# i2c_reg_seq

===== src/rtl/i2c_reg_seq.sv =====
// rtl/i2c_reg_seq.sv - sequences the i2c byte engine through single-byte register write/read transactions
module i2c_reg_seq #(
    parameter int unsigned TIMEOUT_CYCLES = 65535,
    parameter logic [2:0]  CMD_START      = 3'd0,
    parameter logic [2:0]  CMD_RESTART    = 3'd1,
    parameter logic [2:0]  CMD_STOP       = 3'd2,
    parameter logic [2:0]  CMD_READ       = 3'd3,
    parameter logic [2:0]  CMD_WRITE      = 3'd4
) (
    input  logic       clk,
    input  logic       reset,
    input  logic       req_valid,
    output logic       req_ready,
    input  logic       req_rw,
    input  logic [6:0] req_dev,
    input  logic [7:0] req_reg,
    input  logic [7:0] req_wdata,
    output logic       rsp_valid,
    output logic [7:0] rsp_rdata,
    output logic [1:0] rsp_err,
    output logic [2:0] m_cmd,
    output logic [7:0] m_data,
    output logic       m_write,
    input  logic       m_ready,
    input  logic       m_done_tick,
    input  logic [7:0] m_data_out,
    input  logic       m_ack
);
    localparam logic [15:0] CNT_LAST = 16'(TIMEOUT_CYCLES - 1);

    typedef enum logic [2:0] {IDLE, ISSUE, ARM, WAIT, ABORT, RESP} state_t;

    state_t      state, state_nxt;
    logic [2:0]  step, step_nxt;
    logic        aborting, aborting_nxt;
    logic [1:0]  err, err_nxt;
    logic [7:0]  rdata, rdata_nxt;
    logic [15:0] cnt, cnt_nxt;
    logic [2:0]  cmd_q, cmd_nxt;
    logic [7:0]  dat_q, dat_nxt;
    logic        rw_q;
    logic [6:0]  dev_q;
    logic [7:0]  reg_q, wdata_q;
    logic [2:0]  step_cmd;
    logic [7:0]  step_dat;
    logic        byte_cmd, step_done;

    // Command for the current step; an abort always substitutes a STOP.
    always_comb begin
        step_cmd = CMD_STOP;
        step_dat = 8'h00;
        if (!aborting) begin
            case (step)
                3'd0: step_cmd = CMD_START;
                3'd1: begin step_cmd = CMD_WRITE; step_dat = {dev_q, 1'b0}; end
                3'd2: begin step_cmd = CMD_WRITE; step_dat = reg_q; end
                3'd3: begin
                    if (rw_q) step_cmd = CMD_RESTART;
                    else begin step_cmd = CMD_WRITE; step_dat = wdata_q; end
                end
                3'd4: begin
                    if (rw_q) begin step_cmd = CMD_WRITE; step_dat = {dev_q, 1'b1}; end
                end
                3'd5: begin step_cmd = CMD_READ; step_dat = 8'h01; end
                default: step_cmd = CMD_STOP;
            endcase
        end
    end

    assign byte_cmd  = (cmd_q == CMD_WRITE) || (cmd_q == CMD_READ);
    assign step_done = byte_cmd ? m_done_tick : m_ready;

    assign req_ready = (state == IDLE);
    assign rsp_valid = (state == RESP);
    assign rsp_rdata = rdata;
    assign rsp_err   = err;
    assign m_write   = (state == ISSUE) && m_ready;
    assign m_cmd     = (state == ISSUE) ? step_cmd : cmd_q;
    assign m_data    = (state == ISSUE) ? step_dat : dat_q;

    always_comb begin
        state_nxt    = state;
        step_nxt     = step;
        aborting_nxt = aborting;
        err_nxt      = err;
        rdata_nxt    = rdata;
        cnt_nxt      = cnt;
        cmd_nxt      = cmd_q;
        dat_nxt      = dat_q;
        case (state)
            IDLE: begin
                if (req_valid) begin
                    state_nxt    = ISSUE;
                    step_nxt     = 3'd0;
                    aborting_nxt = 1'b0;
                    err_nxt      = 2'b00;
                    cnt_nxt      = '0;
                end
            end
            ISSUE: begin
                if (m_ready) begin
                    cmd_nxt   = step_cmd;
                    dat_nxt   = step_dat;
                    cnt_nxt   = '0;
                    state_nxt = ARM;
                end else if (cnt == CNT_LAST) begin
                    err_nxt   = 2'b10;
                    state_nxt = RESP;
                end else begin
                    cnt_nxt = cnt + 16'd1;
                end
            end
            ARM: state_nxt = WAIT;
            WAIT: begin
                // Completion is checked first so a done_tick beats a same-cycle timeout.
                if (step_done) begin
                    if (cmd_q == CMD_READ) rdata_nxt = m_data_out;
                    if (cmd_q == CMD_WRITE && m_ack) begin
                        err_nxt   = 2'b01;
                        state_nxt = ABORT;
                    end else if (cmd_q == CMD_STOP) begin
                        state_nxt = RESP;
                    end else begin
                        step_nxt  = step + 3'd1;
                        state_nxt = ISSUE;
                    end
                end else if (cnt == CNT_LAST) begin
                    err_nxt   = 2'b10;
                    state_nxt = RESP;
                end else begin
                    cnt_nxt = cnt + 16'd1;
                end
            end
            ABORT: begin
                aborting_nxt = 1'b1;
                state_nxt    = ISSUE;
            end
            RESP:    state_nxt = IDLE;
            default: state_nxt = IDLE;
        endcase
    end

    always_ff @(posedge clk or posedge reset) begin
        if (reset) begin
            state    <= IDLE;
            step     <= 3'd0;
            aborting <= 1'b0;
            err      <= 2'b00;
            rdata    <= 8'h00;
            cnt      <= '0;
            cmd_q    <= CMD_STOP;
            dat_q    <= 8'h00;
            rw_q     <= 1'b0;
            dev_q    <= 7'h00;
            reg_q    <= 8'h00;
            wdata_q  <= 8'h00;
        end else begin
            state    <= state_nxt;
            step     <= step_nxt;
            aborting <= aborting_nxt;
            err      <= err_nxt;
            rdata    <= rdata_nxt;
            cnt      <= cnt_nxt;
            cmd_q    <= cmd_nxt;
            dat_q    <= dat_nxt;
            if (state == IDLE && req_valid) begin
                rw_q    <= req_rw;
                dev_q   <= req_dev;
                reg_q   <= req_reg;
                wdata_q <= req_wdata;
            end
        end
    end
endmodule


===== config.mk =====
export PLATFORM = sky130hd
export DESIGN_NAME = i2c_reg_seq
export DESIGN_NICKNAME = d
export VERILOG_FILES = /design/src/rtl/i2c_reg_seq.sv
export SDC_FILE = /design/constraint.sdc
export NUM_CORES = 1
export LEC_CHECK = 0
export CORE_UTILIZATION = 50
export CTS_CLUSTER_DIAMETER = 30
export DETAILED_ROUTE_END_ITERATION = 8
export HOLD_SLACK_MARGIN = 0.06
export PLACE_DENSITY_LB_ADDON = 0.12
export SYNTH_ARGS = -nofsm -noshare
export SYNTH_HDL_FRONTEND = slang
export SYNTH_SLANG_ARGS = --single-unit

===== constraint.sdc =====
create_clock -name clk -period 2.8 [get_ports clk]
set_clock_uncertainty 0.1 [all_clocks]
set_input_delay 0.28 -clock clk [delete_from_list [all_inputs] [get_ports clk]]
set_output_delay 0.28 -clock clk [all_outputs]
set_load 0.005 [all_outputs]

Figure 1. Met1 routing (i2c_reg_seq).
Drawn at 4 px/µm.
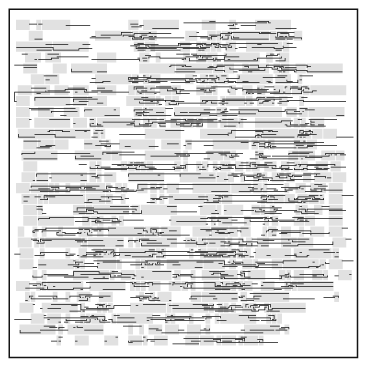
- longest straight run: 32.2 µm
- nets with wire on the layer: 459
- wire length on this layer: 3,910 µm

Figure 2. Met2 routing (i2c_reg_seq).
Drawn at 6 px/µm.
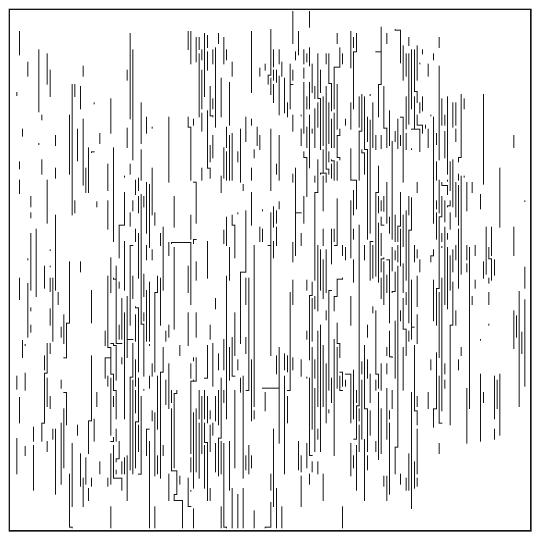
- main direction: vertical
- nets with wire on the layer: 427

Figure 3. M3 wires (i2c_reg_seq).
Drawn at 3 px/µm.
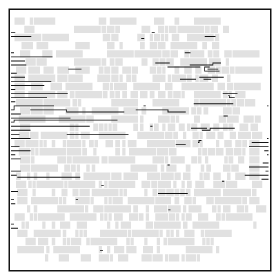
- longest straight run: 34.3 µm
- nets with wire on the layer: 66
- wire length on this layer: 470 µm
- share of all routed wire: 5.6%

==> out/metrics.yaml <==
floorplanning:
  die_x_um: 86.7
  die_h_um: 86.7
cts:
  hold_buffers: 0
  insertion_delay_ns: 0.34
  cts_buffer_depth: 2
logic_synthesis:
  muxShareOfSynthArea_pct: 4.64
  synth_flops: 68
global_routing:
  met3_usage_pct: 6.38
  grt_usage_pct: 24.9
critical_path:
  crit_required_ns: 2.42
  critical_path.most_common_cell: "ha_1"
  path_class: "reg -> out"
  crit_start: "step[0]"
timing:
  fin_crit_sh_pct: 96.6
layout:
  layout.nonclk_buf_share_pct: 16.7
  final_util_pct: 67.4
  area_growth_pct: 29.1
place:
  place_ws_ns: 0.112
  dp.cells: 559
power:
  power_density_mw_per_mm2: 879
  swShare_pct: 37.7
status:
  outcome: "finished, final reports clean"
detailed_routing:
  drt_iter0_drc: 149
==> Yosys cell counts, types with 4 or more instances <==
library cell | count | share of area (%)
nand2_1 | 108 | 11
dfrtp_1 | 67 | 47
o21ai_0 | 29 | 4.0
a21oi_1 | 23 | 3.2
clkbuf_1 | 18 | 1.9
mux2_2 | 13 | 4.1
or4_1 | 13 | 2.7
inv_1 | 12 | 1.3
nand3_1 | 12 | 1.7
nor2_1 | 12 | 1.3
o31ai_1 | 11 | 2.3
ha_1 | 9 | 3.1
or2_2 | 9 | 1.6
a222oi_1 | 7 | 2.0
nand4_1 | 6 | 1.0
nand2b_1 | 5 | 0.87
nor2b_1 | 5 | 0.87
and3_1 | 4 | 0.70
nand3b_1 | 4 | 0.84
==> power groups by stage <==
stage	sequential, mW	combinational (mW)	clock (mW)
floorplan	1.47	1.08	0
global placement	1.53	1.60	0
detailed placement	1.54	1.65	0
CTS	1.52	1.66	0.871
global route	1.57	1.91	0.913
finish	1.52	1.69	0.855
==> logic make-up (layout without fill, tap and decap cells) <==
group | Yosys count | after routing
muxes | 15 | 15
and+or+nand+nor | 193 | 193
buffers and inverters | 32 | 110
AOI/OAI and AO/OA | 87 | 87
DFF | 68 | 68
adders and majority gates | 9 | 9

# pcs_rx_word_align

Figure 4. Met1 routing (pcs_rx_word_align).
Drawn at 3 px/µm.
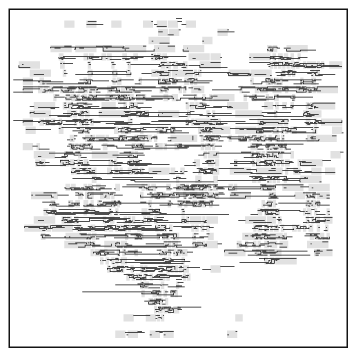
## config.mk

```make
export PLATFORM = sky130hd
export DESIGN_NAME = pcs_rx_word_align
export DESIGN_NICKNAME = d
export VERILOG_FILES = /design/src/rtl/pcs_rx_word_align.sv
export SDC_FILE = /design/constraint.sdc
export NUM_CORES = 1
export LEC_CHECK = 0
export ABC_AREA = 1
export ABC_CLOCK_PERIOD_IN_PS = 6400
export CORE_UTILIZATION = 30
export DETAILED_ROUTE_END_ITERATION = 12
export PLACE_DENSITY_LB_ADDON = 0.25
export SLEW_MARGIN = 25
export SYNTH_ARGS = -nofsm -noshare
export SYNTH_HDL_FRONTEND = slang
export SYNTH_SLANG_ARGS = --single-unit
export TNS_END_PERCENT = 1
```

## constraint.sdc

```tcl
create_clock -name clk -period 6.4 [get_ports clk]
set_input_delay 1.6 -clock clk [delete_from_list [all_inputs] [get_ports clk]]
set_output_delay 1.6 -clock clk [all_outputs]
set_load 0.01 [all_outputs]
```

## src/rtl/pcs_rx_word_align.sv

```systemverilog
// Receive 10-bit symbol aligner: comma search over all bit offsets plus sync FSM.
// Optional statistics outputs are enabled with `define PCS_RX_ALIGN_STATS_EN.
module pcs_rx_word_align #(
    parameter int ACQ_COMMAS = 3,
    parameter int LOSS_BAD   = 4,
    parameter int GOOD_RUN   = 4,
    parameter int MAX_GAP    = 64
) (
    input  logic        clk,
    input  logic        rst,
    input  logic        rx_valid,
    input  logic [9:0]  rx_10b_raw,
    output logic        out_valid,
    output logic [9:0]  out_10b,
    output logic        out_comma,
    output logic        sync_ok,
    output logic [3:0]  align_offset,
    output logic        realign
`ifdef PCS_RX_ALIGN_STATS_EN
    ,
    output logic [15:0] loss_cnt,
    output logic [15:0] bad_cnt_total
`endif
);

    localparam int CW = $clog2(ACQ_COMMAS + 1);
    localparam int BW = $clog2(LOSS_BAD + 1);
    localparam int GW = $clog2(GOOD_RUN + 1);
    localparam int XW = $clog2(MAX_GAP + 1);

    localparam logic [CW-1:0] CMAX = CW'(ACQ_COMMAS);
    localparam logic [BW-1:0] BMAX = BW'(LOSS_BAD);
    localparam logic [GW-1:0] GRUN = GW'(GOOD_RUN);
    localparam logic [XW-1:0] XMAX = XW'(MAX_GAP);

    typedef enum logic [1:0] {
        S_LOSS,
        S_ACQ,
        S_SYNC
    } state_t;

    state_t        state_q, state_d;
    logic [3:0]    offset_q, offset_d;
    logic [9:0]    prev_q, prev_d;
    logic [CW-1:0] comma_q, comma_d;
    logic [BW-1:0] bad_q, bad_d;
    logic [GW-1:0] good_q, good_d;
    logic [XW-1:0] gap_q, gap_d;

    logic          out_valid_q, out_valid_d;
    logic [9:0]    out_10b_q, out_10b_d;
    logic          out_comma_q, out_comma_d;
    logic          sync_ok_q, sync_ok_d;
    logic          realign_q, realign_d;

    logic [19:0]   win;
    logic [9:0]    cand [10];
    logic [9:0]    hit;
    logic [3:0]    first_k;
    logic          any_hit;
    logic          lock_hit;
    logic          bad_word;

    // Candidate k starts k bits into the 20-bit window; lowest k wins.
    always_comb begin
        win     = {prev_q, rx_10b_raw};
        first_k = 4'd0;
        for (int k = 0; k < 10; k++) begin
            cand[k] = win[19-k -: 10];
            hit[k]  = (cand[k][9:3] == 7'b0011111) ||
                      (cand[k][9:3] == 7'b1100000);
        end
        for (int k = 9; k >= 0; k--) begin
            if (hit[k]) first_k = 4'(k);
        end
    end

    assign any_hit  = |hit;
    assign lock_hit = hit[offset_q];
    assign bad_word = any_hit && !lock_hit;

    always_ff @(posedge clk) begin
        if (rst) begin
            state_q  <= S_LOSS;
            offset_q <= 4'd0;
            prev_q   <= 10'd0;
            comma_q  <= '0;
            bad_q    <= '0;
            good_q   <= '0;
            gap_q    <= '0;
        end else begin
            state_q  <= state_d;
            offset_q <= offset_d;
            prev_q   <= prev_d;
            comma_q  <= comma_d;
            bad_q    <= bad_d;
            good_q   <= good_d;
            gap_q    <= gap_d;
        end
    end

    always_comb begin
        state_d  = state_q;
        offset_d = offset_q;
        prev_d   = prev_q;
        comma_d  = comma_q;
        bad_d    = bad_q;
        good_d   = good_q;
        gap_d    = gap_q;
        if (rx_valid) begin
            prev_d = rx_10b_raw;
            unique case (state_q)
                S_LOSS: begin
                    if (any_hit) begin
                        state_d  = S_ACQ;
                        offset_d = first_k;
                        comma_d  = CW'(1);
                        gap_d    = '0;
                    end
                end
                S_ACQ: begin
                    if (lock_hit) begin
                        gap_d = '0;
                        if (comma_q != CMAX) comma_d = comma_q + 1'b1;
                        if (comma_d == CMAX) begin
                            state_d = S_SYNC;
                            bad_d   = '0;
                            good_d  = '0;
                        end
                    end else if (any_hit) begin
                        state_d = S_LOSS;
                    end else begin
                        if (gap_q != XMAX) gap_d = gap_q + 1'b1;
                        if (gap_d == XMAX) state_d = S_LOSS;
                    end
                end
                S_SYNC: begin
                    if (bad_word) begin
                        good_d = '0;
                        if (bad_q != BMAX) bad_d = bad_q + 1'b1;
                        if (bad_d == BMAX) state_d = S_LOSS;
                    end else begin
                        if (good_q != GRUN) good_d = good_q + 1'b1;
                        if (good_d == GRUN) begin
                            good_d = '0;
                            if (bad_q != '0) bad_d = bad_q - 1'b1;
                        end
                    end
                end
                default: state_d = S_LOSS;
            endcase
        end
    end

    // offset_d already carries a newly chosen boundary, so the comma word
    // itself leaves aligned.
    always_comb begin
        out_valid_d = rx_valid;
        out_10b_d   = out_10b_q;
        out_comma_d = out_comma_q;
        if (rx_valid) begin
            out_10b_d   = cand[offset_d];
            out_comma_d = hit[offset_d];
        end
        realign_d = (offset_d != offset_q);
        sync_ok_d = (state_d == S_SYNC);
    end

    always_ff @(posedge clk) begin
        if (rst) begin
            out_valid_q <= 1'b0;
            out_10b_q   <= 10'd0;
            out_comma_q <= 1'b0;
            sync_ok_q   <= 1'b0;
            realign_q   <= 1'b0;
        end else begin
            out_valid_q <= out_valid_d;
            out_10b_q   <= out_10b_d;
            out_comma_q <= out_comma_d;
            sync_ok_q   <= sync_ok_d;
            realign_q   <= realign_d;
        end
    end

    assign out_valid    = out_valid_q;
    assign out_10b      = out_10b_q;
    assign out_comma    = out_comma_q;
    assign sync_ok      = sync_ok_q;
    assign align_offset = offset_q;
    assign realign      = realign_q;

`ifdef PCS_RX_ALIGN_STATS_EN
    logic [15:0] loss_q, loss_d;
    logic [15:0] badt_q, badt_d;

    always_comb begin
        loss_d = loss_q;
        badt_d = badt_q;
        if (rx_valid && state_q == S_SYNC) begin
            if (state_d == S_LOSS && loss_q != 16'hFFFF) loss_d = loss_q + 1'b1;
            if (bad_word && badt_q != 16'hFFFF) badt_d = badt_q + 1'b1;
        end
    end

    always_ff @(posedge clk) begin
        if (rst) begin
            loss_q <= 16'd0;
            badt_q <= 16'd0;
        end else begin
            loss_q <= loss_d;
            badt_q <= badt_d;
        end
    end

    assign loss_cnt      = loss_q;
    assign bad_cnt_total = badt_q;
`endif

endmodule

```

==> out/metrics.yaml <==
timing:
  skew_ns: 0.00774
status:
  outcome: "finished, violations left"
  violations: "design-rule violations"
layout:
  seq_share_pct: 21.8
  logic_area_mm2: 0.00228
place:
  dp.cells: 767
  hpwl_um: 8120
detailed_routing:
  avgRoutedWirePerCell_um: 14.2
  drc_errors: 1
cts:
  numCtsBuffers: 5
  clockRootBuffer: "clkbuf_16"
floorplanning:
  core-area_mm2: 0.0116
  ios: 31
logic_synthesis:
  muxShareOfSynthArea_pct: 0
  simple_gate_share_pct: 43.3
  syn-mean-instance-area_um2: 5.86
critical_path:
  crit_arrival_ns: 4.73
  critPathMaxFanout: 28
Notes on Figure 4 above:
- longest straight run: 40.9 µm
- nets with wire on the layer: 595
- share of all routed wire: 44%
- main direction: horizontal
- wire length on this layer: 4,820 µm
GRT met1 Usage: 21.9%
WL final: 11,000 µm
via count: 4,073

[report_power, final]
part           total [mW]  leakage (nW)  internal, mW  switching (mW)
clock network       0.271        0.0768         0.156           0.115
logic               0.148          1.41        0.0555          0.0921
registers           0.314         0.369         0.296          0.0179
[how the worst max path moves through the flow]
| stage | from | endpoint | slack, ns | depth (start not counted) |
|---|---|---|---|---|
| final | rx_10b_raw[9] | out_10b[1] | 1.89 | 17 |
| after global routing | rx_valid | realign | 1.64 | 13 |
| after CTS | rx_10b_raw[9] | out_10b[9] | 1.94 | 17 |
| after detailed placement | rx_10b_raw[9] | out_10b[9] | 1.66 | 17 |
| after global placement | rx_10b_raw[9] | out_10b[9] | 1.66 | 17 |
| after floorplan | rx_10b_raw[9] | realign | 2.94 | 18 |
[cells in the mapped netlist, types with 5 or more instances]
cell type,count,share of area (%)
nand2_1,144,15
inv_2,13,1.3
o211ai_1,8,1.6
a21oi_1,42,5.8
nor2_2,12,2.1
nor2_1,66,6.8
a211oi_1,7,1.4
buf_2,6,0.82
dfxtp_1,45,25
clkbuf_1,12,1.2
nor3_1,5,0.69
buf_4,8,1.6
nand3_1,110,15
inv_1,64,6.6
ha_1,7,2.4
o21ai_0,40,5.5
xor2_1,5,1.2

# vga_dac_frontend

**config.mk**
```make
export PLATFORM = sky130hd
export DESIGN_NAME = vga_dac_frontend
export DESIGN_NICKNAME = d
export VERILOG_FILES = /design/src/rtl/vga_dac_pkg.sv /design/src/rtl/vga_dac_dither.sv /design/src/rtl/vga_dac_frontend.sv
export SDC_FILE = /design/constraint.sdc
export NUM_CORES = 1
export LEC_CHECK = 0
export CORE_AREA = 10 10 62 89
export CTS_BUF_LIST = sky130_fd_sc_hd__clkbuf_8
export CTS_CLUSTER_DIAMETER = 200
export DETAILED_ROUTE_END_ITERATION = 8
export DIE_AREA = 0 0 72 99
export GPL_ROUTABILITY_DRIVEN = 1
export PLACE_DENSITY = 0.85
export SYNTH_ARGS = -nofsm -noshare
export SYNTH_HDL_FRONTEND = slang
export SYNTH_SLANG_ARGS = --single-unit
```
**constraint.sdc**
```tcl
create_clock -name clk -period 2.1 [get_ports clk]
set_input_delay 0.63 -clock clk [delete_from_list [all_inputs] [get_ports clk]]
set_output_delay 0.63 -clock clk [all_outputs]
set_load 0.1 [all_outputs]
```
**src/rtl/vga_dac_pkg.sv**
```systemverilog
// rtl/vga_dac_pkg.sv - shared constants and helpers for the VGA DAC front end
package vga_dac_pkg;

    localparam int         NCH_DEF        = 3;
    localparam int         IN_BITS_DEF    = 8;
    localparam int         DAC_BITS_DEF   = 8;
    localparam int         BW_DEF         = 3;
    localparam int         PIPE_DEF       = 1;
    localparam logic [2:0] BIAS_RST_DEF   = 3'd4;
    localparam bit         COMMIT_VBL_DEF = 1'b1;

    typedef struct packed {
        logic [7:0]  dd;
        logic [31:0] sat_mask;
    } dither_cfg_t;

    // cfg_sel code that addresses every channel at once
    function automatic logic [31:0] bcast_sel(input int nch);
        return 32'(nch);
    endfunction

    // Number of dithered low bits and the all-ones clamp value for the DAC code
    function automatic dither_cfg_t dither_cfg(input int in_bits, input int dac_bits);
        dither_cfg_t c;
        c.dd       = 8'(in_bits - dac_bits);
        c.sat_mask = (dac_bits >= 32) ? 32'hFFFF_FFFF : ((32'd1 << dac_bits) - 32'd1);
        return c;
    endfunction

endpackage

```
**src/rtl/vga_dac_dither.sv**
```systemverilog
// rtl/vga_dac_dither.sv - per-channel temporal dither, blank gating and stage-1 register
module vga_dac_dither
    import vga_dac_pkg::*;
#(
    parameter int IN_BITS  = IN_BITS_DEF,
    parameter int DAC_BITS = DAC_BITS_DEF
) (
    input  logic                clk,
    input  logic                rst,
    input  logic                blank_i,
    input  logic [IN_BITS-1:0]  pix_i,
    output logic [DAC_BITS-1:0] q_o
);

    localparam dither_cfg_t         CFG = dither_cfg(IN_BITS, DAC_BITS);
    localparam int                  DD  = int'(CFG.dd);
    localparam logic [DAC_BITS-1:0] SAT = CFG.sat_mask[DAC_BITS-1:0];

    logic [DAC_BITS-1:0] q_d;
    logic [DAC_BITS-1:0] q_q;

    generate
        if (DD == 0) begin : g_pass
            // Equal widths: the code is the input word, zeroed during blank
            always_comb q_d = blank_i ? '0 : pix_i;
        end else begin : g_dith
            logic [DD-1:0]     res_q;
            logic [DD-1:0]     res_d;
            logic [DD:0]       sum;
            logic [DAC_BITS:0] qx;

            // Add the residual to the dropped bits; the carry rounds the code up, clamped at full scale
            always_comb begin
                sum   = {1'b0, res_q} + {1'b0, pix_i[DD-1:0]};
                qx    = {1'b0, pix_i[IN_BITS-1:DD]} + {{DAC_BITS{1'b0}}, sum[DD]};
                q_d   = qx[DAC_BITS] ? SAT : qx[DAC_BITS-1:0];
                res_d = res_q;
                if (blank_i) begin
                    q_d = '0;
                end else begin
                    res_d = sum[DD-1:0];
                end
            end

            // Residual is frozen through blanking so the sequence resumes where it stopped
            always_ff @(posedge clk) begin
                if (rst) begin
                    res_q <= '0;
                end else begin
                    res_q <= res_d;
                end
            end
        end
    endgenerate

    // Stage-1 code register
    always_ff @(posedge clk) begin
        if (rst) begin
            q_q <= '0;
        end else begin
            q_q <= q_d;
        end
    end

    assign q_o = q_q;

endmodule

```
**src/rtl/vga_dac_frontend.sv**
```systemverilog
// rtl/vga_dac_frontend.sv - latency-matched DAC codes, Vbias shadow/commit and PMOD outputs
module vga_dac_frontend
    import vga_dac_pkg::*;
#(
    parameter int             NCH        = NCH_DEF,
    parameter int             IN_BITS    = IN_BITS_DEF,
    parameter int             DAC_BITS   = DAC_BITS_DEF,
    parameter int             BW         = BW_DEF,
    parameter int             PIPE       = PIPE_DEF,
    parameter logic [BW-1:0]  BIAS_RST   = BW'(BIAS_RST_DEF),
    parameter bit             COMMIT_VBL = COMMIT_VBL_DEF
) (
    input  logic                       clk,
    input  logic                       rst,
    input  logic                       in_hsync,
    input  logic                       in_vsync,
    input  logic                       in_hblank,
    input  logic                       in_vblank,
    input  logic [NCH*IN_BITS-1:0]     in_rgb,
    input  logic                       cfg_valid,
    output logic                       cfg_ready,
    input  logic [$clog2(NCH+1)-1:0]   cfg_sel,
    input  logic [BW-1:0]              cfg_bias,
    output logic                       cfg_pending,
    output logic [NCH*DAC_BITS-1:0]    dac,
    output logic [NCH*BW-1:0]          bias,
    output logic                       hsync,
    output logic                       vsync,
    output logic                       hblank,
    output logic                       vblank,
    output logic [7:0]                 uo_out
);

    localparam int            SW        = $clog2(NCH + 1);
    localparam logic [SW-1:0] SEL_BCAST = SW'(bcast_sel(NCH));
    localparam int            D         = DAC_BITS;
    localparam int            SLW       = NCH * DAC_BITS + 4;

    logic                    blank;
    logic [NCH*DAC_BITS-1:0] q_s1;
    logic [3:0]              tim_q;
    logic [SLW-1:0]          s1;
    logic [SLW-1:0]          s_out;

    assign blank = in_hblank | in_vblank;

    generate
        for (genvar k = 0; k < NCH; k++) begin : g_dith
            vga_dac_dither #(
                .IN_BITS  (IN_BITS),
                .DAC_BITS (DAC_BITS)
            ) u_dither (
                .clk     (clk),
                .rst     (rst),
                .blank_i (blank),
                .pix_i   (in_rgb[k*IN_BITS +: IN_BITS]),
                .q_o     (q_s1[k*DAC_BITS +: DAC_BITS])
            );
        end
    endgenerate

    // Stage-1 timing register, aligned with the dither output register
    always_ff @(posedge clk) begin
        if (rst) begin
            tim_q <= '0;
        end else begin
            tim_q <= {in_hsync, in_vsync, in_hblank, in_vblank};
        end
    end

    assign s1 = {tim_q, q_s1};

    generate
        if (PIPE == 1) begin : g_p1
            assign s_out = s1;
        end else begin : g_pn
            logic [SLW-1:0] dly_q [PIPE-1];

            // Pure delay stages after stage 1; reset discards everything in flight
            always_ff @(posedge clk) begin
                if (rst) begin
                    for (int i = 0; i < PIPE - 1; i++) dly_q[i] <= '0;
                end else begin
                    dly_q[0] <= s1;
                    for (int i = 1; i < PIPE - 1; i++) dly_q[i] <= dly_q[i-1];
                end
            end

            assign s_out = dly_q[PIPE-2];
        end
    endgenerate

    assign {hsync, vsync, hblank, vblank, dac} = s_out;

    assign uo_out = {hsync, dac[3*D-2], dac[2*D-2], dac[D-2],
                     vsync, dac[3*D-1], dac[2*D-1], dac[D-1]};

    logic [BW-1:0]  shadow_q [NCH];
    logic [BW-1:0]  shadow_d [NCH];
    logic [BW-1:0]  active_q [NCH];
    logic [BW-1:0]  active_d [NCH];
    logic [NCH-1:0] pend_q;
    logic [NCH-1:0] pend_d;
    logic [NCH-1:0] hit;
    logic           vbl_q;
    logic           cfg_pending_q;
    logic           accept;
    logic           commit_edge;

    assign cfg_ready   = !rst;
    assign accept      = cfg_valid && cfg_ready;
    assign commit_edge = in_vblank && !vbl_q;

    // Shadow capture and commit; a write landing on the vblank edge goes straight to active
    always_comb begin
        for (int k = 0; k < NCH; k++) begin
            hit[k]      = accept && ((cfg_sel == SW'(k)) || (cfg_sel == SEL_BCAST));
            shadow_d[k] = hit[k] ? cfg_bias : shadow_q[k];
            active_d[k] = active_q[k];
            if (COMMIT_VBL) begin
                pend_d[k] = pend_q[k] | hit[k];
                if (commit_edge && pend_d[k]) begin
                    active_d[k] = shadow_d[k];
                    pend_d[k]   = 1'b0;
                end
            end else begin
                pend_d[k] = hit[k];
                if (pend_q[k]) active_d[k] = shadow_q[k];
            end
        end
    end

    // Bias state registers; reset drops any uncommitted shadow value
    always_ff @(posedge clk) begin
        if (rst) begin
            for (int k = 0; k < NCH; k++) begin
                shadow_q[k] <= '0;
                active_q[k] <= BIAS_RST;
            end
            pend_q        <= '0;
            vbl_q         <= 1'b0;
            cfg_pending_q <= 1'b0;
        end else begin
            for (int k = 0; k < NCH; k++) begin
                shadow_q[k] <= shadow_d[k];
                active_q[k] <= active_d[k];
            end
            pend_q        <= pend_d;
            vbl_q         <= in_vblank;
            cfg_pending_q <= |pend_d;
        end
    end

    assign cfg_pending = cfg_pending_q;

    generate
        for (genvar k = 0; k < NCH; k++) begin : g_bias
            assign bias[k*BW +: BW] = active_q[k];
        end
    endgenerate

endmodule

```
Figure 5. Met1 routing (vga_dac_frontend).
Drawn at 4 px/µm.
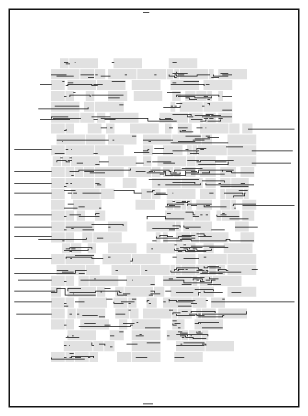
- longest straight run: 20.7 µm
- nets with wire on the layer: 233
- main direction: horizontal
- share of all routed wire: 33%
- wire length on this layer: 1,380 µm

==> out/metrics.yaml <==
place:
  gp_congestion: 0.719
timing:
  max_slew_margin_pct: 60.7
  hold_violations: 0
  hold_ws_ns: 0.495
  period_minus_slack_ns: 1.99
status:
  outcome: "finished, final reports clean"
critical_path:
  cp_top_family: "buffers and inverters"
layout:
  fill_cells: 253
  final_area_mm2: 0.00297
  regArea_mm2: 0.00100
  final_util_pct: 75.7
logic_synthesis:
  syn-mean-instance-area_um2: 11.0
  simple_gate_share_pct: 19.7
power:
  power_density_mw_per_mm2: 695
detailed_routing:
  routed_wl_um: 4250
Figure 6. Met2 routing (vga_dac_frontend).
Drawn at 4 px/µm.
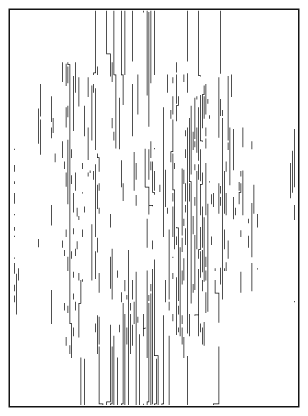
- main direction: vertical
- nets with wire on the layer: 246
- share of all routed wire: 54%
- longest straight run: 64.8 µm
- wire length on this layer: 2,310 µm

[repair_timing]
action | 4_1_cts | 5_1_grt
cloned | 0 | 0
setup buffers | 0 | 0
resized | 1 | 2
setup endpoints to repair | 1 | 5
hold buffers | 0 | 0
pin swaps | 0 | 1
[worst reg2reg max path, delay by kind of cell (launching register included)]
| kind | cells | cell delay, ns |
|---|---|---|
| compound gates | 2 | 0.38 |
| flops | 1 | 0.36 |
| simple gates | 1 | 0.50 |
[layout make-up]
type / count / share of cell area (%)
timing repair buffer: 90 / 39.6
multi-input combinational: 88 / 21.1
inverter: 4 / 0.632
sequential: 50 / 33.7
clock inverter: 2 / 0.295
tap: 45 / 1.90
clock buffer: 6 / 2.78
[power by group]
part	internal [mW]	switching, mW
combinational	0.200	0.319
sequential	0.981	0.0250
clock	0.261	0.279
[flip-flops by register name, indices dropped and copies added, names as in the netlist]
name and flops:
g_dith.u_dither.q_o 24, active_q 9, cfg_pending 1, pend_q 3
shadow_q 9, tim_q 4

# mem_arbiter

### src/rtl/mem_arbiter.sv
// Two-port (instruction/data) arbiter in front of a single shared memory port.
// One access is outstanding at a time, with a bounded-streak priority scheme.
module mem_arbiter #(
  parameter bit          DATA_PRIO = 1'b1,
  parameter int unsigned MAX_BURST = 4
) (
  input  logic        clk,
  input  logic        rst_n,
  input  logic        i_read,
  input  logic [15:0] i_addr,
  output logic [15:0] i_rdata,
  output logic        i_resp,
  input  logic        d_read,
  input  logic        d_write,
  input  logic [15:0] d_addr,
  input  logic [15:0] d_wdata,
  input  logic [1:0]  d_byte_en,
  output logic [15:0] d_rdata,
  output logic        d_resp,
  output logic        pmem_read,
  output logic        pmem_write,
  output logic [15:0] pmem_addr,
  output logic [15:0] pmem_wdata,
  output logic [1:0]  pmem_byte_en,
  input  logic [15:0] pmem_rdata,
  input  logic        pmem_resp,
  output logic        proto_err,
  output logic [1:0]  dbg_state
);

  // Handshake: a requester holds its request (and may change its other inputs)
  // until its resp pulse; the request is sampled only in IDLE, and the access
  // completes on the cycle pmem_resp is seen in a BUSY state.
  typedef enum logic [1:0] {
    IDLE   = 2'd0,
    I_BUSY = 2'd1,
    D_BUSY = 2'd2
  } state_t;

  localparam logic [3:0] BURST = 4'(MAX_BURST);

  state_t      state, state_n;
  logic [3:0]  streak, streak_n;
  logic        d_req, fav_req, oth_req, take_fav, take_oth;
  logic        grant_i, grant_d;
  logic        op_write;
  logic [15:0] addr_q, wdata_q;
  logic [1:0]  be_q;

  assign d_req   = d_read | d_write;
  assign fav_req = DATA_PRIO ? d_req  : i_read;
  assign oth_req = DATA_PRIO ? i_read : d_req;

  // The favoured port loses only after MAX_BURST straight wins over a waiter.
  assign take_fav = fav_req & ~(oth_req & (streak == BURST));
  assign take_oth = oth_req & ~take_fav;

  always_comb begin
    state_n  = state;
    streak_n = streak;
    grant_i  = 1'b0;
    grant_d  = 1'b0;
    case (state)
      IDLE: begin
        grant_d = DATA_PRIO ? take_fav : take_oth;
        grant_i = DATA_PRIO ? take_oth : take_fav;
        if (take_fav) begin
          if (oth_req) streak_n = (streak == BURST) ? BURST : streak + 4'd1;
          else         streak_n = 4'd0;
        end else if (take_oth) begin
          streak_n = 4'd0;
        end
        if (grant_d)      state_n = D_BUSY;
        else if (grant_i) state_n = I_BUSY;
      end
      I_BUSY, D_BUSY: begin
        if (pmem_resp) state_n = IDLE;
      end
      default: state_n = IDLE;
    endcase
  end

  always_ff @(posedge clk or negedge rst_n) begin
    if (!rst_n) begin
      state  <= IDLE;
      streak <= 4'd0;
    end else begin
      state  <= state_n;
      streak <= streak_n;
    end
  end

  // The memory side sees only these registers, so requesters may change their
  // inputs mid-access without disturbing the transfer.
  always_ff @(posedge clk or negedge rst_n) begin
    if (!rst_n) begin
      addr_q    <= 16'h0000;
      wdata_q   <= 16'h0000;
      be_q      <= 2'b00;
      op_write  <= 1'b0;
      proto_err <= 1'b0;
    end else if (grant_i) begin
      addr_q   <= i_addr;
      be_q     <= 2'b11;
      op_write <= 1'b0;
    end else if (grant_d) begin
      addr_q   <= d_addr;
      wdata_q  <= d_wdata;
      be_q     <= d_byte_en;
      op_write <= d_write;
      if (d_read && d_write) proto_err <= 1'b1;
    end
  end

  assign pmem_read    = (state != IDLE) & ~op_write;
  assign pmem_write   = (state != IDLE) &  op_write;
  assign pmem_addr    = addr_q;
  assign pmem_wdata   = wdata_q;
  assign pmem_byte_en = be_q;

  assign i_resp    = pmem_resp & (state == I_BUSY);
  assign d_resp    = pmem_resp & (state == D_BUSY);
  assign i_rdata   = pmem_rdata;
  assign d_rdata   = pmem_rdata;
  assign dbg_state = state;

endmodule

### config.mk
export PLATFORM = sky130hd
export DESIGN_NAME = mem_arbiter
export DESIGN_NICKNAME = d
export VERILOG_FILES = /design/src/rtl/mem_arbiter.sv
export SDC_FILE = /design/constraint.sdc
export NUM_CORES = 1
export LEC_CHECK = 0
export ABC_CLOCK_PERIOD_IN_PS = 2400
export CAP_MARGIN = 20
export CORE_AREA = 4 4 88 90
export CTS_CLUSTER_DIAMETER = 30
export CTS_CLUSTER_SIZE = 16
export DETAILED_ROUTE_END_ITERATION = 10
export DIE_AREA = 0 0 92 94
export PLACE_DENSITY = 0.83
export SLEW_MARGIN = 0
export SYNTH_ARGS = -nofsm -noshare
export SYNTH_HDL_FRONTEND = slang
export SYNTH_SLANG_ARGS = --single-unit
### constraint.sdc
create_clock -name clk -period 2.4 [get_ports clk]
set_clock_uncertainty 0.1 [all_clocks]
set_input_delay 0.48 -clock clk [delete_from_list [all_inputs] [get_ports clk]]
set_output_delay 0.48 -clock clk [all_outputs]
set_load 0.005 [all_outputs]
Figure 7. Met1 routing (mem_arbiter).
Drawn at 4 px/µm.
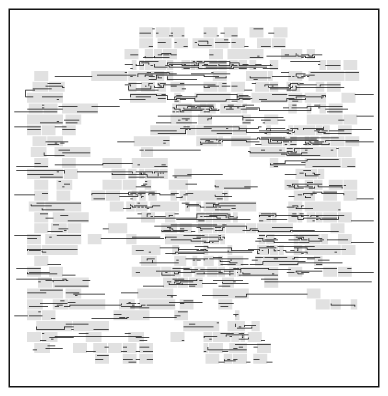
- nets with wire on the layer: 325
- wire length on this layer: 2,630 µm
- share of all routed wire: 40%

==> out/metrics.yaml <==
status:
  outcome: "finished, final reports clean"
detailed_routing:
  ant_nets: 0
  via_per_inst: 5.09
  routed_wl_um: 6600
  dr.pass1.iters: 4
power:
  power_mw: 3.90
logic_synthesis:
  top_logic_kind: "AND-OR/OR-AND gates"
  syn-mean-instance-area_um2: 10.4
  common_cells: "dfrtp_1 (42), buf_4 (33), nor2_1 (20)"
  synth.distinct_cells: 35
  synth.yosys.warnings: 0
  yosys_cells: 259
  async_reset_ff_share_pct: 100
global_routing:
  grt_pass1_wl_um: 11000
run:
  cap_violations: 0
layout:
  fin_cells: 422
  antennaDiodeCount: 0
  clkbuf_count: 6
  n_all_buffers: 106
  final_area_mm2: 0.00362
  lay_top_count: "clkdlybuf4s50_1"
critical_path:
  cp_cell_sequence: "inv_1, ha_1, nor2b_1, clkdlybuf4s50_1"
  crit_required_ns: 1.82
cts:
  cts_repair_resize_count: 0
  cts_num_sinks: 42
timing:
  tns_ns: 0
place:
  dp.cells: 416
Figure 8. Met2 routing (mem_arbiter).
Drawn at 4 px/µm.
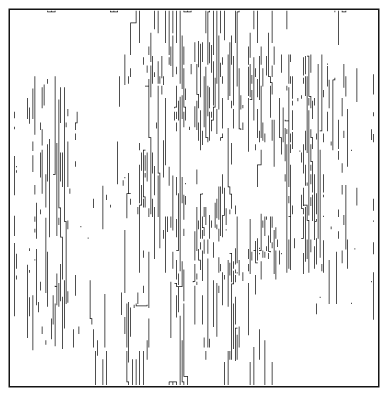
- longest straight run: 43.5 µm
- share of all routed wire: 49%

==> metal layers <==
| metal | global-route usage [%] | wire [µm] | part of all wire [%] | vias to the layer above |
|---|---|---|---|---|
| met2 | 27.0 | 3260 | 49 | 77 |
| li1 | - | - | - | 1015 |
| met1 | 18.1 | 2630 | 40 | 1039 |
| met4 | 4.33 | 74 | 1.1 | 0 |
| met5 | 0 | 0 | 0 | - |
| met3 | 5.69 | 642 | 9.7 | 19 |
==> registers in the layout, summed over array words and instances (netlist names) <==
signal / cells
proto_err: 1
dbg_state: 2
streak: 4
pmem_wdata: 16
op_write: 1
pmem_addr: 16
pmem_byte_en: 2
==> power breakdown <==
| group | internal (mW) | total [mW] | leakage (nW) | switching, mW |
|---|---|---|---|---|
| registers | 1.05 | 1.31 | 0.491 | 0.259 |
| logic | 1.27 | 2.14 | 1.03 | 0.871 |
| clock network | 0.222 | 0.450 | 0.0431 | 0.228 |
| total | 2.54 | 3.90 | 1.56 | 1.36 |
==> logic make-up (layout without fill, tap and decap cells) <==
logic type | Yosys count | in the layout
mux | 19 | 19
fa+ha+maj | 5 | 5
flops | 42 | 42
buf+inv | 54 | 118
compound gates | 47 | 47
simple gates | 92 | 92

# op_amp_cal_ctrl

`src/rtl/op_amp_cal_ctrl.sv`:
```
`default_nettype none
// ============================================================================
// Module   : op_amp_cal_ctrl
// Purpose  : Op-amp front-end driver with SAR offset-trim calibration.
// Revision : 1.0 - initial release
// ============================================================================
module op_amp_cal_ctrl #(
  parameter int WIDTH  = 16,
  parameter int TRIM_W = 6,
  parameter int SETTLE = 4,
  parameter int TOL    = 8
) (
  input  logic                     clk,
  input  logic                     rst_n,
  input  logic                     cal_start,
  input  logic signed [WIDTH-1:0]  in_p,
  input  logic signed [WIDTH-1:0]  in_n,
  input  logic signed [WIDTH-1:0]  amp_out,
  output logic signed [WIDTH-1:0]  amp_inp,
  output logic signed [WIDTH-1:0]  amp_inn,
  output logic signed [TRIM_W-1:0] trim,
  output logic                     null_p,
  output logic                     null_n,
  output logic                     cal_busy,
  output logic                     cal_done,
  output logic                     cal_err
);

  localparam int MAG_W = TRIM_W - 1;
  localparam int BIT_W = (MAG_W > 1) ? $clog2(MAG_W) : 1;
  localparam int CNT_W = $clog2(SETTLE + 1);

  localparam logic [CNT_W-1:0] c_settle_last = CNT_W'(SETTLE - 1);
  localparam logic [BIT_W-1:0] c_bit_msb     = BIT_W'(MAG_W - 1);
  localparam logic [MAG_W-1:0] c_mag_msb     = MAG_W'(1) << (MAG_W - 1);
  localparam logic [WIDTH:0]   c_tol         = (WIDTH+1)'(TOL);

  typedef enum logic [2:0] {
    S_IDLE      = 3'd0,
    S_SIGN_WAIT = 3'd1,
    S_SIGN_EVAL = 3'd2,
    S_BIT_WAIT  = 3'd3,
    S_BIT_EVAL  = 3'd4,
    S_DONE      = 3'd5
  } state_t;

  state_t             state_q, state_d;
  logic [CNT_W-1:0]   cnt_q, cnt_d;
  logic [BIT_W-1:0]   bit_q, bit_d;
  logic [MAG_W-1:0]   mag_q, mag_d;
  logic               sign_q, sign_d;
  logic [TRIM_W-1:0]  trim_trial_q, trim_trial_d;
  logic [TRIM_W-1:0]  trim_q, trim_d;
  logic               null_p_q, null_p_d;
  logic               null_n_q, null_n_d;
  logic               busy_q, busy_d;
  logic               done_q, done_d;
  logic               err_q, err_d;

  logic               w_amp_zero, w_amp_pos, w_amp_neg, w_keep, w_over_tol;
  logic [WIDTH:0]     w_amp_ext, w_amp_abs;
  logic [MAG_W-1:0]   w_bit_mask, w_mag_kept, w_mag_next;
  logic [TRIM_W-1:0]  w_first_trial, w_next_trial, w_final_trial;
  logic [WIDTH-1:0]   w_trim_ext, w_trial_ext, w_sat;
  logic [WIDTH:0]     w_sum;

  // Sign-magnitude to two's complement; magnitude never reaches -2^(TRIM_W-1).
  function automatic logic [TRIM_W-1:0] to_trial(input logic neg,
                                                 input logic [MAG_W-1:0] mag);
    logic [TRIM_W-1:0] m;
    m = {1'b0, mag};
    return neg ? (~m + 1'b1) : m;
  endfunction

  always_comb begin
    w_amp_neg     = amp_out[WIDTH-1];
    w_amp_zero    = (amp_out == '0);
    w_amp_pos     = !w_amp_neg && !w_amp_zero;
    w_keep        = w_amp_zero || (sign_q ? w_amp_pos : w_amp_neg);
    w_amp_ext     = {amp_out[WIDTH-1], amp_out};
    w_amp_abs     = w_amp_neg ? (~w_amp_ext + 1'b1) : w_amp_ext;
    w_over_tol    = (w_amp_abs > c_tol);
    w_bit_mask    = MAG_W'(1) << bit_q;
    w_mag_kept    = w_keep ? mag_q : (mag_q & ~w_bit_mask);
    w_mag_next    = w_mag_kept | (w_bit_mask >> 1);
    w_first_trial = to_trial(w_amp_pos, c_mag_msb);
    w_next_trial  = to_trial(sign_q, w_mag_next);
    w_final_trial = to_trial(sign_q, w_mag_kept);
  end

  always_comb begin
    state_d      = state_q;
    cnt_d        = cnt_q;
    bit_d        = bit_q;
    mag_d        = mag_q;
    sign_d       = sign_q;
    trim_trial_d = trim_trial_q;
    trim_d       = trim_q;
    null_p_d     = null_p_q;
    null_n_d     = null_n_q;
    busy_d       = busy_q;
    done_d       = 1'b0;
    err_d        = err_q;
    unique case (state_q)
      S_IDLE: begin
        if (cal_start) begin
          state_d      = S_SIGN_WAIT;
          busy_d       = 1'b1;
          err_d        = 1'b0;
          cnt_d        = '0;
          bit_d        = c_bit_msb;
          mag_d        = '0;
          trim_trial_d = '0;
        end
      end
      S_SIGN_WAIT: begin
        if (cnt_q == c_settle_last) begin
          state_d = S_SIGN_EVAL;
          cnt_d   = '0;
        end else begin
          cnt_d = cnt_q + CNT_W'(1);
        end
      end
      S_SIGN_EVAL: begin
        if (w_amp_zero) begin
          // No offset seen: commit a zero trim straight away.
          state_d      = S_DONE;
          trim_trial_d = '0;
          trim_d       = '0;
          null_p_d     = 1'b0;
          null_n_d     = 1'b0;
          busy_d       = 1'b0;
          done_d       = 1'b1;
          err_d        = w_over_tol;
        end else begin
          state_d      = S_BIT_WAIT;
          sign_d       = w_amp_pos;
          mag_d        = c_mag_msb;
          trim_trial_d = w_first_trial;
          cnt_d        = '0;
        end
      end
      S_BIT_WAIT: begin
        if (cnt_q == c_settle_last) begin
          state_d = S_BIT_EVAL;
          cnt_d   = '0;
        end else begin
          cnt_d = cnt_q + CNT_W'(1);
        end
      end
      S_BIT_EVAL: begin
        if (bit_q == '0) begin
          state_d      = S_DONE;
          mag_d        = w_mag_kept;
          trim_trial_d = w_final_trial;
          trim_d       = w_final_trial;
          null_p_d     = !w_final_trial[TRIM_W-1] && (w_final_trial != '0);
          null_n_d     = w_final_trial[TRIM_W-1];
          busy_d       = 1'b0;
          done_d       = 1'b1;
          err_d        = w_over_tol;
        end else begin
          state_d      = S_BIT_WAIT;
          mag_d        = w_mag_next;
          trim_trial_d = w_next_trial;
          bit_d        = bit_q - BIT_W'(1);
          cnt_d        = '0;
        end
      end
      S_DONE:  state_d = S_IDLE;
      default: state_d = S_IDLE;
    endcase
  end

  always_ff @(posedge clk or negedge rst_n) begin
    if (!rst_n) begin
      state_q      <= S_IDLE;
      cnt_q        <= '0;
      bit_q        <= '0;
      mag_q        <= '0;
      sign_q       <= 1'b0;
      trim_trial_q <= '0;
      trim_q       <= '0;
      null_p_q     <= 1'b0;
      null_n_q     <= 1'b0;
      busy_q       <= 1'b0;
      done_q       <= 1'b0;
      err_q        <= 1'b0;
    end else begin
      state_q      <= state_d;
      cnt_q        <= cnt_d;
      bit_q        <= bit_d;
      mag_q        <= mag_d;
      sign_q       <= sign_d;
      trim_trial_q <= trim_trial_d;
      trim_q       <= trim_d;
      null_p_q     <= null_p_d;
      null_n_q     <= null_n_d;
      busy_q       <= busy_d;
      done_q       <= done_d;
      err_q        <= err_d;
    end
  end

  // Amplifier drive: trimmed user signal in IDLE, trial trim alone while calibrating.
  always_comb begin
    w_trim_ext  = {{(WIDTH-TRIM_W){trim_q[TRIM_W-1]}}, trim_q};
    w_trial_ext = {{(WIDTH-TRIM_W){trim_trial_q[TRIM_W-1]}}, trim_trial_q};
    w_sum       = {in_p[WIDTH-1], in_p} + {w_trim_ext[WIDTH-1], w_trim_ext};
    if (w_sum[WIDTH] != w_sum[WIDTH-1]) begin
      w_sat = w_sum[WIDTH] ? {1'b1, {(WIDTH-1){1'b0}}} : {1'b0, {(WIDTH-1){1'b1}}};
    end else begin
      w_sat = w_sum[WIDTH-1:0];
    end
    if (state_q == S_IDLE) begin
      amp_inp = w_sat;
      amp_inn = in_n;
    end else begin
      amp_inp = w_trial_ext;
      amp_inn = '0;
    end
  end

  assign trim     = trim_q;
  assign null_p   = null_p_q;
  assign null_n   = null_n_q;
  assign cal_busy = busy_q;
  assign cal_done = done_q;
  assign cal_err  = err_q;

endmodule
`default_nettype wire

```
`config.mk`:
```
export PLATFORM = sky130hd
export DESIGN_NAME = op_amp_cal_ctrl
export DESIGN_NICKNAME = d
export VERILOG_FILES = /design/src/rtl/op_amp_cal_ctrl.sv
export SDC_FILE = /design/constraint.sdc
export NUM_CORES = 1
export LEC_CHECK = 0
export ABC_AREA = 1
export CAP_MARGIN = 15
export CORE_MARGIN = 5
export CORE_UTILIZATION = 43
export CTS_BUF_LIST = sky130_fd_sc_hd__clkbuf_16
export CTS_CLUSTER_DIAMETER = 30
export DETAILED_ROUTE_END_ITERATION = 10
export PLACE_DENSITY_LB_ADDON = 0.05
export RECOVER_POWER = 50
export SLEW_MARGIN = 20
export SYNTH_ARGS = -nofsm -noshare
export SYNTH_HDL_FRONTEND = slang
export SYNTH_SLANG_ARGS = --single-unit
```
`constraint.sdc`:
```
create_clock -name clk -period 6.2 [get_ports clk]
set_input_delay 1.24 -clock clk [delete_from_list [all_inputs] [get_ports clk]]
set_output_delay 1.24 -clock clk [all_outputs]
set_load 0.03 [all_outputs]
```
Figure 9. Met1 routing (op_amp_cal_ctrl).
Drawn at 4 px/µm.
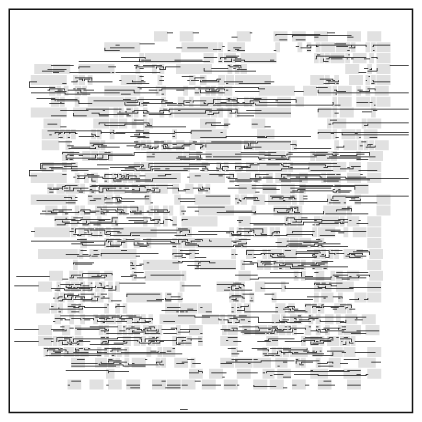
- main direction: horizontal
- longest straight run: 39.6 µm
- share of all routed wire: 47%
- nets with wire on the layer: 629
- wire length on this layer: 4,530 µm

Figure 10. Met2 routing (op_amp_cal_ctrl).
Drawn at 4 px/µm.
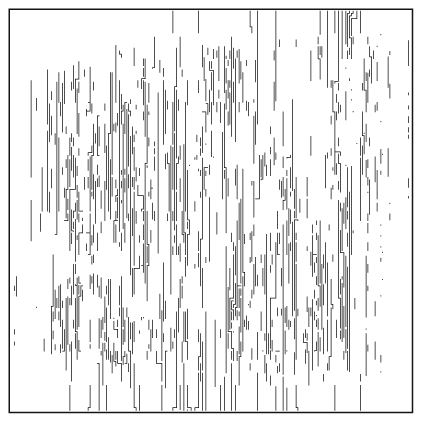
- main direction: vertical
- wire length on this layer: 4,500 µm
- longest straight run: 44.9 µm
- nets with wire on the layer: 542
- share of all routed wire: 47%

==> out/metrics.yaml <==
cts:
  cts_buffer_depth: 2
logic_synthesis:
  ys_sh_adder_pct: 9.46
  async_reset_ff_share_pct: 100
  top_logic_kind: "simple AND/OR/NAND/NOR gates"
  synth_flops: 31
  synth.yosys.warnings: 0
critical_path:
  crit_start: "in_p[0]"
  cp_cell_sequence: "clkdlybuf4s50_1, ha_1, fa_1, nand3_1, nand2_1, nand3_1, nand3_2, nand2_1, nand2_1, nand2_2, a21oi_4, nor2_4, a21oi_1, clkdlybuf4s50_1"
  critPathMaxFanout: 15
status:
  outcome: "finished, violations left"
  violations: "max-capacitance violations, max-slew violations"
run:
  cap_violations: 1
  warning_count: 30
timing:
  hold_violations: 0
  tightestPinTransition_ns: 1.66
  maxSlewViolCount: 32
min_path:
  hp-start: "null_p"
power:
  power_density_mw_per_mm2: 529
floorplanning:
  chip_area_mm2: 0.0101
detailed_routing:
  drc_errors: 0
  via_per_inst: 4.91
global_routing:
  grt_usage_pct: 19.2
layout:
  fin_cells: 726
flip-flops by register name (all words and copies together) (netlist names):
register	flops
bit_q	3
cal_busy	1
cal_done	1
cal_err	1
cnt_q	3
mag_q	5
null_p	1
sign_q	1
state_q	3
trim	6
trim_trial_q	6
metal layers:
| layer | vias up | part of all wire [%] | global-route usage, % |
|---|---|---|---|
| li1 | 1882 | - | - |
| met1 | 1598 | 47 | 26.3 |
| met2 | 77 | 47 | 31.9 |
| met3 | 6 | 5.2 | 2.71 |
| met4 | 0 | 0.76 | 4.87 |
| met5 | - | 0 | 0 |
power breakdown:
group          total, mW  switching, mW  internal (mW)
logic               1.83           1.16          0.668
registers          0.355         0.0797          0.276
clock network      0.273         0.0862          0.187
total               2.46           1.33           1.13
layout make-up:
cell class / count / area [µm²]
clock buffer: 5 / 125
clock inverter: 3 / 38.8
fill: 830 / 3450
inverter: 73 / 277
multi-input combinational: 415 / 2360
sequential: 31 / 776
tap: 105 / 131
timing repair buffer: 94 / 935

# pipelined_adder

Figure 11. Met1 routing (pipelined_adder).
Drawn at 2 px/µm.
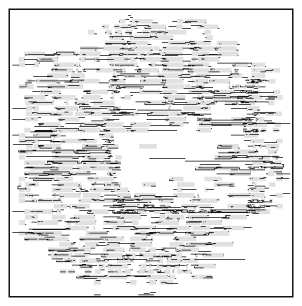
Figure 12. Met2 routing (pipelined_adder).
Drawn at 3 px/µm.
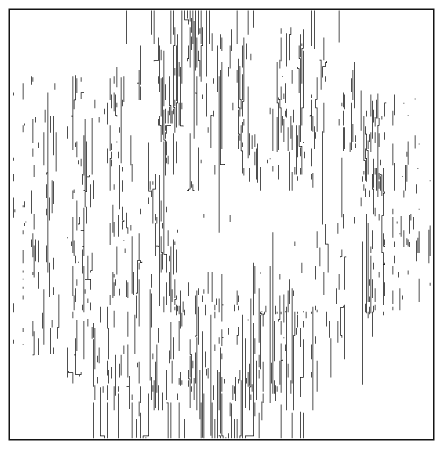
Figure 13. M3 wires (pipelined_adder).
Drawn at 2 px/µm.
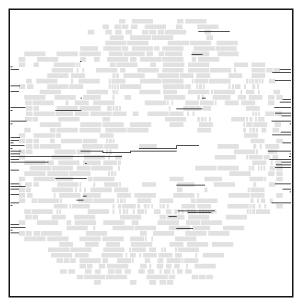
## src/rtl/pipelined_adder_pkg.sv

```systemverilog
// Shared ALU definitions: default operand geometry and the add/subtract mode encodings.
package pipelined_adder_pkg;
    localparam int   DEFAULT_WIDTH  = 32;
    localparam int   DEFAULT_STAGES = 4;
    localparam logic MODE_ADD       = 1'b0;
    localparam logic MODE_SUB       = 1'b1;
endpackage

```

## src/rtl/adder_slice.sv

```systemverilog
// Combinational S-bit ripple-carry slice; each full adder is two half adders plus an OR.
module adder_slice #(
    parameter int S = 8
) (
    input  logic [S-1:0] a,
    input  logic [S-1:0] b,
    input  logic         cin,
    output logic [S-1:0] sum,
    output logic         cout,
    output logic         c_msb
);
    logic [S:0]   c;
    logic [S-1:0] hs;
    logic [S-1:0] hc1;
    logic [S-1:0] hc2;

    assign c[0] = cin;

    for (genvar i = 0; i < S; i++) begin : g_fa
        half_adder u_ha0 (.a(a[i]),  .b(b[i]), .s(hs[i]),  .c(hc1[i]));
        half_adder u_ha1 (.a(hs[i]), .b(c[i]), .s(sum[i]), .c(hc2[i]));
        assign c[i+1] = hc1[i] | hc2[i];
    end

    assign cout  = c[S];
    assign c_msb = c[S-1];
endmodule

```

## src/rtl/half_adder.sv

```systemverilog
// Single-bit half adder cell, the building block of every slice's ripple chain.
module half_adder (
    input  logic a,
    input  logic b,
    output logic s,
    output logic c
);
    assign s = a ^ b;
    assign c = a & b;
endmodule

```

## src/rtl/pipelined_adder.sv

```systemverilog
// WIDTH-bit add/subtract unit resolving one S-bit slice per register stage, with the
// carry rippling stage to stage under a valid/ready handshake.
module pipelined_adder
    import pipelined_adder_pkg::*;
#(
    parameter int WIDTH  = DEFAULT_WIDTH,
    parameter int STAGES = DEFAULT_STAGES
) (
    input  logic             clk,
    input  logic             rst,
    input  logic [WIDTH-1:0] a,
    input  logic [WIDTH-1:0] b,
    input  logic             cin,
    input  logic             sub,
    input  logic             in_valid,
    output logic             in_ready,
    output logic [WIDTH-1:0] sum,
    output logic             carry,
    output logic             ovf,
    output logic             out_valid,
    input  logic             out_ready
);
    localparam int S = WIDTH / STAGES;

    logic en;

    assign en       = !out_valid || out_ready;
    assign in_ready = en;

    // The A word rotates right by one slice per stage: finished sum bits enter at the top
    // while unsummed A bits drain from the bottom, so the last stage holds an aligned SUM.
    // B only needs its unsummed bits, so its skew register narrows by S every stage.
    for (genvar k = 0; k < STAGES; k++) begin : g_stage
        localparam int XW = WIDTH - k * S;

        logic [WIDTH-1:0] xa;
        logic [XW-1:0]    xb;
        logic             xc;
        logic             xv;
        logic [S-1:0]     ssum;
        logic             scout;
        logic             smsb;
        logic [WIDTH-1:0] na;

        if (k == 0) begin : g_head
            assign xa = a;
            assign xb = (sub == MODE_SUB) ? ~b : b;
            assign xc = (sub == MODE_SUB) ? 1'b1 : cin;
            assign xv = in_valid;
        end else begin : g_tail
            assign xa = g_stage[k-1].g_mid.ra;
            assign xb = g_stage[k-1].g_mid.rb;
            assign xc = g_stage[k-1].g_mid.rc;
            assign xv = g_stage[k-1].g_mid.rv;
        end

        adder_slice #(.S(S)) u_slice (
            .a     (xa[S-1:0]),
            .b     (xb[S-1:0]),
            .cin   (xc),
            .sum   (ssum),
            .cout  (scout),
            .c_msb (smsb)
        );

        assign na = (xa >> S) | (WIDTH'(ssum) << (WIDTH - S));

        if (k < STAGES - 1) begin : g_mid
            localparam int RW = XW - S;

            logic [WIDTH-1:0] ra;
            logic [RW-1:0]    rb;
            logic             rc;
            logic             rv;
            logic             unused_msb;

            // Only the top slice's carry-into-MSB matters for overflow.
            assign unused_msb = smsb;

            always_ff @(posedge clk) begin
                if (rst) begin
                    rv <= 1'b0;
                end else if (en) begin
                    rv <= xv;
                    ra <= na;
                    rb <= xb[XW-1:S];
                    rc <= scout;
                end
            end
        end else begin : g_last
            always_ff @(posedge clk) begin
                if (rst) begin
                    out_valid <= 1'b0;
                    sum       <= '0;
                    carry     <= 1'b0;
                    ovf       <= 1'b0;
                end else if (en) begin
                    out_valid <= xv;
                    sum       <= na;
                    carry     <= scout;
                    ovf       <= scout ^ smsb;
                end
            end
        end
    end
endmodule

```

## config.mk

```make
export PLATFORM = sky130hd
export DESIGN_NAME = pipelined_adder
export DESIGN_NICKNAME = d
export VERILOG_FILES = /design/src/rtl/pipelined_adder_pkg.sv /design/src/rtl/adder_slice.sv /design/src/rtl/half_adder.sv /design/src/rtl/pipelined_adder.sv
export SDC_FILE = /design/constraint.sdc
export NUM_CORES = 1
export LEC_CHECK = 0
export CORE_AREA = 4 4 137 139
export DETAILED_ROUTE_END_ITERATION = 8
export DIE_AREA = 0 0 141 143
export PLACE_DENSITY = 0.64
export SYNTH_ARGS = -nofsm -noshare
export SYNTH_HDL_FRONTEND = slang
export SYNTH_SLANG_ARGS = --single-unit
```

## constraint.sdc

```tcl
create_clock -name clk -period 13.05 [get_ports clk]
set_clock_uncertainty 0.2 [all_clocks]
set_input_delay 2.61 -clock clk [delete_from_list [all_inputs] [get_ports clk]]
set_output_delay 2.61 -clock clk [all_outputs]
set_load 0.02 [all_outputs]
```

==> out/metrics.yaml <==
power:
  p_comb_share_pct: 9.5
  clock_power_mw: 0.512
  p_int_mw: 1.07
  swShare_pct: 21.7
critical_path:
  crit-reg2reg-capture: "sum[31]"
  crit_required_ns: 10.24
  path_class: "in -> out"
  crit_end: "in_ready"
status:
  outcome: "finished, final reports clean"
detailed_routing:
  dr.pass1.iters: 4
  highest_layer: "met4"
  wl_met1_um: 4230
layout:
  lay_top_count: "edfxtp_1"
  final_cell_mix: "edfxtp_1 (147), clkdlybuf4s50_1 (103), nand2_1 (68)"
logic_synthesis:
  common_cells: "edfxtp_1 (147), nand2_1 (68), inv_1 (42)"
floorplanning:
  die_h_um: 143
  die_x_um: 141
  ios: 106
  core-area_mm2: 0.0177
place:
  dp.cells: 745
timing:
  setup_viol: 0
  fin_crit_sh_pct: 55.4
cts:
  cts_num_sinks: 185
  numCtsBuffers: 17
  post_cts_buffers: 0
min_path:
  hold_depth: 0
  hold_end: "g_stage[2].g_mid.rb[0]"
global_routing:
  grt_use_met2_pct: 19.8
  grt_pass1_vias: 3586
About Figure 11:
- wire length on this layer: 4,230 µm
- longest straight run: 42.3 µm
- main direction: horizontal
- nets with wire on the layer: 582
- share of all routed wire: 40%

About Figure 12:
- main direction: vertical
- nets with wire on the layer: 528

About Figure 13:
- longest straight run: 55.4 µm
- nets with wire on the layer: 57
grt met3 use: 3.35%
WL final: 10,500 µm
via count: 3,336

metrics by stage:
step | utilization [%] | cell area (µm²) | worst slack, ns | hold WS, ns
2_1_floorplan | - | 6890 | 3.15 | 0.200
3_3_place_gp | 46.1 | 8150 | 5.81 | 0.202
3_5_place_dp | 46.1 | 8150 | 5.70 | 0.205
4_1_cts | 49.5 | 8740 | 5.80 | 0.218
5_1_grt | 49.5 | 8740 | 5.72 | 0.221
6_report | 49.5 | 8740 | 5.82 | 0.217
registers in the layout, summed over array words and instances (netlist names):
signal,count
carry,1
g_stage.g_mid.ra,96
g_stage.g_mid.rb,48
g_stage.g_mid.rc,3
g_stage.g_mid.rv,3
out_valid,1
ovf,1
sum,32
worst max-delay path, stage by stage:
cell             delay [ns]
clkdlybuf4s50_1        0.51
nor2b_4                0.05
buf_4                  0.25
inv_6                  0.30
clkdlybuf4s50_1        0.67
cell type report:
class | count | area [µm²] | area share (%)
Clock buffer | 17 | 425 | 4.86
Clock inverter | 15 | 173 | 1.97
Inverter | 43 | 166 | 1.90
Multi-Input combinational cell | 178 | 1440 | 16.5
Sequential cell | 185 | 5170 | 59.2
Tap cell | 229 | 287 | 3.28
Timing Repair Buffer | 110 | 1080 | 12.3

# adj_button_ctrl

Figure 14. Met1 routing (adj_button_ctrl).
Drawn at 3 px/µm.
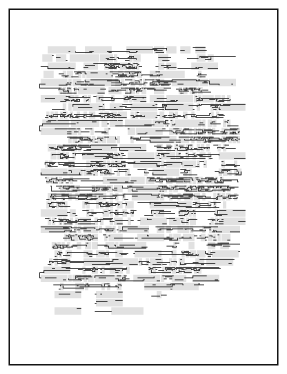
<file path="src/rtl/adj_button_ctrl.sv">
// Pushbutton front end for the pixel adjust blocks: sync, debounce, one pulse per press
// with hold-to-repeat, clamped at level 0x0/0xF. Define ADJ_AUTOREPEAT_EN to build the repeat path.
module adj_button_ctrl #(
  parameter int DEBOUNCE_CYCLES = 500000,
  parameter int REPEAT_DELAY    = 25000000,
  parameter int REPEAT_RATE     = 5000000,
  parameter int CNT_W           = 25
) (
  input  logic       clk,
  input  logic       rst,
  input  logic       btn_up_n,
  input  logic       btn_dn_n,
  input  logic [3:0] level_in,
  output logic       inc,
  output logic       dec,
  output logic       held
);

  if (DEBOUNCE_CYCLES < 2 || REPEAT_RATE < 2 || REPEAT_DELAY <= REPEAT_RATE ||
      longint'(REPEAT_DELAY) > (64'd1 << CNT_W)) begin : g_bad_cfg
    $error("adj_button_ctrl: invalid timing parameters");
  end

`ifdef ADJ_AUTOREPEAT_EN
  typedef enum logic [2:0] {IDLE, FIRST, WAIT_DLY, REPEAT, LOCK} state_t;
`else
  typedef enum logic [2:0] {IDLE, FIRST, HOLD, LOCK} state_t;
`endif

  logic [1:0]            up_sync_q, dn_sync_q;
  logic [1:0]            key_s;                 // [0]=up, [1]=dn, active-high
  logic [1:0]            deb_q;
  logic [1:0][CNT_W-1:0] db_cnt_q;
  state_t                state_q, state_d;
  logic                  dir_up_q, dir_up_d;
  logic                  inc_q, dec_q, held_q;
  logic                  pulse, own_key, other_key;
`ifdef ADJ_AUTOREPEAT_EN
  logic [CNT_W-1:0]      rpt_cnt_q, rpt_cnt_d;
`endif

  always_ff @(posedge clk or posedge rst) begin
    if (rst) begin
      up_sync_q <= 2'b11;
      dn_sync_q <= 2'b11;
    end else begin
      up_sync_q <= {up_sync_q[0], btn_up_n};
      dn_sync_q <= {dn_sync_q[0], btn_dn_n};
    end
  end

  assign key_s = {~dn_sync_q[1], ~up_sync_q[1]};

  // A key change is accepted only after DEBOUNCE_CYCLES consecutive differing samples.
  always_ff @(posedge clk or posedge rst) begin
    if (rst) begin
      deb_q    <= '0;
      db_cnt_q <= '0;
    end else begin
      for (int k = 0; k < 2; k++) begin
        if (key_s[k] == deb_q[k]) begin
          db_cnt_q[k] <= '0;
        end else if (db_cnt_q[k] == CNT_W'(DEBOUNCE_CYCLES - 1)) begin
          deb_q[k]    <= key_s[k];
          db_cnt_q[k] <= '0;
        end else begin
          db_cnt_q[k] <= db_cnt_q[k] + CNT_W'(1);
        end
      end
    end
  end

  assign own_key   = dir_up_q ? deb_q[0] : deb_q[1];
  assign other_key = dir_up_q ? deb_q[1] : deb_q[0];

  always_ff @(posedge clk or posedge rst) begin
    if (rst) begin
      state_q  <= IDLE;
      dir_up_q <= 1'b0;
      inc_q    <= 1'b0;
      dec_q    <= 1'b0;
      held_q   <= 1'b0;
`ifdef ADJ_AUTOREPEAT_EN
      rpt_cnt_q <= '0;
`endif
    end else begin
      state_q  <= state_d;
      dir_up_q <= dir_up_d;
      inc_q    <= pulse &  dir_up_q & (level_in != 4'hF);
      dec_q    <= pulse & ~dir_up_q & (level_in != 4'h0);
      held_q   <= (state_q != IDLE) && (state_q != LOCK);
`ifdef ADJ_AUTOREPEAT_EN
      rpt_cnt_q <= rpt_cnt_d;
`endif
    end
  end

  always_comb begin
    state_d  = state_q;
    dir_up_d = dir_up_q;
    pulse    = 1'b0;
`ifdef ADJ_AUTOREPEAT_EN
    rpt_cnt_d = rpt_cnt_q;
`endif
    case (state_q)
      IDLE: begin
        if (deb_q[0] && deb_q[1]) begin
          state_d = LOCK;
        end else if (deb_q[0] ^ deb_q[1]) begin
          state_d  = FIRST;
          dir_up_d = deb_q[0];
        end
      end
      LOCK: begin
        if (!deb_q[0] && !deb_q[1]) state_d = IDLE;
      end
      default: begin
        // Abort paths win over any scheduled pulse in the same cycle.
        if (other_key) begin
          state_d = LOCK;
        end else if (!own_key) begin
          state_d = IDLE;
        end else begin
          case (state_q)
            FIRST: begin
              pulse = 1'b1;
`ifdef ADJ_AUTOREPEAT_EN
              rpt_cnt_d = '0;
              state_d   = WAIT_DLY;
`else
              state_d   = HOLD;
`endif
            end
`ifdef ADJ_AUTOREPEAT_EN
            WAIT_DLY: begin
              if (rpt_cnt_q == CNT_W'(REPEAT_DELAY - 1)) begin
                pulse     = 1'b1;
                rpt_cnt_d = '0;
                state_d   = REPEAT;
              end else begin
                rpt_cnt_d = rpt_cnt_q + CNT_W'(1);
              end
            end
            REPEAT: begin
              if (rpt_cnt_q == CNT_W'(REPEAT_RATE - 1)) begin
                pulse     = 1'b1;
                rpt_cnt_d = '0;
              end else begin
                rpt_cnt_d = rpt_cnt_q + CNT_W'(1);
              end
            end
`endif
            default: ;
          endcase
        end
      end
    endcase
  end

  assign inc  = inc_q;
  assign dec  = dec_q;
  assign held = held_q;

endmodule

</file>
<file path="config.mk">
export PLATFORM = sky130hd
export DESIGN_NAME = adj_button_ctrl
export DESIGN_NICKNAME = d
export VERILOG_FILES = /design/src/rtl/adj_button_ctrl.sv
export SDC_FILE = /design/constraint.sdc
export NUM_CORES = 1
export LEC_CHECK = 0
export ABC_AREA = 1
export CAP_MARGIN = 20
export CORE_AREA = 10 10 79 108
export DETAILED_ROUTE_END_ITERATION = 10
export DIE_AREA = 0 0 89 118
export GPL_TIMING_DRIVEN = 0
export PLACE_DENSITY = 0.79
export SLEW_MARGIN = 20
export SYNTH_ARGS = -nofsm -noshare
export SYNTH_HDL_FRONTEND = slang
export SYNTH_SLANG_ARGS = --single-unit
</file>
<file path="constraint.sdc">
create_clock -name clk -period 2.05 [get_ports clk]
set_clock_uncertainty 0.05 [all_clocks]
set_input_delay 0.41 -clock clk [delete_from_list [all_inputs] [get_ports clk]]
set_output_delay 0.41 -clock clk [all_outputs]
set_load 0.01 [all_outputs]
</file>
==> out/metrics.yaml <==
timing:
  fin_crit_sh_pct: 81.5
detailed_routing:
  avgRoutedWirePerCell_um: 13.9
  drc_errors: 0
  route.met2.wl_um: 4210
  drt_iter0_drc: 134
logic_synthesis:
  common_cells: "nor2_1 (114), nand2_1 (101), dfrtp_1 (58)"
  ys_sh_adder_pct: 2.49
  syn-mean-instance-area_um2: 7.62
floorplanning:
  ios: 11
  chip_area_mm2: 0.0105
  die_x_um: 89
cts:
  hold_buffers: 0
  clockRootBuffer: "clkbuf_8"
  post_cts_buffers: 0
status:
  outcome: "finished, final reports clean"
power:
  power_density_mw_per_mm2: 617
  clock_power_mw: 1.09
  clockPowerShare_pct: 44.8
layout:
  fill_cells: 555
critical_path:
  crit_required_ns: 1.59
  crit-reg2reg-capture: "db_cnt_q[25]"
  path_depth: 1
global_routing:
  grt_pass1_vias: 3039
Notes on Figure 14 above:
- wire length on this layer: 2,980 µm
- longest straight run: 20.7 µm
- nets with wire on the layer: 466
- main direction: horizontal

cell type report:
cell class / instances / area [µm²] / share of cell area, %
Tap cell: 74 / 92.6 / 2.35
Sequential cell: 62 / 1560 / 39.5
Timing Repair Buffer: 11 / 128 / 3.24
Buffer: 2 / 10.0 / 0.254
Clock inverter: 4 / 45.0 / 1.14
Inverter: 49 / 186 / 4.73
Multi-Input combinational cell: 349 / 1770 / 44.9
Clock buffer: 12 / 155 / 3.93
through the flow:
| step | TNS, ns | power [mW] | instances | area [µm²] | hold WS [ns] |
|---|---|---|---|---|---|
| after detailed placement | 0 | 1.37 | 547 | 3740 | 0.307 |
| after global placement | -59.49 | 1.36 | 546 | 3710 | 0.296 |
| after global routing | 0 | 2.53 | 563 | 3940 | 0.307 |
| after CTS | 0 | 2.46 | 563 | 3940 | 0.310 |
| final | 0 | 2.43 | 563 | 3940 | 0.313 |
| after floorplan | 0 | 1.32 | 462 | 3520 | 0.295 |
state kept, by name (all words and copies together) (netlist names):
signal     flops
dn_sync_q      2
held           1
state_q        2
inc            1
db_cnt_q      50
dec            1
deb_q          2
dir_up_q       1
up_sync_q      2

# sipo_frame_ctrl

Figure 15. M3 wires (sipo_frame_ctrl).
Drawn at 6 px/µm.
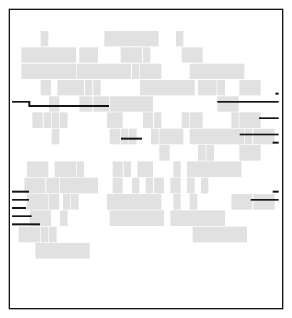
Figure 16. Pin map (sipo_frame_ctrl).
Drawn at 10 px/µm. Pins as bars across the die edge, other pins in grey.
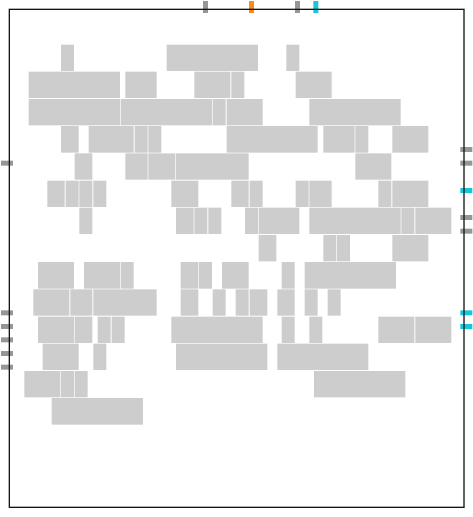
Figure 17. Met1 routing (sipo_frame_ctrl).
Drawn at 8 px/µm.
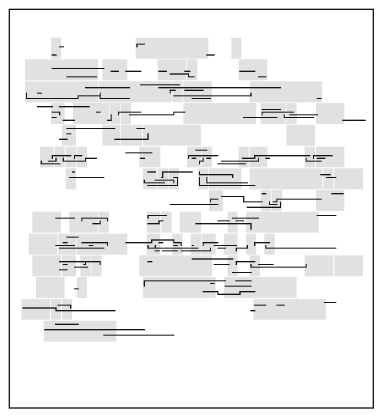
`src/rtl/sipo_frame_ctrl.sv`:
```
// Framing SIPO controller: bit-valid gated shifting, word counting, registered valid/ready output.
// Define SIPO_PARITY_EN to expect a trailing even-parity bit after each WIDTH-bit word.
module sipo_frame_ctrl #(
    parameter int unsigned WIDTH = 4
) (
    input  logic             clk,
    input  logic             rst,
    input  logic             start,
    input  logic             abort,
    input  logic             cont,
    input  logic             d,
    input  logic             bit_valid,
    output logic [WIDTH-1:0] out_word,
    output logic             out_valid,
    input  logic             out_ready,
    output logic             busy,
    output logic             overrun,
    output logic             parity_err,
    input  logic             clear_flags
);

    localparam int unsigned CW = $clog2(WIDTH + 1);

`ifdef SIPO_PARITY_EN
    typedef enum logic [1:0] {IDLE, SHIFT, PAR} state_t;
`else
    typedef enum logic {IDLE, SHIFT} state_t;
`endif

    state_t           state;
    state_t           state_next;
    logic [WIDTH-1:0] sh;
    logic [WIDTH-1:0] sh_next;
    logic [CW-1:0]    cnt;
    logic [CW-1:0]    cnt_next;
    logic             word_done;
    logic [WIDTH-1:0] word_val;
`ifdef SIPO_PARITY_EN
    logic             par_fail;
`endif

    always_comb begin
        state_next = state;
        sh_next    = sh;
        cnt_next   = cnt;
        word_done  = 1'b0;
        word_val   = {sh[WIDTH-2:0], d};
`ifdef SIPO_PARITY_EN
        par_fail   = 1'b0;
`endif
        if (abort) begin
            state_next = IDLE;
            cnt_next   = '0;
        end else begin
            case (state)
                IDLE: begin
                    if (start) begin
                        state_next = SHIFT;
                        cnt_next   = '0;
                    end
                end
                SHIFT: begin
                    if (bit_valid) begin
                        sh_next = {sh[WIDTH-2:0], d};
                        if (cnt == CW'(WIDTH - 1)) begin
                            cnt_next = '0;
`ifdef SIPO_PARITY_EN
                            state_next = PAR;
`else
                            word_done  = 1'b1;
                            state_next = cont ? SHIFT : IDLE;
`endif
                        end else begin
                            cnt_next = cnt + 1'b1;
                        end
                    end
                end
`ifdef SIPO_PARITY_EN
                // Parity bit is checked against the full word already in sh and never shifted in.
                PAR: begin
                    if (bit_valid) begin
                        word_val = sh;
                        if (^{sh, d}) par_fail = 1'b1;
                        else          word_done = 1'b1;
                        state_next = cont ? SHIFT : IDLE;
                    end
                end
`endif
                default: state_next = IDLE;
            endcase
        end
    end

    always_ff @(posedge clk or posedge rst) begin
        if (rst) begin
            state <= IDLE;
            busy  <= 1'b0;
        end else begin
            state <= state_next;
            busy  <= (state_next != IDLE);
        end
    end

    always_ff @(posedge clk or posedge rst) begin
        if (rst) begin
            sh        <= '0;
            cnt       <= '0;
            out_word  <= '0;
            out_valid <= 1'b0;
            overrun   <= 1'b0;
        end else begin
            sh  <= sh_next;
            cnt <= cnt_next;
            if (word_done) begin
                if (!out_valid || out_ready) begin
                    out_word  <= word_val;
                    out_valid <= 1'b1;
                end
            end else if (out_valid && out_ready) begin
                out_valid <= 1'b0;
            end
            if (clear_flags)
                overrun <= 1'b0;
            else if (word_done && out_valid && !out_ready)
                overrun <= 1'b1;
        end
    end

`ifdef SIPO_PARITY_EN
    always_ff @(posedge clk or posedge rst) begin
        if (rst)              parity_err <= 1'b0;
        else if (clear_flags) parity_err <= 1'b0;
        else if (par_fail)    parity_err <= 1'b1;
    end
`else
    assign parity_err = 1'b0;
`endif

endmodule

```
`config.mk`:
```
export PLATFORM = sky130hd
export DESIGN_NAME = sipo_frame_ctrl
export DESIGN_NICKNAME = d
export VERILOG_FILES = /design/src/rtl/sipo_frame_ctrl.sv
export SDC_FILE = /design/constraint.sdc
export NUM_CORES = 1
export LEC_CHECK = 0
export ABC_AREA = 1
export CAP_MARGIN = 20
export CORE_ASPECT_RATIO = 1.1
export CORE_UTILIZATION = 30
export CTS_CLUSTER_DIAMETER = 40
export CTS_CLUSTER_SIZE = 24
export DETAILED_ROUTE_END_ITERATION = 6
export GPL_ROUTABILITY_DRIVEN = 0
export HOLD_SLACK_MARGIN = 0.03
export SETUP_SLACK_MARGIN = 0.4
export SLEW_MARGIN = 20
export SYNTH_ARGS = -nofsm -noshare
export SYNTH_HDL_FRONTEND = slang
export SYNTH_SLANG_ARGS = --single-unit
```
`constraint.sdc`:
```
create_clock -name clk -period 3.5 [get_ports clk]
set_input_delay 0.875 -clock clk [delete_from_list [all_inputs] [get_ports clk]]
set_output_delay 0.875 -clock clk [all_outputs]
set_load 0.02 [all_outputs]
```
==> out/metrics.yaml <==
logic_synthesis:
  synthesis.area_um2: 619
  common_cells: "nand2_1 (16), dfrtp_1 (13), inv_1 (10)"
  synthTopCellsByArea: "dfrtp_1 (53%), nand2_1 (9.7%), inv_1 (6.1%)"
  syn_nets: 78
  syn-mean-instance-area_um2: 9.11
  yosys_cells: 68
  synthCells: 68
  ys_sh_adder_pct: 2.02
global_routing:
  grt_usage_pct: 10.9
  grt_busiest_layer: "met2"
  grt_pass1_wl_um: 1860
power:
  power_mw: 0.371
critical_path:
  worstSetupEndpointType: "output port"
  reg2reg_depth: 6
  path_depth: 1
  r2r_setup_slack_ns: 2.30
  crit-reg2reg-capture: "out_word[0]"
status:
  outcome: "finished, final reports clean"
cts:
  cts.clk_slew.worst_paths_ns: 0.08
timing:
  hold_violations: 0
run:
  cap_violations: 0
floorplanning:
  fp-row-count: 16
## Picture notes: Figure 15
- main direction: horizontal
- share of all routed wire: 5.9%
- longest straight run: 13.1 µm
via count: 473
grt met3 use: 3.30%
WL final: 1010 µm

## Picture notes: Figure 16
- orange: d (pins 1; direction input; edge top)
- cyan: out_word (pins 4; direction output; edge 3 right, 1 top)
- all pins by edge: 7 right, 6 left, 4 top
chip width: 45.3 µm
I/O Buffers: 15
Die Span Y: 49.7 µm

## Picture notes: Figure 17
- wire length on this layer: 430 µm
- main direction: horizontal
- share of all routed wire: 43%
- longest straight run: 15.2 µm
- nets with wire on the layer: 79
GRT met1 Usage: 13.4%

-- through the flow --
stage / instance area, µm² / worst slack, ns / util [%] / std cells / hold WS (ns)
6_report: 822 / 1.28 / 44.2 / 113 / 0.478
5_1_grt: 822 / 1.21 / 44.2 / 113 / 0.504
4_1_cts: 822 / 1.25 / 44.2 / 113 / 0.482
3_5_place_dp: 796 / 1.47 / 42.7 / 109 / 0.461
3_3_place_gp: 796 / 1.48 / 42.7 / 109 / 0.463
2_1_floorplan: 619 / 2.02 / - / 68 / 0.454
-- state kept, by name, indices dropped and copies added (netlist names) --
name	count
sh	3
state	1
out_valid	1
cnt	3
out_word	4
overrun	1
-- kinds of logic after synthesis --
family | count (synthesis)
AND/OR/NAND/NOR | 33
flip-flops | 13
buffers and inverters | 12
AND-OR/OR-AND | 8
adder cells (fa/ha/maj) | 1
other | 1
-- cell type report --
type,count,area share [%]
tap,27,4.11
multi-input combinational,43,29.8
inverter,11,5.02
clock buffer,4,3.20
timing repair buffer,15,18.3
sequential,13,39.6
-- report_power, final --
group	switching [mW]	leakage (nW)	internal, mW
clock network	0.0449	0.0150	0.0440
logic	0.0472	0.226	0.0415
registers	0.0170	0.171	0.176
total	0.109	0.412	0.262

# axi_traffic_gen

Figure 18. Met1 routing (axi_traffic_gen).
Drawn at 3 px/µm.
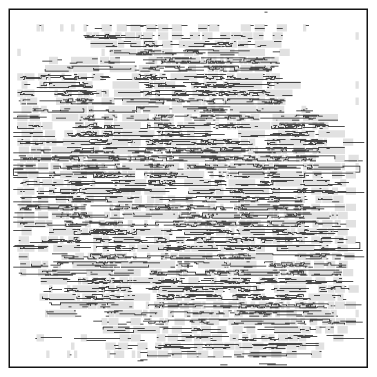
Figure 19. Met2 routing (axi_traffic_gen).
Drawn at 4 px/µm.
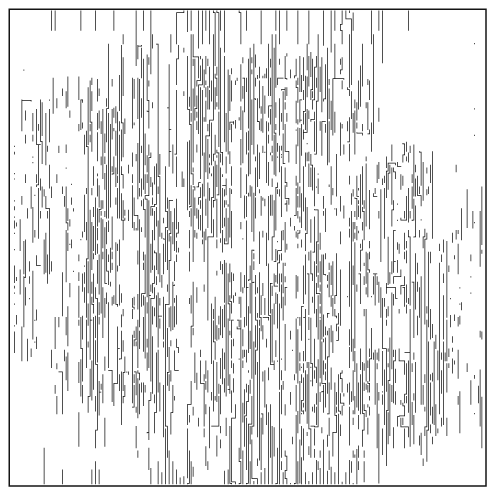
===== src/rtl/axi_traffic_gen.sv =====
// rtl/axi_traffic_gen.sv - AXI burst traffic generator with deterministic write data and read-back checking
// Optional TRAFFIC_GEN_LFSR_PATTERN_EN selects an LFSR data pattern instead of the running counter.
module axi_traffic_gen #(
    parameter int unsigned           ADDR_WIDTH  = 27,
    parameter int unsigned           DATA_WIDTH  = 32,
    parameter int unsigned           BURST_LEN   = 8,
    parameter int unsigned           NUM_BURSTS  = 4,
    parameter logic [ADDR_WIDTH-1:0] BASE_ADDR   = '0,
    parameter int unsigned           ADDR_STRIDE = 32
) (
    input  logic                  clk,
    input  logic                  rstn,
    input  logic                  trig,
    input  logic [1:0]            mode,
    output logic                  busy,
    output logic                  done,
    output logic [15:0]           err_cnt,
    output logic                  awvalid,
    input  logic                  awready,
    output logic [ADDR_WIDTH-1:0] awaddr,
    output logic [7:0]            awlen,
    output logic                  wvalid,
    input  logic                  wready,
    output logic                  wlast,
    output logic [DATA_WIDTH-1:0] wdata,
    input  logic                  bvalid,
    output logic                  bready,
    output logic                  arvalid,
    input  logic                  arready,
    output logic [ADDR_WIDTH-1:0] araddr,
    output logic [7:0]            arlen,
    input  logic                  rvalid,
    output logic                  rready,
    input  logic                  rlast,
    input  logic [DATA_WIDTH-1:0] rdata
);
    typedef enum logic [2:0] {S_IDLE, S_AW, S_W, S_B, S_AR, S_R, S_DONE} state_e;

    localparam logic [8:0] LAST_BEAT = 9'(BURST_LEN - 1);
    localparam logic [7:0] AXI_LEN   = 8'(BURST_LEN - 1);

`ifdef TRAFFIC_GEN_LFSR_PATTERN_EN
    localparam logic [31:0] PAT_SEED = 32'h1;

    // Fibonacci LFSR for x^32+x^22+x^2+x+1
    function automatic logic [31:0] pat_step(input logic [31:0] p);
        return {p[30:0], p[31] ^ p[21] ^ p[1] ^ p[0]};
    endfunction

    function automatic logic [DATA_WIDTH-1:0] pat_data(input logic [31:0] p);
        logic [DATA_WIDTH-1:0] d;
        for (int i = 0; i < int'(DATA_WIDTH); i++) begin
            d[i] = p[i % 32];
        end
        return d;
    endfunction
`else
    localparam logic [31:0] PAT_SEED = 32'h0;

    function automatic logic [31:0] pat_step(input logic [31:0] p);
        return p + 32'd1;
    endfunction

    function automatic logic [DATA_WIDTH-1:0] pat_data(input logic [31:0] p);
        return DATA_WIDTH'(p);
    endfunction
`endif

    state_e                  state_q, state_d;
    logic [1:0]              mode_q, mode_d;
    logic [31:0]             burst_q, burst_d;
    logic [8:0]              beat_q, beat_d;
    logic [31:0]             pat_q, pat_d;
    logic [15:0]             err_q, err_d;

    logic [ADDR_WIDTH-1:0]   addr_cur;
    logic [DATA_WIDTH-1:0]   exp_data;
    logic                    beat_last;
    logic                    burst_last;
    logic                    rd_mismatch;

    assign addr_cur    = BASE_ADDR + ADDR_WIDTH'(burst_q * ADDR_STRIDE);
    assign exp_data    = pat_data(pat_q);
    assign beat_last   = (beat_q == LAST_BEAT);
    assign burst_last  = (burst_q == 32'(NUM_BURSTS - 1));
    // Read-only runs have no written reference, so only rlast framing is judged there
    assign rd_mismatch = ((mode_q == 2'b11) && (rdata != exp_data)) || (rlast != beat_last);

    // Outputs decode from registered state only, so everything is zero while held in reset
    assign busy    = (state_q != S_IDLE) && (state_q != S_DONE);
    assign done    = (state_q == S_DONE);
    assign err_cnt = err_q;
    assign awvalid = (state_q == S_AW);
    assign awaddr  = awvalid ? addr_cur : '0;
    assign awlen   = awvalid ? AXI_LEN : '0;
    assign wvalid  = (state_q == S_W);
    assign wdata   = wvalid ? exp_data : '0;
    assign wlast   = wvalid && beat_last;
    assign bready  = (state_q == S_B);
    assign arvalid = (state_q == S_AR);
    assign araddr  = arvalid ? addr_cur : '0;
    assign arlen   = arvalid ? AXI_LEN : '0;
    assign rready  = (state_q == S_R);

    always_ff @(posedge clk or negedge rstn) begin
        if (!rstn) begin
            state_q <= S_IDLE;
            mode_q  <= 2'b00;
            burst_q <= '0;
            beat_q  <= '0;
            pat_q   <= PAT_SEED;
            err_q   <= '0;
        end else begin
            state_q <= state_d;
            mode_q  <= mode_d;
            burst_q <= burst_d;
            beat_q  <= beat_d;
            pat_q   <= pat_d;
            err_q   <= err_d;
        end
    end

    always_comb begin
        state_d = state_q;
        mode_d  = mode_q;
        burst_d = burst_q;
        beat_d  = beat_q;
        pat_d   = pat_q;
        err_d   = err_q;
        unique case (state_q)
            S_IDLE: begin
                if (trig && (mode != 2'b00)) begin
                    mode_d  = mode;
                    err_d   = '0;
                    burst_d = '0;
                    beat_d  = '0;
                    pat_d   = PAT_SEED;
                    state_d = mode[0] ? S_AW : S_AR;
                end
            end
            S_AW: begin
                if (awready) begin
                    beat_d  = '0;
                    state_d = S_W;
                end
            end
            S_W: begin
                if (wready) begin
                    pat_d = pat_step(pat_q);
                    if (beat_last) begin
                        state_d = S_B;
                    end else begin
                        beat_d = beat_q + 9'd1;
                    end
                end
            end
            S_B: begin
                if (bvalid) begin
                    if (!burst_last) begin
                        burst_d = burst_q + 32'd1;
                        state_d = S_AW;
                    end else if (mode_q == 2'b11) begin
                        burst_d = '0;
                        pat_d   = PAT_SEED;
                        state_d = S_AR;
                    end else begin
                        state_d = S_DONE;
                    end
                end
            end
            S_AR: begin
                if (arready) begin
                    beat_d  = '0;
                    state_d = S_R;
                end
            end
            S_R: begin
                if (rvalid) begin
                    if (rd_mismatch && (err_q != 16'hFFFF)) begin
                        err_d = err_q + 16'd1;
                    end
                    pat_d = pat_step(pat_q);
                    if (beat_last) begin
                        if (!burst_last) begin
                            burst_d = burst_q + 32'd1;
                            state_d = S_AR;
                        end else begin
                            state_d = S_DONE;
                        end
                    end else begin
                        beat_d = beat_q + 9'd1;
                    end
                end
            end
            S_DONE: state_d = S_IDLE;
            default: state_d = S_IDLE;
        endcase
    end
endmodule


===== config.mk =====
export PLATFORM = sky130hd
export DESIGN_NAME = axi_traffic_gen
export DESIGN_NICKNAME = d
export VERILOG_FILES = /design/src/rtl/axi_traffic_gen.sv
export SDC_FILE = /design/constraint.sdc
export NUM_CORES = 1
export LEC_CHECK = 0
export ABC_AREA = 0
export ABC_CLOCK_PERIOD_IN_PS = 3550
export CAP_MARGIN = 20
export CORE_MARGIN = 2
export CORE_UTILIZATION = 50
export DETAILED_ROUTE_END_ITERATION = 10
export GPL_TIMING_DRIVEN = 1
export HOLD_SLACK_MARGIN = 0.06
export PLACE_DENSITY = 0.81
export SKIP_CTS_REPAIR_TIMING = 1
export SLEW_MARGIN = 20
export SYNTH_ARGS = -nofsm -noshare
export SYNTH_HDL_FRONTEND = slang
export SYNTH_SLANG_ARGS = --single-unit

===== constraint.sdc =====
create_clock -name clk -period 3.55 [get_ports clk]
set_input_delay 0.5325 -clock clk [delete_from_list [all_inputs] [get_ports clk]]
set_output_delay 0.5325 -clock clk [all_outputs]
set_load 0.02 [all_outputs]

==> out/metrics.yaml <==
layout:
  antennaDiodeCount: 0
  lay_top_count: "clkdlybuf4s50_1"
logic_synthesis:
  yosysSeqAreaShare_pct: 35.7
  synthesis.area_mm2: 0.00659
  most_common_cell: "dfrtp_1"
status:
  outcome: "finished, final reports clean"
critical_path:
  crit_end: "wlast"
  path_class: "reg -> out"
  crit_arrival_ns: 2.77
min_path:
  hold_path_class: "in -> async"
timing:
  tightestPinTransition_ns: 0.908
  hold_violations: 0
  hold_ws_ns: 0.307
run:
  warning_count: 26
floorplanning:
  initCoreUtil_pct: 51.8
  ios: 169
power:
  power_density_mw_per_mm2: 493
detailed_routing:
  drt_iter0_drc: 625
  wl_met1_um: 8210
## Picture notes: Figure 18
- longest straight run: 43.7 µm
- wire length on this layer: 8,210 µm
- share of all routed wire: 45%
- main direction: horizontal
- nets with wire on the layer: 868

## Picture notes: Figure 19
- main direction: vertical
- longest straight run: 41.8 µm
- share of all routed wire: 47%
M2 GR Usage: 41.8%
WL final: 18,400 µm
via count: 6,335

[report_power, final]
part,switching [mW],internal [mW],total (mW)
combinational,1.13,0.694,1.82
clock,0.422,0.620,1.04
sequential,0.155,1.15,1.31
[cells by family after synthesis]
logic type,Yosys count,synth area share (%)
AND-OR/OR-AND,173,17.4
other,1,0.0569
buffers and inverters,93,7.00
adder cells (fa/ha/maj),4,0.759
flip-flops,94,35.7
AND/OR/NAND/NOR,363,30.4
multiplexers,2,0.342
XOR/XNOR,61,8.39
[sequential cells by signal (all words and copies together) (netlist names)]
register,flops
exp_data,32
beat_q,9
state_q,3
err_cnt,16
burst_q,32
mode_q,2
[stage by stage]
stage / power (mW) / cells
after floorplan: 2.48 / 810
after global placement: 3.09 / 1076
after detailed placement: 3.13 / 1076
after CTS: 4.17 / 1092
after global routing: 4.42 / 1092
final: 4.18 / 1092
[cell type report]
cell class	instances	area, µm²	share of cell area (%)
multi-input cells	623	3860	45.6
flip-flops and latches	94	2350	27.8
repair buffers	169	1650	19.5
clock buffers	11	233	2.75
well taps	172	215	2.54
clock inverters	5	83.8	0.991
inverters	18	67.6	0.798

# lut_layer_stream

<file path="src/rtl/lut_layer_pkg.sv">
// Shared types and elaboration-time helpers for the streamed-table LUT layer.
package lut_layer_pkg;

  typedef enum logic [1:0] {
    EMPTY = 2'd0,
    LOAD  = 2'd1,
    RUN   = 2'd2
  } state_t;

  // Never returns less than 1 so counters stay at least one bit wide.
  function automatic int clog2(input int v);
    int r;
    r = 0;
    for (int i = 0; i < 32; i++) begin
      if ((64'(1) << r) < 64'(v)) r = r + 1;
    end
    return (r < 1) ? 1 : r;
  endfunction

  function automatic int slice_off(input int k, input int a);
    return k * a;
  endfunction

endpackage

</file>
<file path="src/rtl/lut_neuron_ram.sv">
// One neuron's truth table: synchronous write, registered read that doubles
// as the layer's output pipeline register.
module lut_neuron_ram #(
  parameter int OUT_BW = 2,
  parameter int A      = 6
) (
  input  logic              clk,
  input  logic              rst,
  input  logic              we,
  input  logic [A-1:0]      waddr,
  input  logic [OUT_BW-1:0] wdata,
  input  logic              re,
  input  logic [A-1:0]      raddr,
  output logic [OUT_BW-1:0] rdata
);

  (* rom_style = "distributed" *) logic [OUT_BW-1:0] mem [2**A];

  // Table contents are deliberately not reset; the FSM guards against stale use.
  always_ff @(posedge clk) begin
    if (we) mem[waddr] <= wdata;
  end

  always_ff @(posedge clk) begin
    if (rst)     rdata <= '0;
    else if (re) rdata <= mem[raddr];
  end

endmodule

</file>
<file path="src/rtl/lut_layer_stream.sv">
// Layer of N_NEURONS LUT neurons with tables streamed in over a config port
// and valid/ready handshakes on input and output.
module lut_layer_stream
  import lut_layer_pkg::*;
#(
  parameter int N_NEURONS = 8,
  parameter int FAN_IN    = 3,
  parameter int IN_BW     = 2,
  parameter int OUT_BW    = 2
) (
  input  logic                        clk,
  input  logic                        rst,
  input  logic                        in_valid,
  output logic                        in_ready,
  input  logic [N_NEURONS*FAN_IN*IN_BW-1:0] in_data,
  output logic                        out_valid,
  input  logic                        out_ready,
  output logic [N_NEURONS*OUT_BW-1:0] out_data,
  input  logic                        cfg_start,
  input  logic                        cfg_valid,
  output logic                        cfg_ready,
  input  logic [OUT_BW-1:0]           cfg_data,
  output logic                        cfg_done,
  output logic                        loaded
);

  localparam int A  = FAN_IN * IN_BW;
  localparam int D  = 1 << A;
  localparam int W  = N_NEURONS * D;
  localparam int CW = clog2(W);

  state_t          state, state_nxt;
  logic [CW-1:0]   cnt;
  logic            accept;
  logic            cfg_fire;
  logic            last_word;
  logic [N_NEURONS-1:0] we;

  assign accept    = in_valid & in_ready;
  // A word presented together with cfg_start is dropped: the restart wins.
  assign cfg_fire  = cfg_valid & cfg_ready & ~cfg_start;
  assign last_word = (cnt == CW'(W - 1));

  always_ff @(posedge clk) begin
    if (rst) state <= EMPTY;
    else     state <= state_nxt;
  end

  always_comb begin
    state_nxt = state;
    in_ready  = 1'b0;
    cfg_ready = 1'b0;
    loaded    = 1'b0;
    case (state)
      EMPTY: begin
        if (cfg_start) state_nxt = LOAD;
      end
      LOAD: begin
        cfg_ready = 1'b1;
        if (cfg_fire && last_word) state_nxt = RUN;
      end
      RUN: begin
        loaded   = 1'b1;
        in_ready = ~out_valid | out_ready;
        if (cfg_start) state_nxt = LOAD;
      end
      default: state_nxt = EMPTY;
    endcase
  end

  always_ff @(posedge clk) begin
    if (rst)                              cnt <= '0;
    else if (state != LOAD || cfg_start)  cnt <= '0;
    else if (cfg_fire)                    cnt <= last_word ? '0 : cnt + CW'(1);
  end

  always_ff @(posedge clk) begin
    if (rst) cfg_done <= 1'b0;
    else     cfg_done <= cfg_fire & last_word;
  end

  always_ff @(posedge clk) begin
    if (rst)            out_valid <= 1'b0;
    else if (accept)    out_valid <= 1'b1;
    else if (out_ready) out_valid <= 1'b0;
  end

  for (genvar k = 0; k < N_NEURONS; k++) begin : g_neuron
    localparam int OFF = slice_off(k, A);

    // Upper counter bits select the neuron, lower bits the table entry.
    assign we[k] = cfg_fire && ((cnt >> A) == CW'(k));

    lut_neuron_ram #(
      .OUT_BW (OUT_BW),
      .A      (A)
    ) u_ram (
      .clk   (clk),
      .rst   (rst),
      .we    (we[k]),
      .waddr (cnt[A-1:0]),
      .wdata (cfg_data),
      .re    (accept),
      .raddr (in_data[OFF +: A]),
      .rdata (out_data[k*OUT_BW +: OUT_BW])
    );
  end

endmodule

</file>
<file path="config.mk">
export PLATFORM = sky130hd
export DESIGN_NAME = lut_layer_stream
export DESIGN_NICKNAME = d
export VERILOG_FILES = /design/src/rtl/lut_layer_pkg.sv /design/src/rtl/lut_neuron_ram.sv /design/src/rtl/lut_layer_stream.sv
export SDC_FILE = /design/constraint.sdc
export NUM_CORES = 1
export LEC_CHECK = 0
export ABC_AREA = 0
export CAP_MARGIN = 0
export CORE_MARGIN = 4
export CORE_UTILIZATION = 34
export DETAILED_ROUTE_END_ITERATION = 10
export SLEW_MARGIN = 20
export SYNTH_ARGS = -nofsm -noshare
export SYNTH_HDL_FRONTEND = slang
export SYNTH_SLANG_ARGS = --single-unit
</file>
<file path="constraint.sdc">
create_clock -name clk -period 2 [get_ports clk]
set_clock_uncertainty 0.05 [all_clocks]
set_input_delay 0.2 -clock clk [delete_from_list [all_inputs] [get_ports clk]]
set_output_delay 0.2 -clock clk [all_outputs]
set_load 0.01 [all_outputs]
</file>
Figure 20. Met1 routing (lut_layer_stream).
Drawn at 1 px/µm.
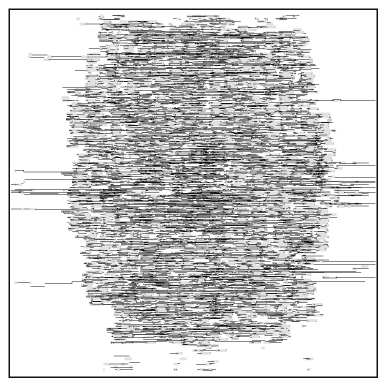
- longest straight run: 84.2 µm
- nets with wire on the layer: 2,997
- wire length on this layer: 51.0 mm
- share of all routed wire: 41%
via count: 25,200
WL final: 123,000 µm

==> out/metrics.yaml <==
timing:
  clock.fmax_mhz: 519
  fin_ws_ns: 0.0715
place:
  hpwl_um: 82100
  dp.cells: 4558
layout:
  area_dominant_class: "flip-flops and latches"
  regMostFlops: "g_neuron.u_ram.mem"
logic_synthesis:
  synth_chip_area_mm2: 0.0437
  synthesis.area_mm2: 0.0437
  ys_sh_xor_pct: 0.140
  synth.distinct_cells: 45
  most_common_cell: "edfxtp_1"
  syn-mean-instance-area_um2: 16.3
min_path:
  hold_depth: 4
status:
  outcome: "finished, final reports clean"
critical_path:
  reg2reg_depth: 7
  path_class: "reg -> reg"
  cp_top_family: "simple AND/OR/NAND/NOR gates"
detailed_routing:
  dr.pass1.iters: 5
power:
  p_comb_share_pct: 4.7
run:
  warning_count: 31
Figure 21. Met2 routing (lut_layer_stream).
Drawn at 1 px/µm.
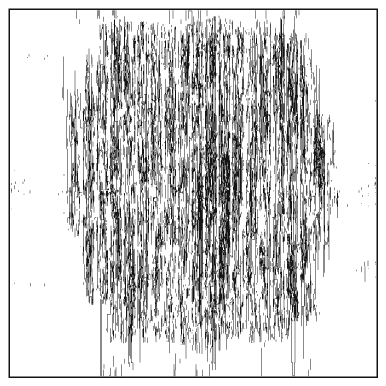
- nets with wire on the layer: 2,724
- share of all routed wire: 47%
- main direction: vertical
- longest straight run: 121 µm
- wire length on this layer: 57.7 mm
M2 GR Usage: 28.7%

[cell usage in the layout (no fill, tap or decap), types with 10 or more instances in the layout]
master,netlist,routed
mux2_2,65,65
clkinv_1,0,22
buf_12,5,68
o21ai_1,16,16
clkbuf_16,0,108
bufinv_16,0,10
nand2_1,110,107
o22ai_1,80,80
a221oi_1,32,32
a21oi_1,34,34
nand2b_1,24,24
or3_1,17,14
mux2i_1,257,257
edfxtp_1,1024,1024
clkinv_2,0,30
buf_4,15,227
clkbuf_1,12,17
nor2b_1,23,20
nor2_1,541,536
clkdlybuf4s50_1,0,62
a22oi_1,64,64
mux4_2,128,128
dfxtp_1,29,24
[power by group through the flow]
stage	Clock [mW]	Sequential, mW	Combinational, mW
floorplan	0	24.7	1.20
global placement	0	24.6	2.15
detailed placement	0	24.6	2.17
CTS	19.7	24.2	2.18
global route	20.7	24.2	2.32
finish	19.4	24.2	2.16
[through the flow]
stage / hold WS [ns] / TNS (ns)
floorplan: 0.219 / 0
global placement: 0.420 / -228.13
detailed placement: 0.423 / -215.13
CTS: 0.162 / 0
global route: 0.217 / -0.00805
finish: 0.204 / 0

# instr_fetch_unit

Figure 22. Met1 routing (instr_fetch_unit).
Drawn at 6 px/µm.
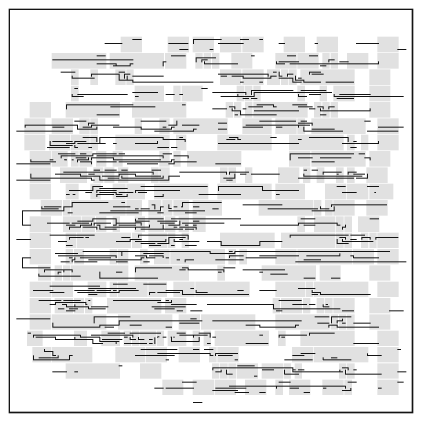
Figure 23. Met2 routing (instr_fetch_unit).
Drawn at 8 px/µm.
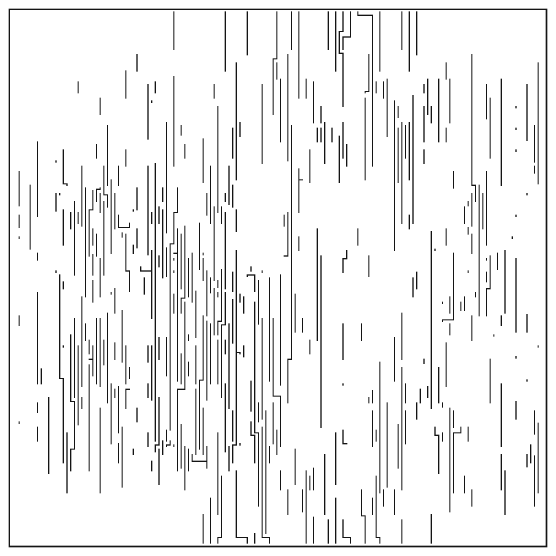
<file path="src/rtl/instr_fetch_unit.sv">
// -----------------------------------------------------------------------------
// instr_fetch_unit
//
// Fetches 16-bit instructions from a registered ROM one at a time, decodes the
// fixed fields combinationally and offers each instruction to a consumer with
// a valid/ready handshake. Fetching begins at RESET_PC on start and stops in
// HALT when an instruction with opcode 4'b0000 is read.
// The consumer may redirect the PC with jump_en/jump_addr during the handshake.
//
// One instruction takes three cycles: FETCH (ROM strobe), CAPTURE (ROM data
// latched), then ISSUE (held until accepted).
//
// Ports
//   clk          rising-edge clock
//   rst          asynchronous active-high reset
//   start        begin fetching at RESET_PC (honoured in IDLE and HALT only)
//   rom_read     ROM read strobe, high only in FETCH
//   rom_addr     ROM address (the current PC)
//   rom_data     registered ROM output, valid the cycle after rom_read
//   instr_valid  instruction available to the consumer (ISSUE)
//   instr_ready  consumer accepts the instruction
//   instr        captured instruction word
//   opcode       instr[15:12]
//   dst          instr[11:6]
//   src          instr[5:0]
//   dst_is_acc   dst addresses the accumulator (6'h3F)
//   pc_out       address the current instr was fetched from
//   jump_en      load jump_addr into the PC on the handshake
//   jump_addr    jump target
//   halted       stopped on a zero-opcode instruction
// -----------------------------------------------------------------------------
module instr_fetch_unit #(
   parameter int                ADDR_W   = 8,
   parameter logic [ADDR_W-1:0] RESET_PC = '0
) (
   input  logic              clk,
   input  logic              rst,
   input  logic              start,
   output logic              rom_read,
   output logic [ADDR_W-1:0] rom_addr,
   input  logic [15:0]       rom_data,
   output logic              instr_valid,
   input  logic              instr_ready,
   output logic [15:0]       instr,
   output logic [3:0]        opcode,
   output logic [5:0]        dst,
   output logic [5:0]        src,
   output logic              dst_is_acc,
   output logic [ADDR_W-1:0] pc_out,
   input  logic              jump_en,
   input  logic [ADDR_W-1:0] jump_addr,
   output logic              halted
);

   typedef enum logic [2:0] {
      S_IDLE,
      S_FETCH,
      S_CAPTURE,
      S_ISSUE,
      S_HALT
   } state_t;

   state_t            state;
   state_t            state_next;
   logic [ADDR_W-1:0] pc;        // next address to fetch
   logic [ADDR_W-1:0] fetch_pc;  // address the held instruction came from
   logic [15:0]       instr_q;
   logic              handshake;
   logic              halt_op;

   assign handshake = (state == S_ISSUE) && instr_ready;
   assign halt_op   = (rom_data[15:12] == 4'b0000);

   // -------------------------------------------------------------------------
   // State register
   // -------------------------------------------------------------------------
   // NOTE: sequential state uses non-blocking assignments so every register
   // samples its inputs from before the edge, independent of statement order.
   always_ff @(posedge clk or posedge rst) begin
      if (rst) begin
         state <= S_IDLE;
      end else begin
         state <= state_next;
      end
   end

   // -------------------------------------------------------------------------
   // Next-state and control outputs
   // -------------------------------------------------------------------------
   // NOTE: every output of this block is given a default first, so no path
   // through the case statement can leave one unassigned and infer a latch.
   always_comb begin
      state_next  = state;
      rom_read    = 1'b0;
      instr_valid = 1'b0;
      halted      = 1'b0;
      unique case (state)
         S_IDLE: begin
            if (start) state_next = S_FETCH;
         end
         S_FETCH: begin
            rom_read   = 1'b1;
            state_next = S_CAPTURE;
         end
         S_CAPTURE: begin
            state_next = halt_op ? S_HALT : S_ISSUE;
         end
         S_ISSUE: begin
            instr_valid = 1'b1;
            if (instr_ready) state_next = S_FETCH;
         end
         S_HALT: begin
            halted = 1'b1;
            if (start) state_next = S_FETCH;
         end
         default: state_next = S_IDLE;
      endcase
   end

   // -------------------------------------------------------------------------
   // PC and instruction registers
   // -------------------------------------------------------------------------
   always_ff @(posedge clk or posedge rst) begin
      if (rst) begin
         pc       <= RESET_PC;
         fetch_pc <= RESET_PC;
         instr_q  <= 16'h0000;
      end else begin
         unique case (state)
            S_IDLE, S_HALT: begin
               if (start) pc <= RESET_PC;
            end
            S_CAPTURE: begin
               instr_q  <= rom_data;
               fetch_pc <= pc;
               // The PC stays on a halting instruction; restart reloads it.
               if (!halt_op) pc <= pc + ADDR_W'(1);
            end
            S_ISSUE: begin
               // The jump is only looked at when the instruction is accepted.
               if (handshake && jump_en) pc <= jump_addr;
            end
            default: ;
         endcase
      end
   end

   // -------------------------------------------------------------------------
   // Outputs and combinational decode
   // -------------------------------------------------------------------------
   assign rom_addr   = pc;
   assign pc_out     = fetch_pc;
   assign instr      = instr_q;
   assign opcode     = instr_q[15:12];
   assign dst        = instr_q[11:6];
   assign src        = instr_q[5:0];
   assign dst_is_acc = (instr_q[11:6] == 6'h3F);

endmodule

</file>
<file path="config.mk">
export PLATFORM = sky130hd
export DESIGN_NAME = instr_fetch_unit
export DESIGN_NICKNAME = d
export VERILOG_FILES = /design/src/rtl/instr_fetch_unit.sv
export SDC_FILE = /design/constraint.sdc
export NUM_CORES = 1
export LEC_CHECK = 0
export CORE_MARGIN = 2
export CORE_UTILIZATION = 44
export DETAILED_ROUTE_END_ITERATION = 8
export PLACE_DENSITY = 0.85
export RECOVER_POWER = 25
export SETUP_SLACK_MARGIN = 0.3
export SLEW_MARGIN = 10
export SYNTH_ARGS = -nofsm -noshare
export SYNTH_HDL_FRONTEND = slang
export SYNTH_SLANG_ARGS = --single-unit
</file>
<file path="constraint.sdc">
create_clock -name clk -period 4.9 [get_ports clk]
set_input_delay 0.98 -clock clk [delete_from_list [all_inputs] [get_ports clk]]
set_output_delay 0.98 -clock clk [all_outputs]
set_load 0.01 [all_outputs]
</file>
==> out/metrics.yaml <==
status:
  outcome: "finished, violations left"
  violations: "max-capacitance violations, max-slew violations"
cts:
  post_cts_buffers: 0
  insertion_delay_ns: 0.29
  cts_num_sinks: 35
  htreeDepth: 2
logic_synthesis:
  synth_chip_area_mm2: 0.00174
  synth.distinct_cells: 38
  yosysSeqAreaShare_pct: 50.2
  top_logic_kind: "simple AND/OR/NAND/NOR gates"
power:
  ir_drop_mv: 0.630
  power_mw: 1.68
detailed_routing:
  highest_layer: "met4"
  dr.pass1.iters: 4
  via_count: 1609
run:
  cap_violations: 1
place:
  place_ws_ns: 1.83
critical_path:
  critPathMaxFanout: 11
global_routing:
  grt_pass1_vias: 1556
timing:
  tightestPinTransition_ns: 1.83
  maxSlewViolCount: 36
## Picture notes: Figure 22
- wire length on this layer: 1,870 µm
- share of all routed wire: 43%

## Picture notes: Figure 23
- longest straight run: 34.7 µm
- share of all routed wire: 46%

## worst max-delay path, delay by kind of cell, from the launching register on
| family | cells | cell delay [ns] |
|---|---|---|
| buffers and inverters | 1 | 0.63 |
| DFF | 1 | 0.55 |
| and+or+nand+nor | 1 | 0.50 |
## logic make-up after synthesis
kind of cell	after synthesis
DFF	35
adders and majority gates	1
buffers and inverters	33
AOI/OAI and AO/OA	33
and+or+nand+nor	98
## state kept, by name, summed over array words and instances, names as in the netlist
register,flops
rom_addr,8
instr,16
state,3
pc_out,8
## synth_stat cells, types with 2 or more instances
cell	number	area, µm²
a21oi_1	5	25.0
a32oi_1	2	17.5
buf_2	4	20.0
buf_4	17	128
clkbuf_1	7	26.3
dfrtp_1	35	876
inv_1	5	18.8
nand2_1	72	270
nand3_1	2	10.0
nor2_1	7	26.3
nor3_1	4	20.0
o21ai_0	7	35.0
o21ai_1	4	20.0
o22ai_1	3	18.8
o31ai_1	3	22.5
## area by class of cell
class                      instances  area (µm²)  area share [%]
clock buffer                       8         100            3.94
inverter                           5        18.8           0.739
multi-input combinational        132         682            26.8
sequential                        35         876            34.5
tap                               48        60.1            2.36
timing repair buffer              81         805            31.7

# regfile_wb_arbiter

Figure 24. Met1 routing (regfile_wb_arbiter).
Drawn at 4 px/µm.
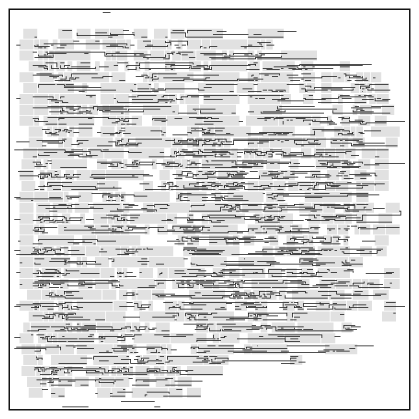
Figure 25. Met2 routing (regfile_wb_arbiter).
Drawn at 4 px/µm.
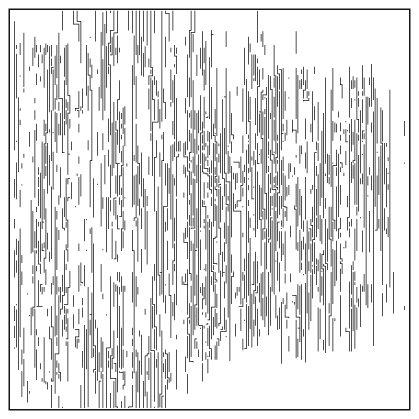
File: src/rtl/regfile_wb_arbiter.sv
// rtl/regfile_wb_arbiter.sv - register-bank writeback arbiter with busy scoreboard
module regfile_wb_arbiter #(
  parameter int WORD_SIZE    = 32,
  parameter int BANK_SIZE    = 32,
  parameter int STARVE_LIMIT = 3
) (
  input  logic                 clk,
  input  logic                 rstn,
  input  logic                 a_valid,
  input  logic [4:0]           a_addr,
  input  logic [WORD_SIZE-1:0] a_data,
  output logic                 a_ready,
  input  logic                 m_valid,
  input  logic [4:0]           m_addr,
  input  logic [WORD_SIZE-1:0] m_data,
  output logic                 m_ready,
  input  logic                 issue_valid,
  input  logic [4:0]           issue_rd,
  input  logic [4:0]           issue_rs1,
  input  logic [4:0]           issue_rs2,
  output logic                 issue_stall,
  output logic                 wb_we,
  output logic [4:0]           wb_addr,
  output logic [WORD_SIZE-1:0] wb_data
);

  localparam logic [3:0] STARVE_MAX = 4'(STARVE_LIMIT);

  logic [3:0]           starve_q, starve_d;
  logic                 wb_we_q, wb_we_d;
  logic [4:0]           wb_addr_q, wb_addr_d;
  logic [WORD_SIZE-1:0] wb_data_q, wb_data_d;
  logic [BANK_SIZE-1:0] busy_q, busy_d;
  logic                 grant_a, grant_m;
  logic [4:0]           sel_addr;
  logic [WORD_SIZE-1:0] sel_data;
  logic                 hz_rs1, hz_rs2, hz_rd;

  // A source is a hazard only if busy and not being forwarded from the in-flight write
  function automatic logic hazard(input logic [4:0] r, input logic [BANK_SIZE-1:0] busy,
                                  input logic we, input logic [4:0] wa);
    return (r != 5'd0) && busy[r] && !(we && (wa == r));
  endfunction

  // Grant: M by default, A once it has been denied STARVE_LIMIT cycles in a row
  always_comb begin
    grant_a  = a_valid && (!m_valid || (starve_q == STARVE_MAX));
    grant_m  = m_valid && !grant_a;
    sel_addr = grant_a ? a_addr : m_addr;
    sel_data = grant_a ? a_data : m_data;
  end

  assign a_ready = grant_a;
  assign m_ready = grant_m;

  // Starvation counter: counts consecutive denials of A, saturating
  always_comb begin
    starve_d = 4'd0;
    if (a_valid && !grant_a)
      starve_d = (starve_q == STARVE_MAX) ? starve_q : starve_q + 4'd1;
  end

  // Write port next state: register the granted beat; address-0 beats are discarded
  always_comb begin
    wb_we_d   = 1'b0;
    wb_addr_d = wb_addr_q;
    wb_data_d = wb_data_q;
    if ((grant_a || grant_m) && (sel_addr != 5'd0)) begin
      wb_we_d   = 1'b1;
      wb_addr_d = sel_addr;
      wb_data_d = sel_data;
    end
  end

  // Hazard detection against the scoreboard
  always_comb begin
    hz_rs1      = hazard(issue_rs1, busy_q, wb_we_q, wb_addr_q);
    hz_rs2      = hazard(issue_rs2, busy_q, wb_we_q, wb_addr_q);
    hz_rd       = hazard(issue_rd,  busy_q, wb_we_q, wb_addr_q);
    issue_stall = issue_valid && (hz_rs1 || hz_rs2 || hz_rd);
  end

  // Scoreboard: commit clears first, then a new issue sets (newer producer wins)
  always_comb begin
    busy_d = busy_q;
    if (wb_we_q)
      busy_d[wb_addr_q] = 1'b0;
    if (issue_valid && !issue_stall && (issue_rd != 5'd0))
      busy_d[issue_rd] = 1'b1;
    busy_d[0] = 1'b0;
  end

  // State registers
  always_ff @(posedge clk or negedge rstn) begin
    if (!rstn) begin
      starve_q  <= 4'd0;
      wb_we_q   <= 1'b0;
      wb_addr_q <= 5'd0;
      wb_data_q <= '0;
      busy_q    <= '0;
    end else begin
      starve_q  <= starve_d;
      wb_we_q   <= wb_we_d;
      wb_addr_q <= wb_addr_d;
      wb_data_q <= wb_data_d;
      busy_q    <= busy_d;
    end
  end

  assign wb_we   = wb_we_q;
  assign wb_addr = wb_addr_q;
  assign wb_data = wb_data_q;

endmodule

File: config.mk
export PLATFORM = sky130hd
export DESIGN_NAME = regfile_wb_arbiter
export DESIGN_NICKNAME = d
export VERILOG_FILES = /design/src/rtl/regfile_wb_arbiter.sv
export SDC_FILE = /design/constraint.sdc
export NUM_CORES = 1
export LEC_CHECK = 0
export CAP_MARGIN = 10
export CORE_MARGIN = 2
export CORE_UTILIZATION = 48
export DETAILED_ROUTE_END_ITERATION = 16
export PLACE_DENSITY = 0.82
export SLEW_MARGIN = 10
export SYNTH_ARGS = -nofsm -noshare
export SYNTH_HDL_FRONTEND = slang
export SYNTH_SLANG_ARGS = --single-unit
File: constraint.sdc
create_clock -name clk -period 3.4 [get_ports clk]
set_input_delay 0.68 -clock clk [delete_from_list [all_inputs] [get_ports clk]]
set_output_delay 0.68 -clock clk [all_outputs]
set_load 0.01 [all_outputs]
==> out/metrics.yaml <==
cts:
  post_cts_buffers: 1
  insertion_delay_ns: 0.34
  clockRootBuffer: "clkbuf_8"
  numCtsBuffers: 9
place:
  dp.cells: 719
  hpwl_um: 10800
critical_path:
  cp_cell_sequence: "clkdlybuf4s50_1, nor2_1, a31oi_1, nand4_1, and4_1, a211o_1, o21a_1, buf_2"
  critPathMaxFanout: 4
  worst_path_max_delay_cell: "clkdlybuf4s50_1"
global_routing:
  grt_pass1_wl_um: 23200
detailed_routing:
  drc_errors: 0
logic_synthesis:
  edf_count: 0
  most_common_cell: "nand2_1"
status:
  outcome: "finished, final reports clean"
timing:
  skew_ns: 0.00638
  hold_ws_ns: 0.403
  clock.fmax_mhz: 299
layout:
  fin_cells: 736
  area_growth_pct: 43.2
  lay_top_count: "clkdlybuf4s50_1"
  final_layout_size_suffix_gt1_share_pct: 14.8
floorplanning:
  die_x_um: 99.8
  ios: 135
  initCoreUtil_pct: 50.0
  tapCellCount: 108
  chip_area_mm2: 0.00995
About Figure 24:
- wire length on this layer: 5,360 µm
- nets with wire on the layer: 630
- longest straight run: 23.0 µm
- main direction: horizontal
- share of all routed wire: 37%
WL final: 14,500 µm
via count: 4,536
GRT met1 Usage: 36.5%

About Figure 25:
- longest straight run: 58.5 µm
- nets with wire on the layer: 623
- wire length on this layer: 7,120 µm
- share of all routed wire: 49%
M2 GR Usage: 50.8%

[power breakdown]
group	internal, mW	switching [mW]	total (mW)
combinational	0.647	0.569	1.22
sequential	1.10	0.312	1.42
clock	0.428	0.321	0.749
total	2.18	1.20	3.38
[sequential cells by signal, indices dropped and copies added (netlist names)]
signal and count:
wb_data 32, busy_q 31, wb_addr 5, starve_q 4, wb_we 1
[routing by layer]
metal | global-route usage, % | part of all wire (%) | vias up
li1 | - | - | 2059
met1 | 36.5 | 37 | 2155
met2 | 50.8 | 49 | 273
met3 | 8.29 | 11 | 49
met4 | 12.2 | 3.2 | 0
met5 | 0 | 0 | -
[worst max-delay path, delay by kind of cell]
family | cells | cell delay [ns]
compound gates | 3 | 0.71
buf+inv | 2 | 0.74
simple gates | 3 | 0.53
[kinds of logic after synthesis]
kind of cell	after synthesis	synth area share [%]
AND-OR/OR-AND	120	18.8
XOR/XNOR	16	3.18
adder cells (fa/ha/maj)	1	0.284
buffers and inverters	50	5.23
flip-flops	73	41.5
multiplexers	37	12.2
AND/OR/NAND/NOR	181	18.7

# signal_in_sync_multi

`src/rtl/signal_in_sync_multi.sv`:
```
// Multi-channel input conditioner: per-channel synchroniser, optional glitch filter
// (enabled by defining SIGNAL_SYNC_FILTER_EN), rise/fall pulses and an activity window.
module signal_in_sync_multi #(
  parameter int CHANNELS    = 1,
  parameter int SYNC_STAGES = 2,
  parameter int FILTER_LEN  = 4,
  parameter int IDLE_CYCLES = 50_000_000
) (
  input  logic                clk_50M,
  input  logic                rst,
  input  logic [CHANNELS-1:0] signal_in,
  output logic [CHANNELS-1:0] level_out,
  output logic [CHANNELS-1:0] rise_pulse,
  output logic [CHANNELS-1:0] fall_pulse,
  output logic [CHANNELS-1:0] active
);

  if (CHANNELS < 1 || CHANNELS > 32) begin : g_bad_channels
    $error("CHANNELS out of range 1..32");
  end
  if (SYNC_STAGES < 2 || SYNC_STAGES > 4) begin : g_bad_stages
    $error("SYNC_STAGES out of range 2..4");
  end
  if (FILTER_LEN < 1 || FILTER_LEN > 16) begin : g_bad_filter
    $error("FILTER_LEN out of range 1..16");
  end
  if (IDLE_CYCLES < 1 || IDLE_CYCLES > 67108863) begin : g_bad_idle
    $error("IDLE_CYCLES out of range 1..2^26-1");
  end

  localparam logic [25:0] IDLE_LOAD = 26'(IDLE_CYCLES);
`ifdef SIGNAL_SYNC_FILTER_EN
  localparam int FW = (FILTER_LEN > 1) ? $clog2(FILTER_LEN) : 1;
`endif

  for (genvar i = 0; i < CHANNELS; i++) begin : g_ch
    logic [SYNC_STAGES-1:0] s;
    logic                   sync_q;
    logic                   accept;
    logic                   level_q;
    logic                   rise_q;
    logic                   fall_q;
    logic                   active_q;
    logic [25:0]            icnt;
    logic [25:0]            icnt_next;

    // Only s[0] touches the asynchronous pin.
    always_ff @(posedge clk_50M) begin
      if (rst) s <= '0;
      else     s <= {s[SYNC_STAGES-2:0], signal_in[i]};
    end

    assign sync_q = s[SYNC_STAGES-1];

`ifdef SIGNAL_SYNC_FILTER_EN
    logic [FW-1:0] fcnt;

    // fcnt counts consecutive samples that disagree with the accepted level.
    assign accept = (sync_q != level_q) && (fcnt == FW'(FILTER_LEN - 1));

    always_ff @(posedge clk_50M) begin
      if (rst)                            fcnt <= '0;
      else if (sync_q == level_q || accept) fcnt <= '0;
      else                                fcnt <= fcnt + 1'b1;
    end
`else
    assign accept = (sync_q != level_q);
`endif

    always_comb begin
      icnt_next = icnt;
      if (accept)           icnt_next = IDLE_LOAD;
      else if (icnt != '0)  icnt_next = icnt - 26'd1;
    end

    // active follows the next counter state so it rises with the edge pulse.
    always_ff @(posedge clk_50M) begin
      if (rst) begin
        level_q  <= 1'b0;
        rise_q   <= 1'b0;
        fall_q   <= 1'b0;
        icnt     <= '0;
        active_q <= 1'b0;
      end else begin
        if (accept) level_q <= sync_q;
        rise_q   <= accept & sync_q;
        fall_q   <= accept & ~sync_q;
        icnt     <= icnt_next;
        active_q <= (icnt_next != '0);
      end
    end

    assign level_out[i]  = level_q;
    assign rise_pulse[i] = rise_q;
    assign fall_pulse[i] = fall_q;
    assign active[i]     = active_q;
  end

endmodule

```
`config.mk`:
```
export PLATFORM = sky130hd
export DESIGN_NAME = signal_in_sync_multi
export DESIGN_NICKNAME = d
export VERILOG_FILES = /design/src/rtl/signal_in_sync_multi.sv
export SDC_FILE = /design/constraint.sdc
export NUM_CORES = 1
export LEC_CHECK = 0
export ABC_AREA = 0
export CORE_UTILIZATION = 50
export CTS_BUF_LIST = sky130_fd_sc_hd__clkbuf_4 sky130_fd_sc_hd__clkbuf_8
export CTS_CLUSTER_SIZE = 40
export DETAILED_ROUTE_END_ITERATION = 8
export GPL_TIMING_DRIVEN = 0
export PLACE_DENSITY_LB_ADDON = 0.25
export SLEW_MARGIN = 30
export SYNTH_ARGS = -nofsm -noshare
export SYNTH_HDL_FRONTEND = slang
export SYNTH_SLANG_ARGS = --single-unit
export TNS_END_PERCENT = 20
```
`constraint.sdc`:
```
create_clock -name clk_50M -period 2.71 [get_ports clk_50M]
set_input_delay 0.271 -clock clk_50M [delete_from_list [all_inputs] [get_ports clk_50M]]
set_output_delay 0.271 -clock clk_50M [all_outputs]
set_load 0.1 [all_outputs]
```
Figure 26. Met1 routing (signal_in_sync_multi).
Drawn at 6 px/µm.
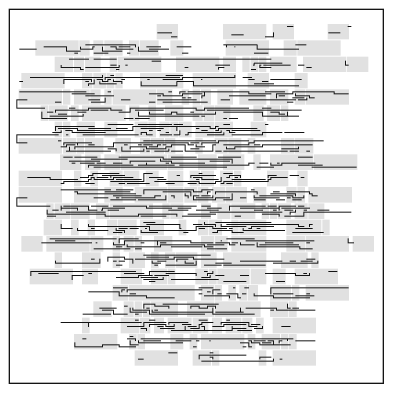
- nets with wire on the layer: 225
- longest straight run: 25.3 µm
GRT met1 Usage: 34.1%
via count: 1,579

==> out/metrics.yaml <==
logic_synthesis:
  common_cells: "dfxtp_1 (32), nor2_1 (30), nand2_1 (16)"
  syn_nets: 225
  muxShareOfSynthArea_pct: 3.40
  synth_flops: 32
global_routing:
  grt-ovfl-total: 0
  grt_use_met2_pct: 32.2
  antenna_found_initial: 0
timing:
  setup_viol: 0
status:
  outcome: "finished, final reports clean"
layout:
  n_all_buffers: 18
  antennaDiodeCount: 0
  ff_count: 32
  area_growth_pct: 14.3
detailed_routing:
  drt_iter0_drc: 89
  via_per_inst: 5.64
  wl_met1_um: 2050
power:
  ir_drop_mv: 0.672
  p_leak_nw: 0.777
worst paths after layout:
| path | cells after the start | end |
|---|---|---|
| setup / recovery | 7 | active |
| hold / removal | 1 | g_ch[0].s[1] |
| setup reg to reg | 7 | active |
| hold reg to reg | 1 | g_ch[0].s[1] |
metrics by stage:
stage / cell area, µm² / power [mW]
after floorplan: 1810 / 1.85
final: 2060 / 2.59
after detailed placement: 1920 / 2.11
after CTS: 2030 / 2.52
after global placement: 1920 / 2.11
after global routing: 2060 / 2.79
timing repair:
| item | in CTS | in global routing |
|---|---|---|
| buffers inserted | 2 | 0 |
| endpoints found under the setup margin | 4 | 2 |
| gates resized | 2 | 7 |
| pin swaps | 1 | 0 |
power by group through the flow:
stage          registers (mW)  logic (mW)  clock network [mW]
6_report                0.789        1.43               0.375
2_1_floorplan           0.745        1.11                   0
3_3_place_gp            0.775        1.33                   0
3_5_place_dp            0.777        1.34                   0
5_1_grt                 0.807        1.58               0.402
4_1_cts                 0.767        1.38               0.374
sequential cells by signal, indices dropped and copies added, names as in the netlist:
| register | cells |
|---|---|
| fall_pulse | 1 |
| level_out | 1 |
| g_ch.s | 2 |
| g_ch.icnt | 26 |
| rise_pulse | 1 |
| active | 1 |


==> notes/layouts.md <==
Pictures saved along the way, in no particular order.

Signal wires on met4.
panel A
Drawn at 2 px/µm.
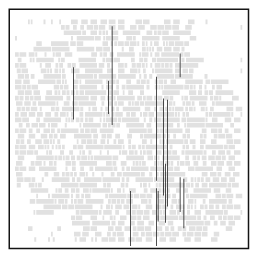
panel B
Drawn at 2 px/µm.
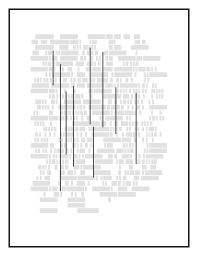
panel C
Drawn at 3 px/µm.
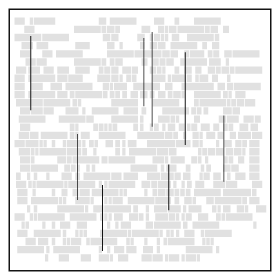
panel D
Drawn at 2 px/µm.
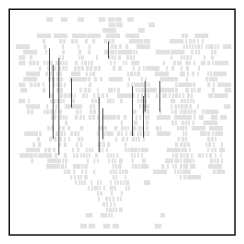
panel E
Drawn at 2 px/µm.
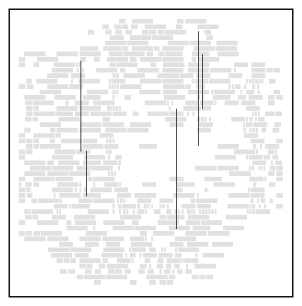
panel F
Drawn at 3 px/µm.
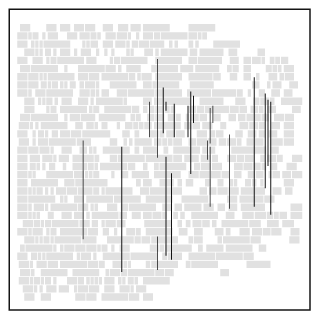
The one with the smallest die is panel C.
The one with the largest die is panel E.
For i2c_reg_seq, see panel C.
For adj_button_ctrl, see panel B.
For pcs_rx_word_align, see panel D.
For pipelined_adder, see panel E.
For regfile_wb_arbiter, see panel F.
For axi_traffic_gen, see panel A.


## Gallery

M3 wires.
(a)
Drawn at 4 px/µm.
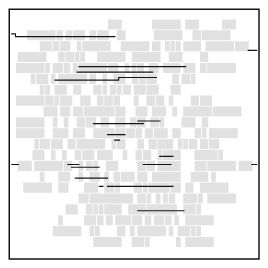
(b)
Drawn at 4 px/µm.
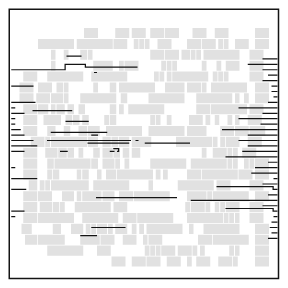
(c)
Drawn at 3 px/µm.
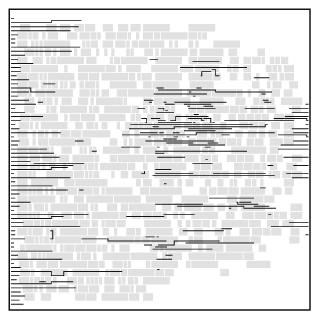
(d)
Drawn at 2 px/µm.
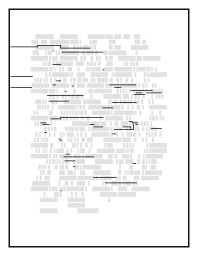
(e)
Drawn at 3 px/µm.
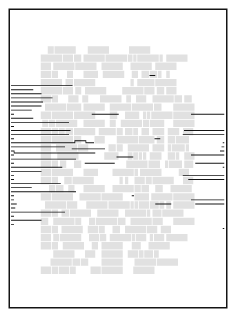
(f)
Drawn at 1 px/µm.
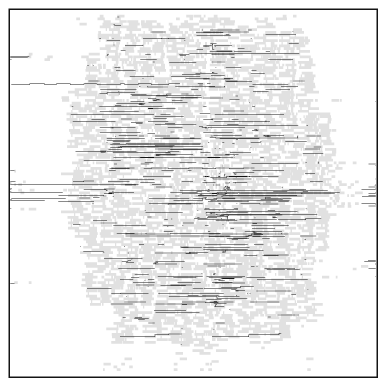
regfile_wb_arbiter -> (c)
signal_in_sync_multi -> (a)
vga_dac_frontend -> (e)
adj_button_ctrl -> (d)
instr_fetch_unit -> (b)
lut_layer_stream -> (f)

No activity file was given, so power comes from the tool's default toggle rates.
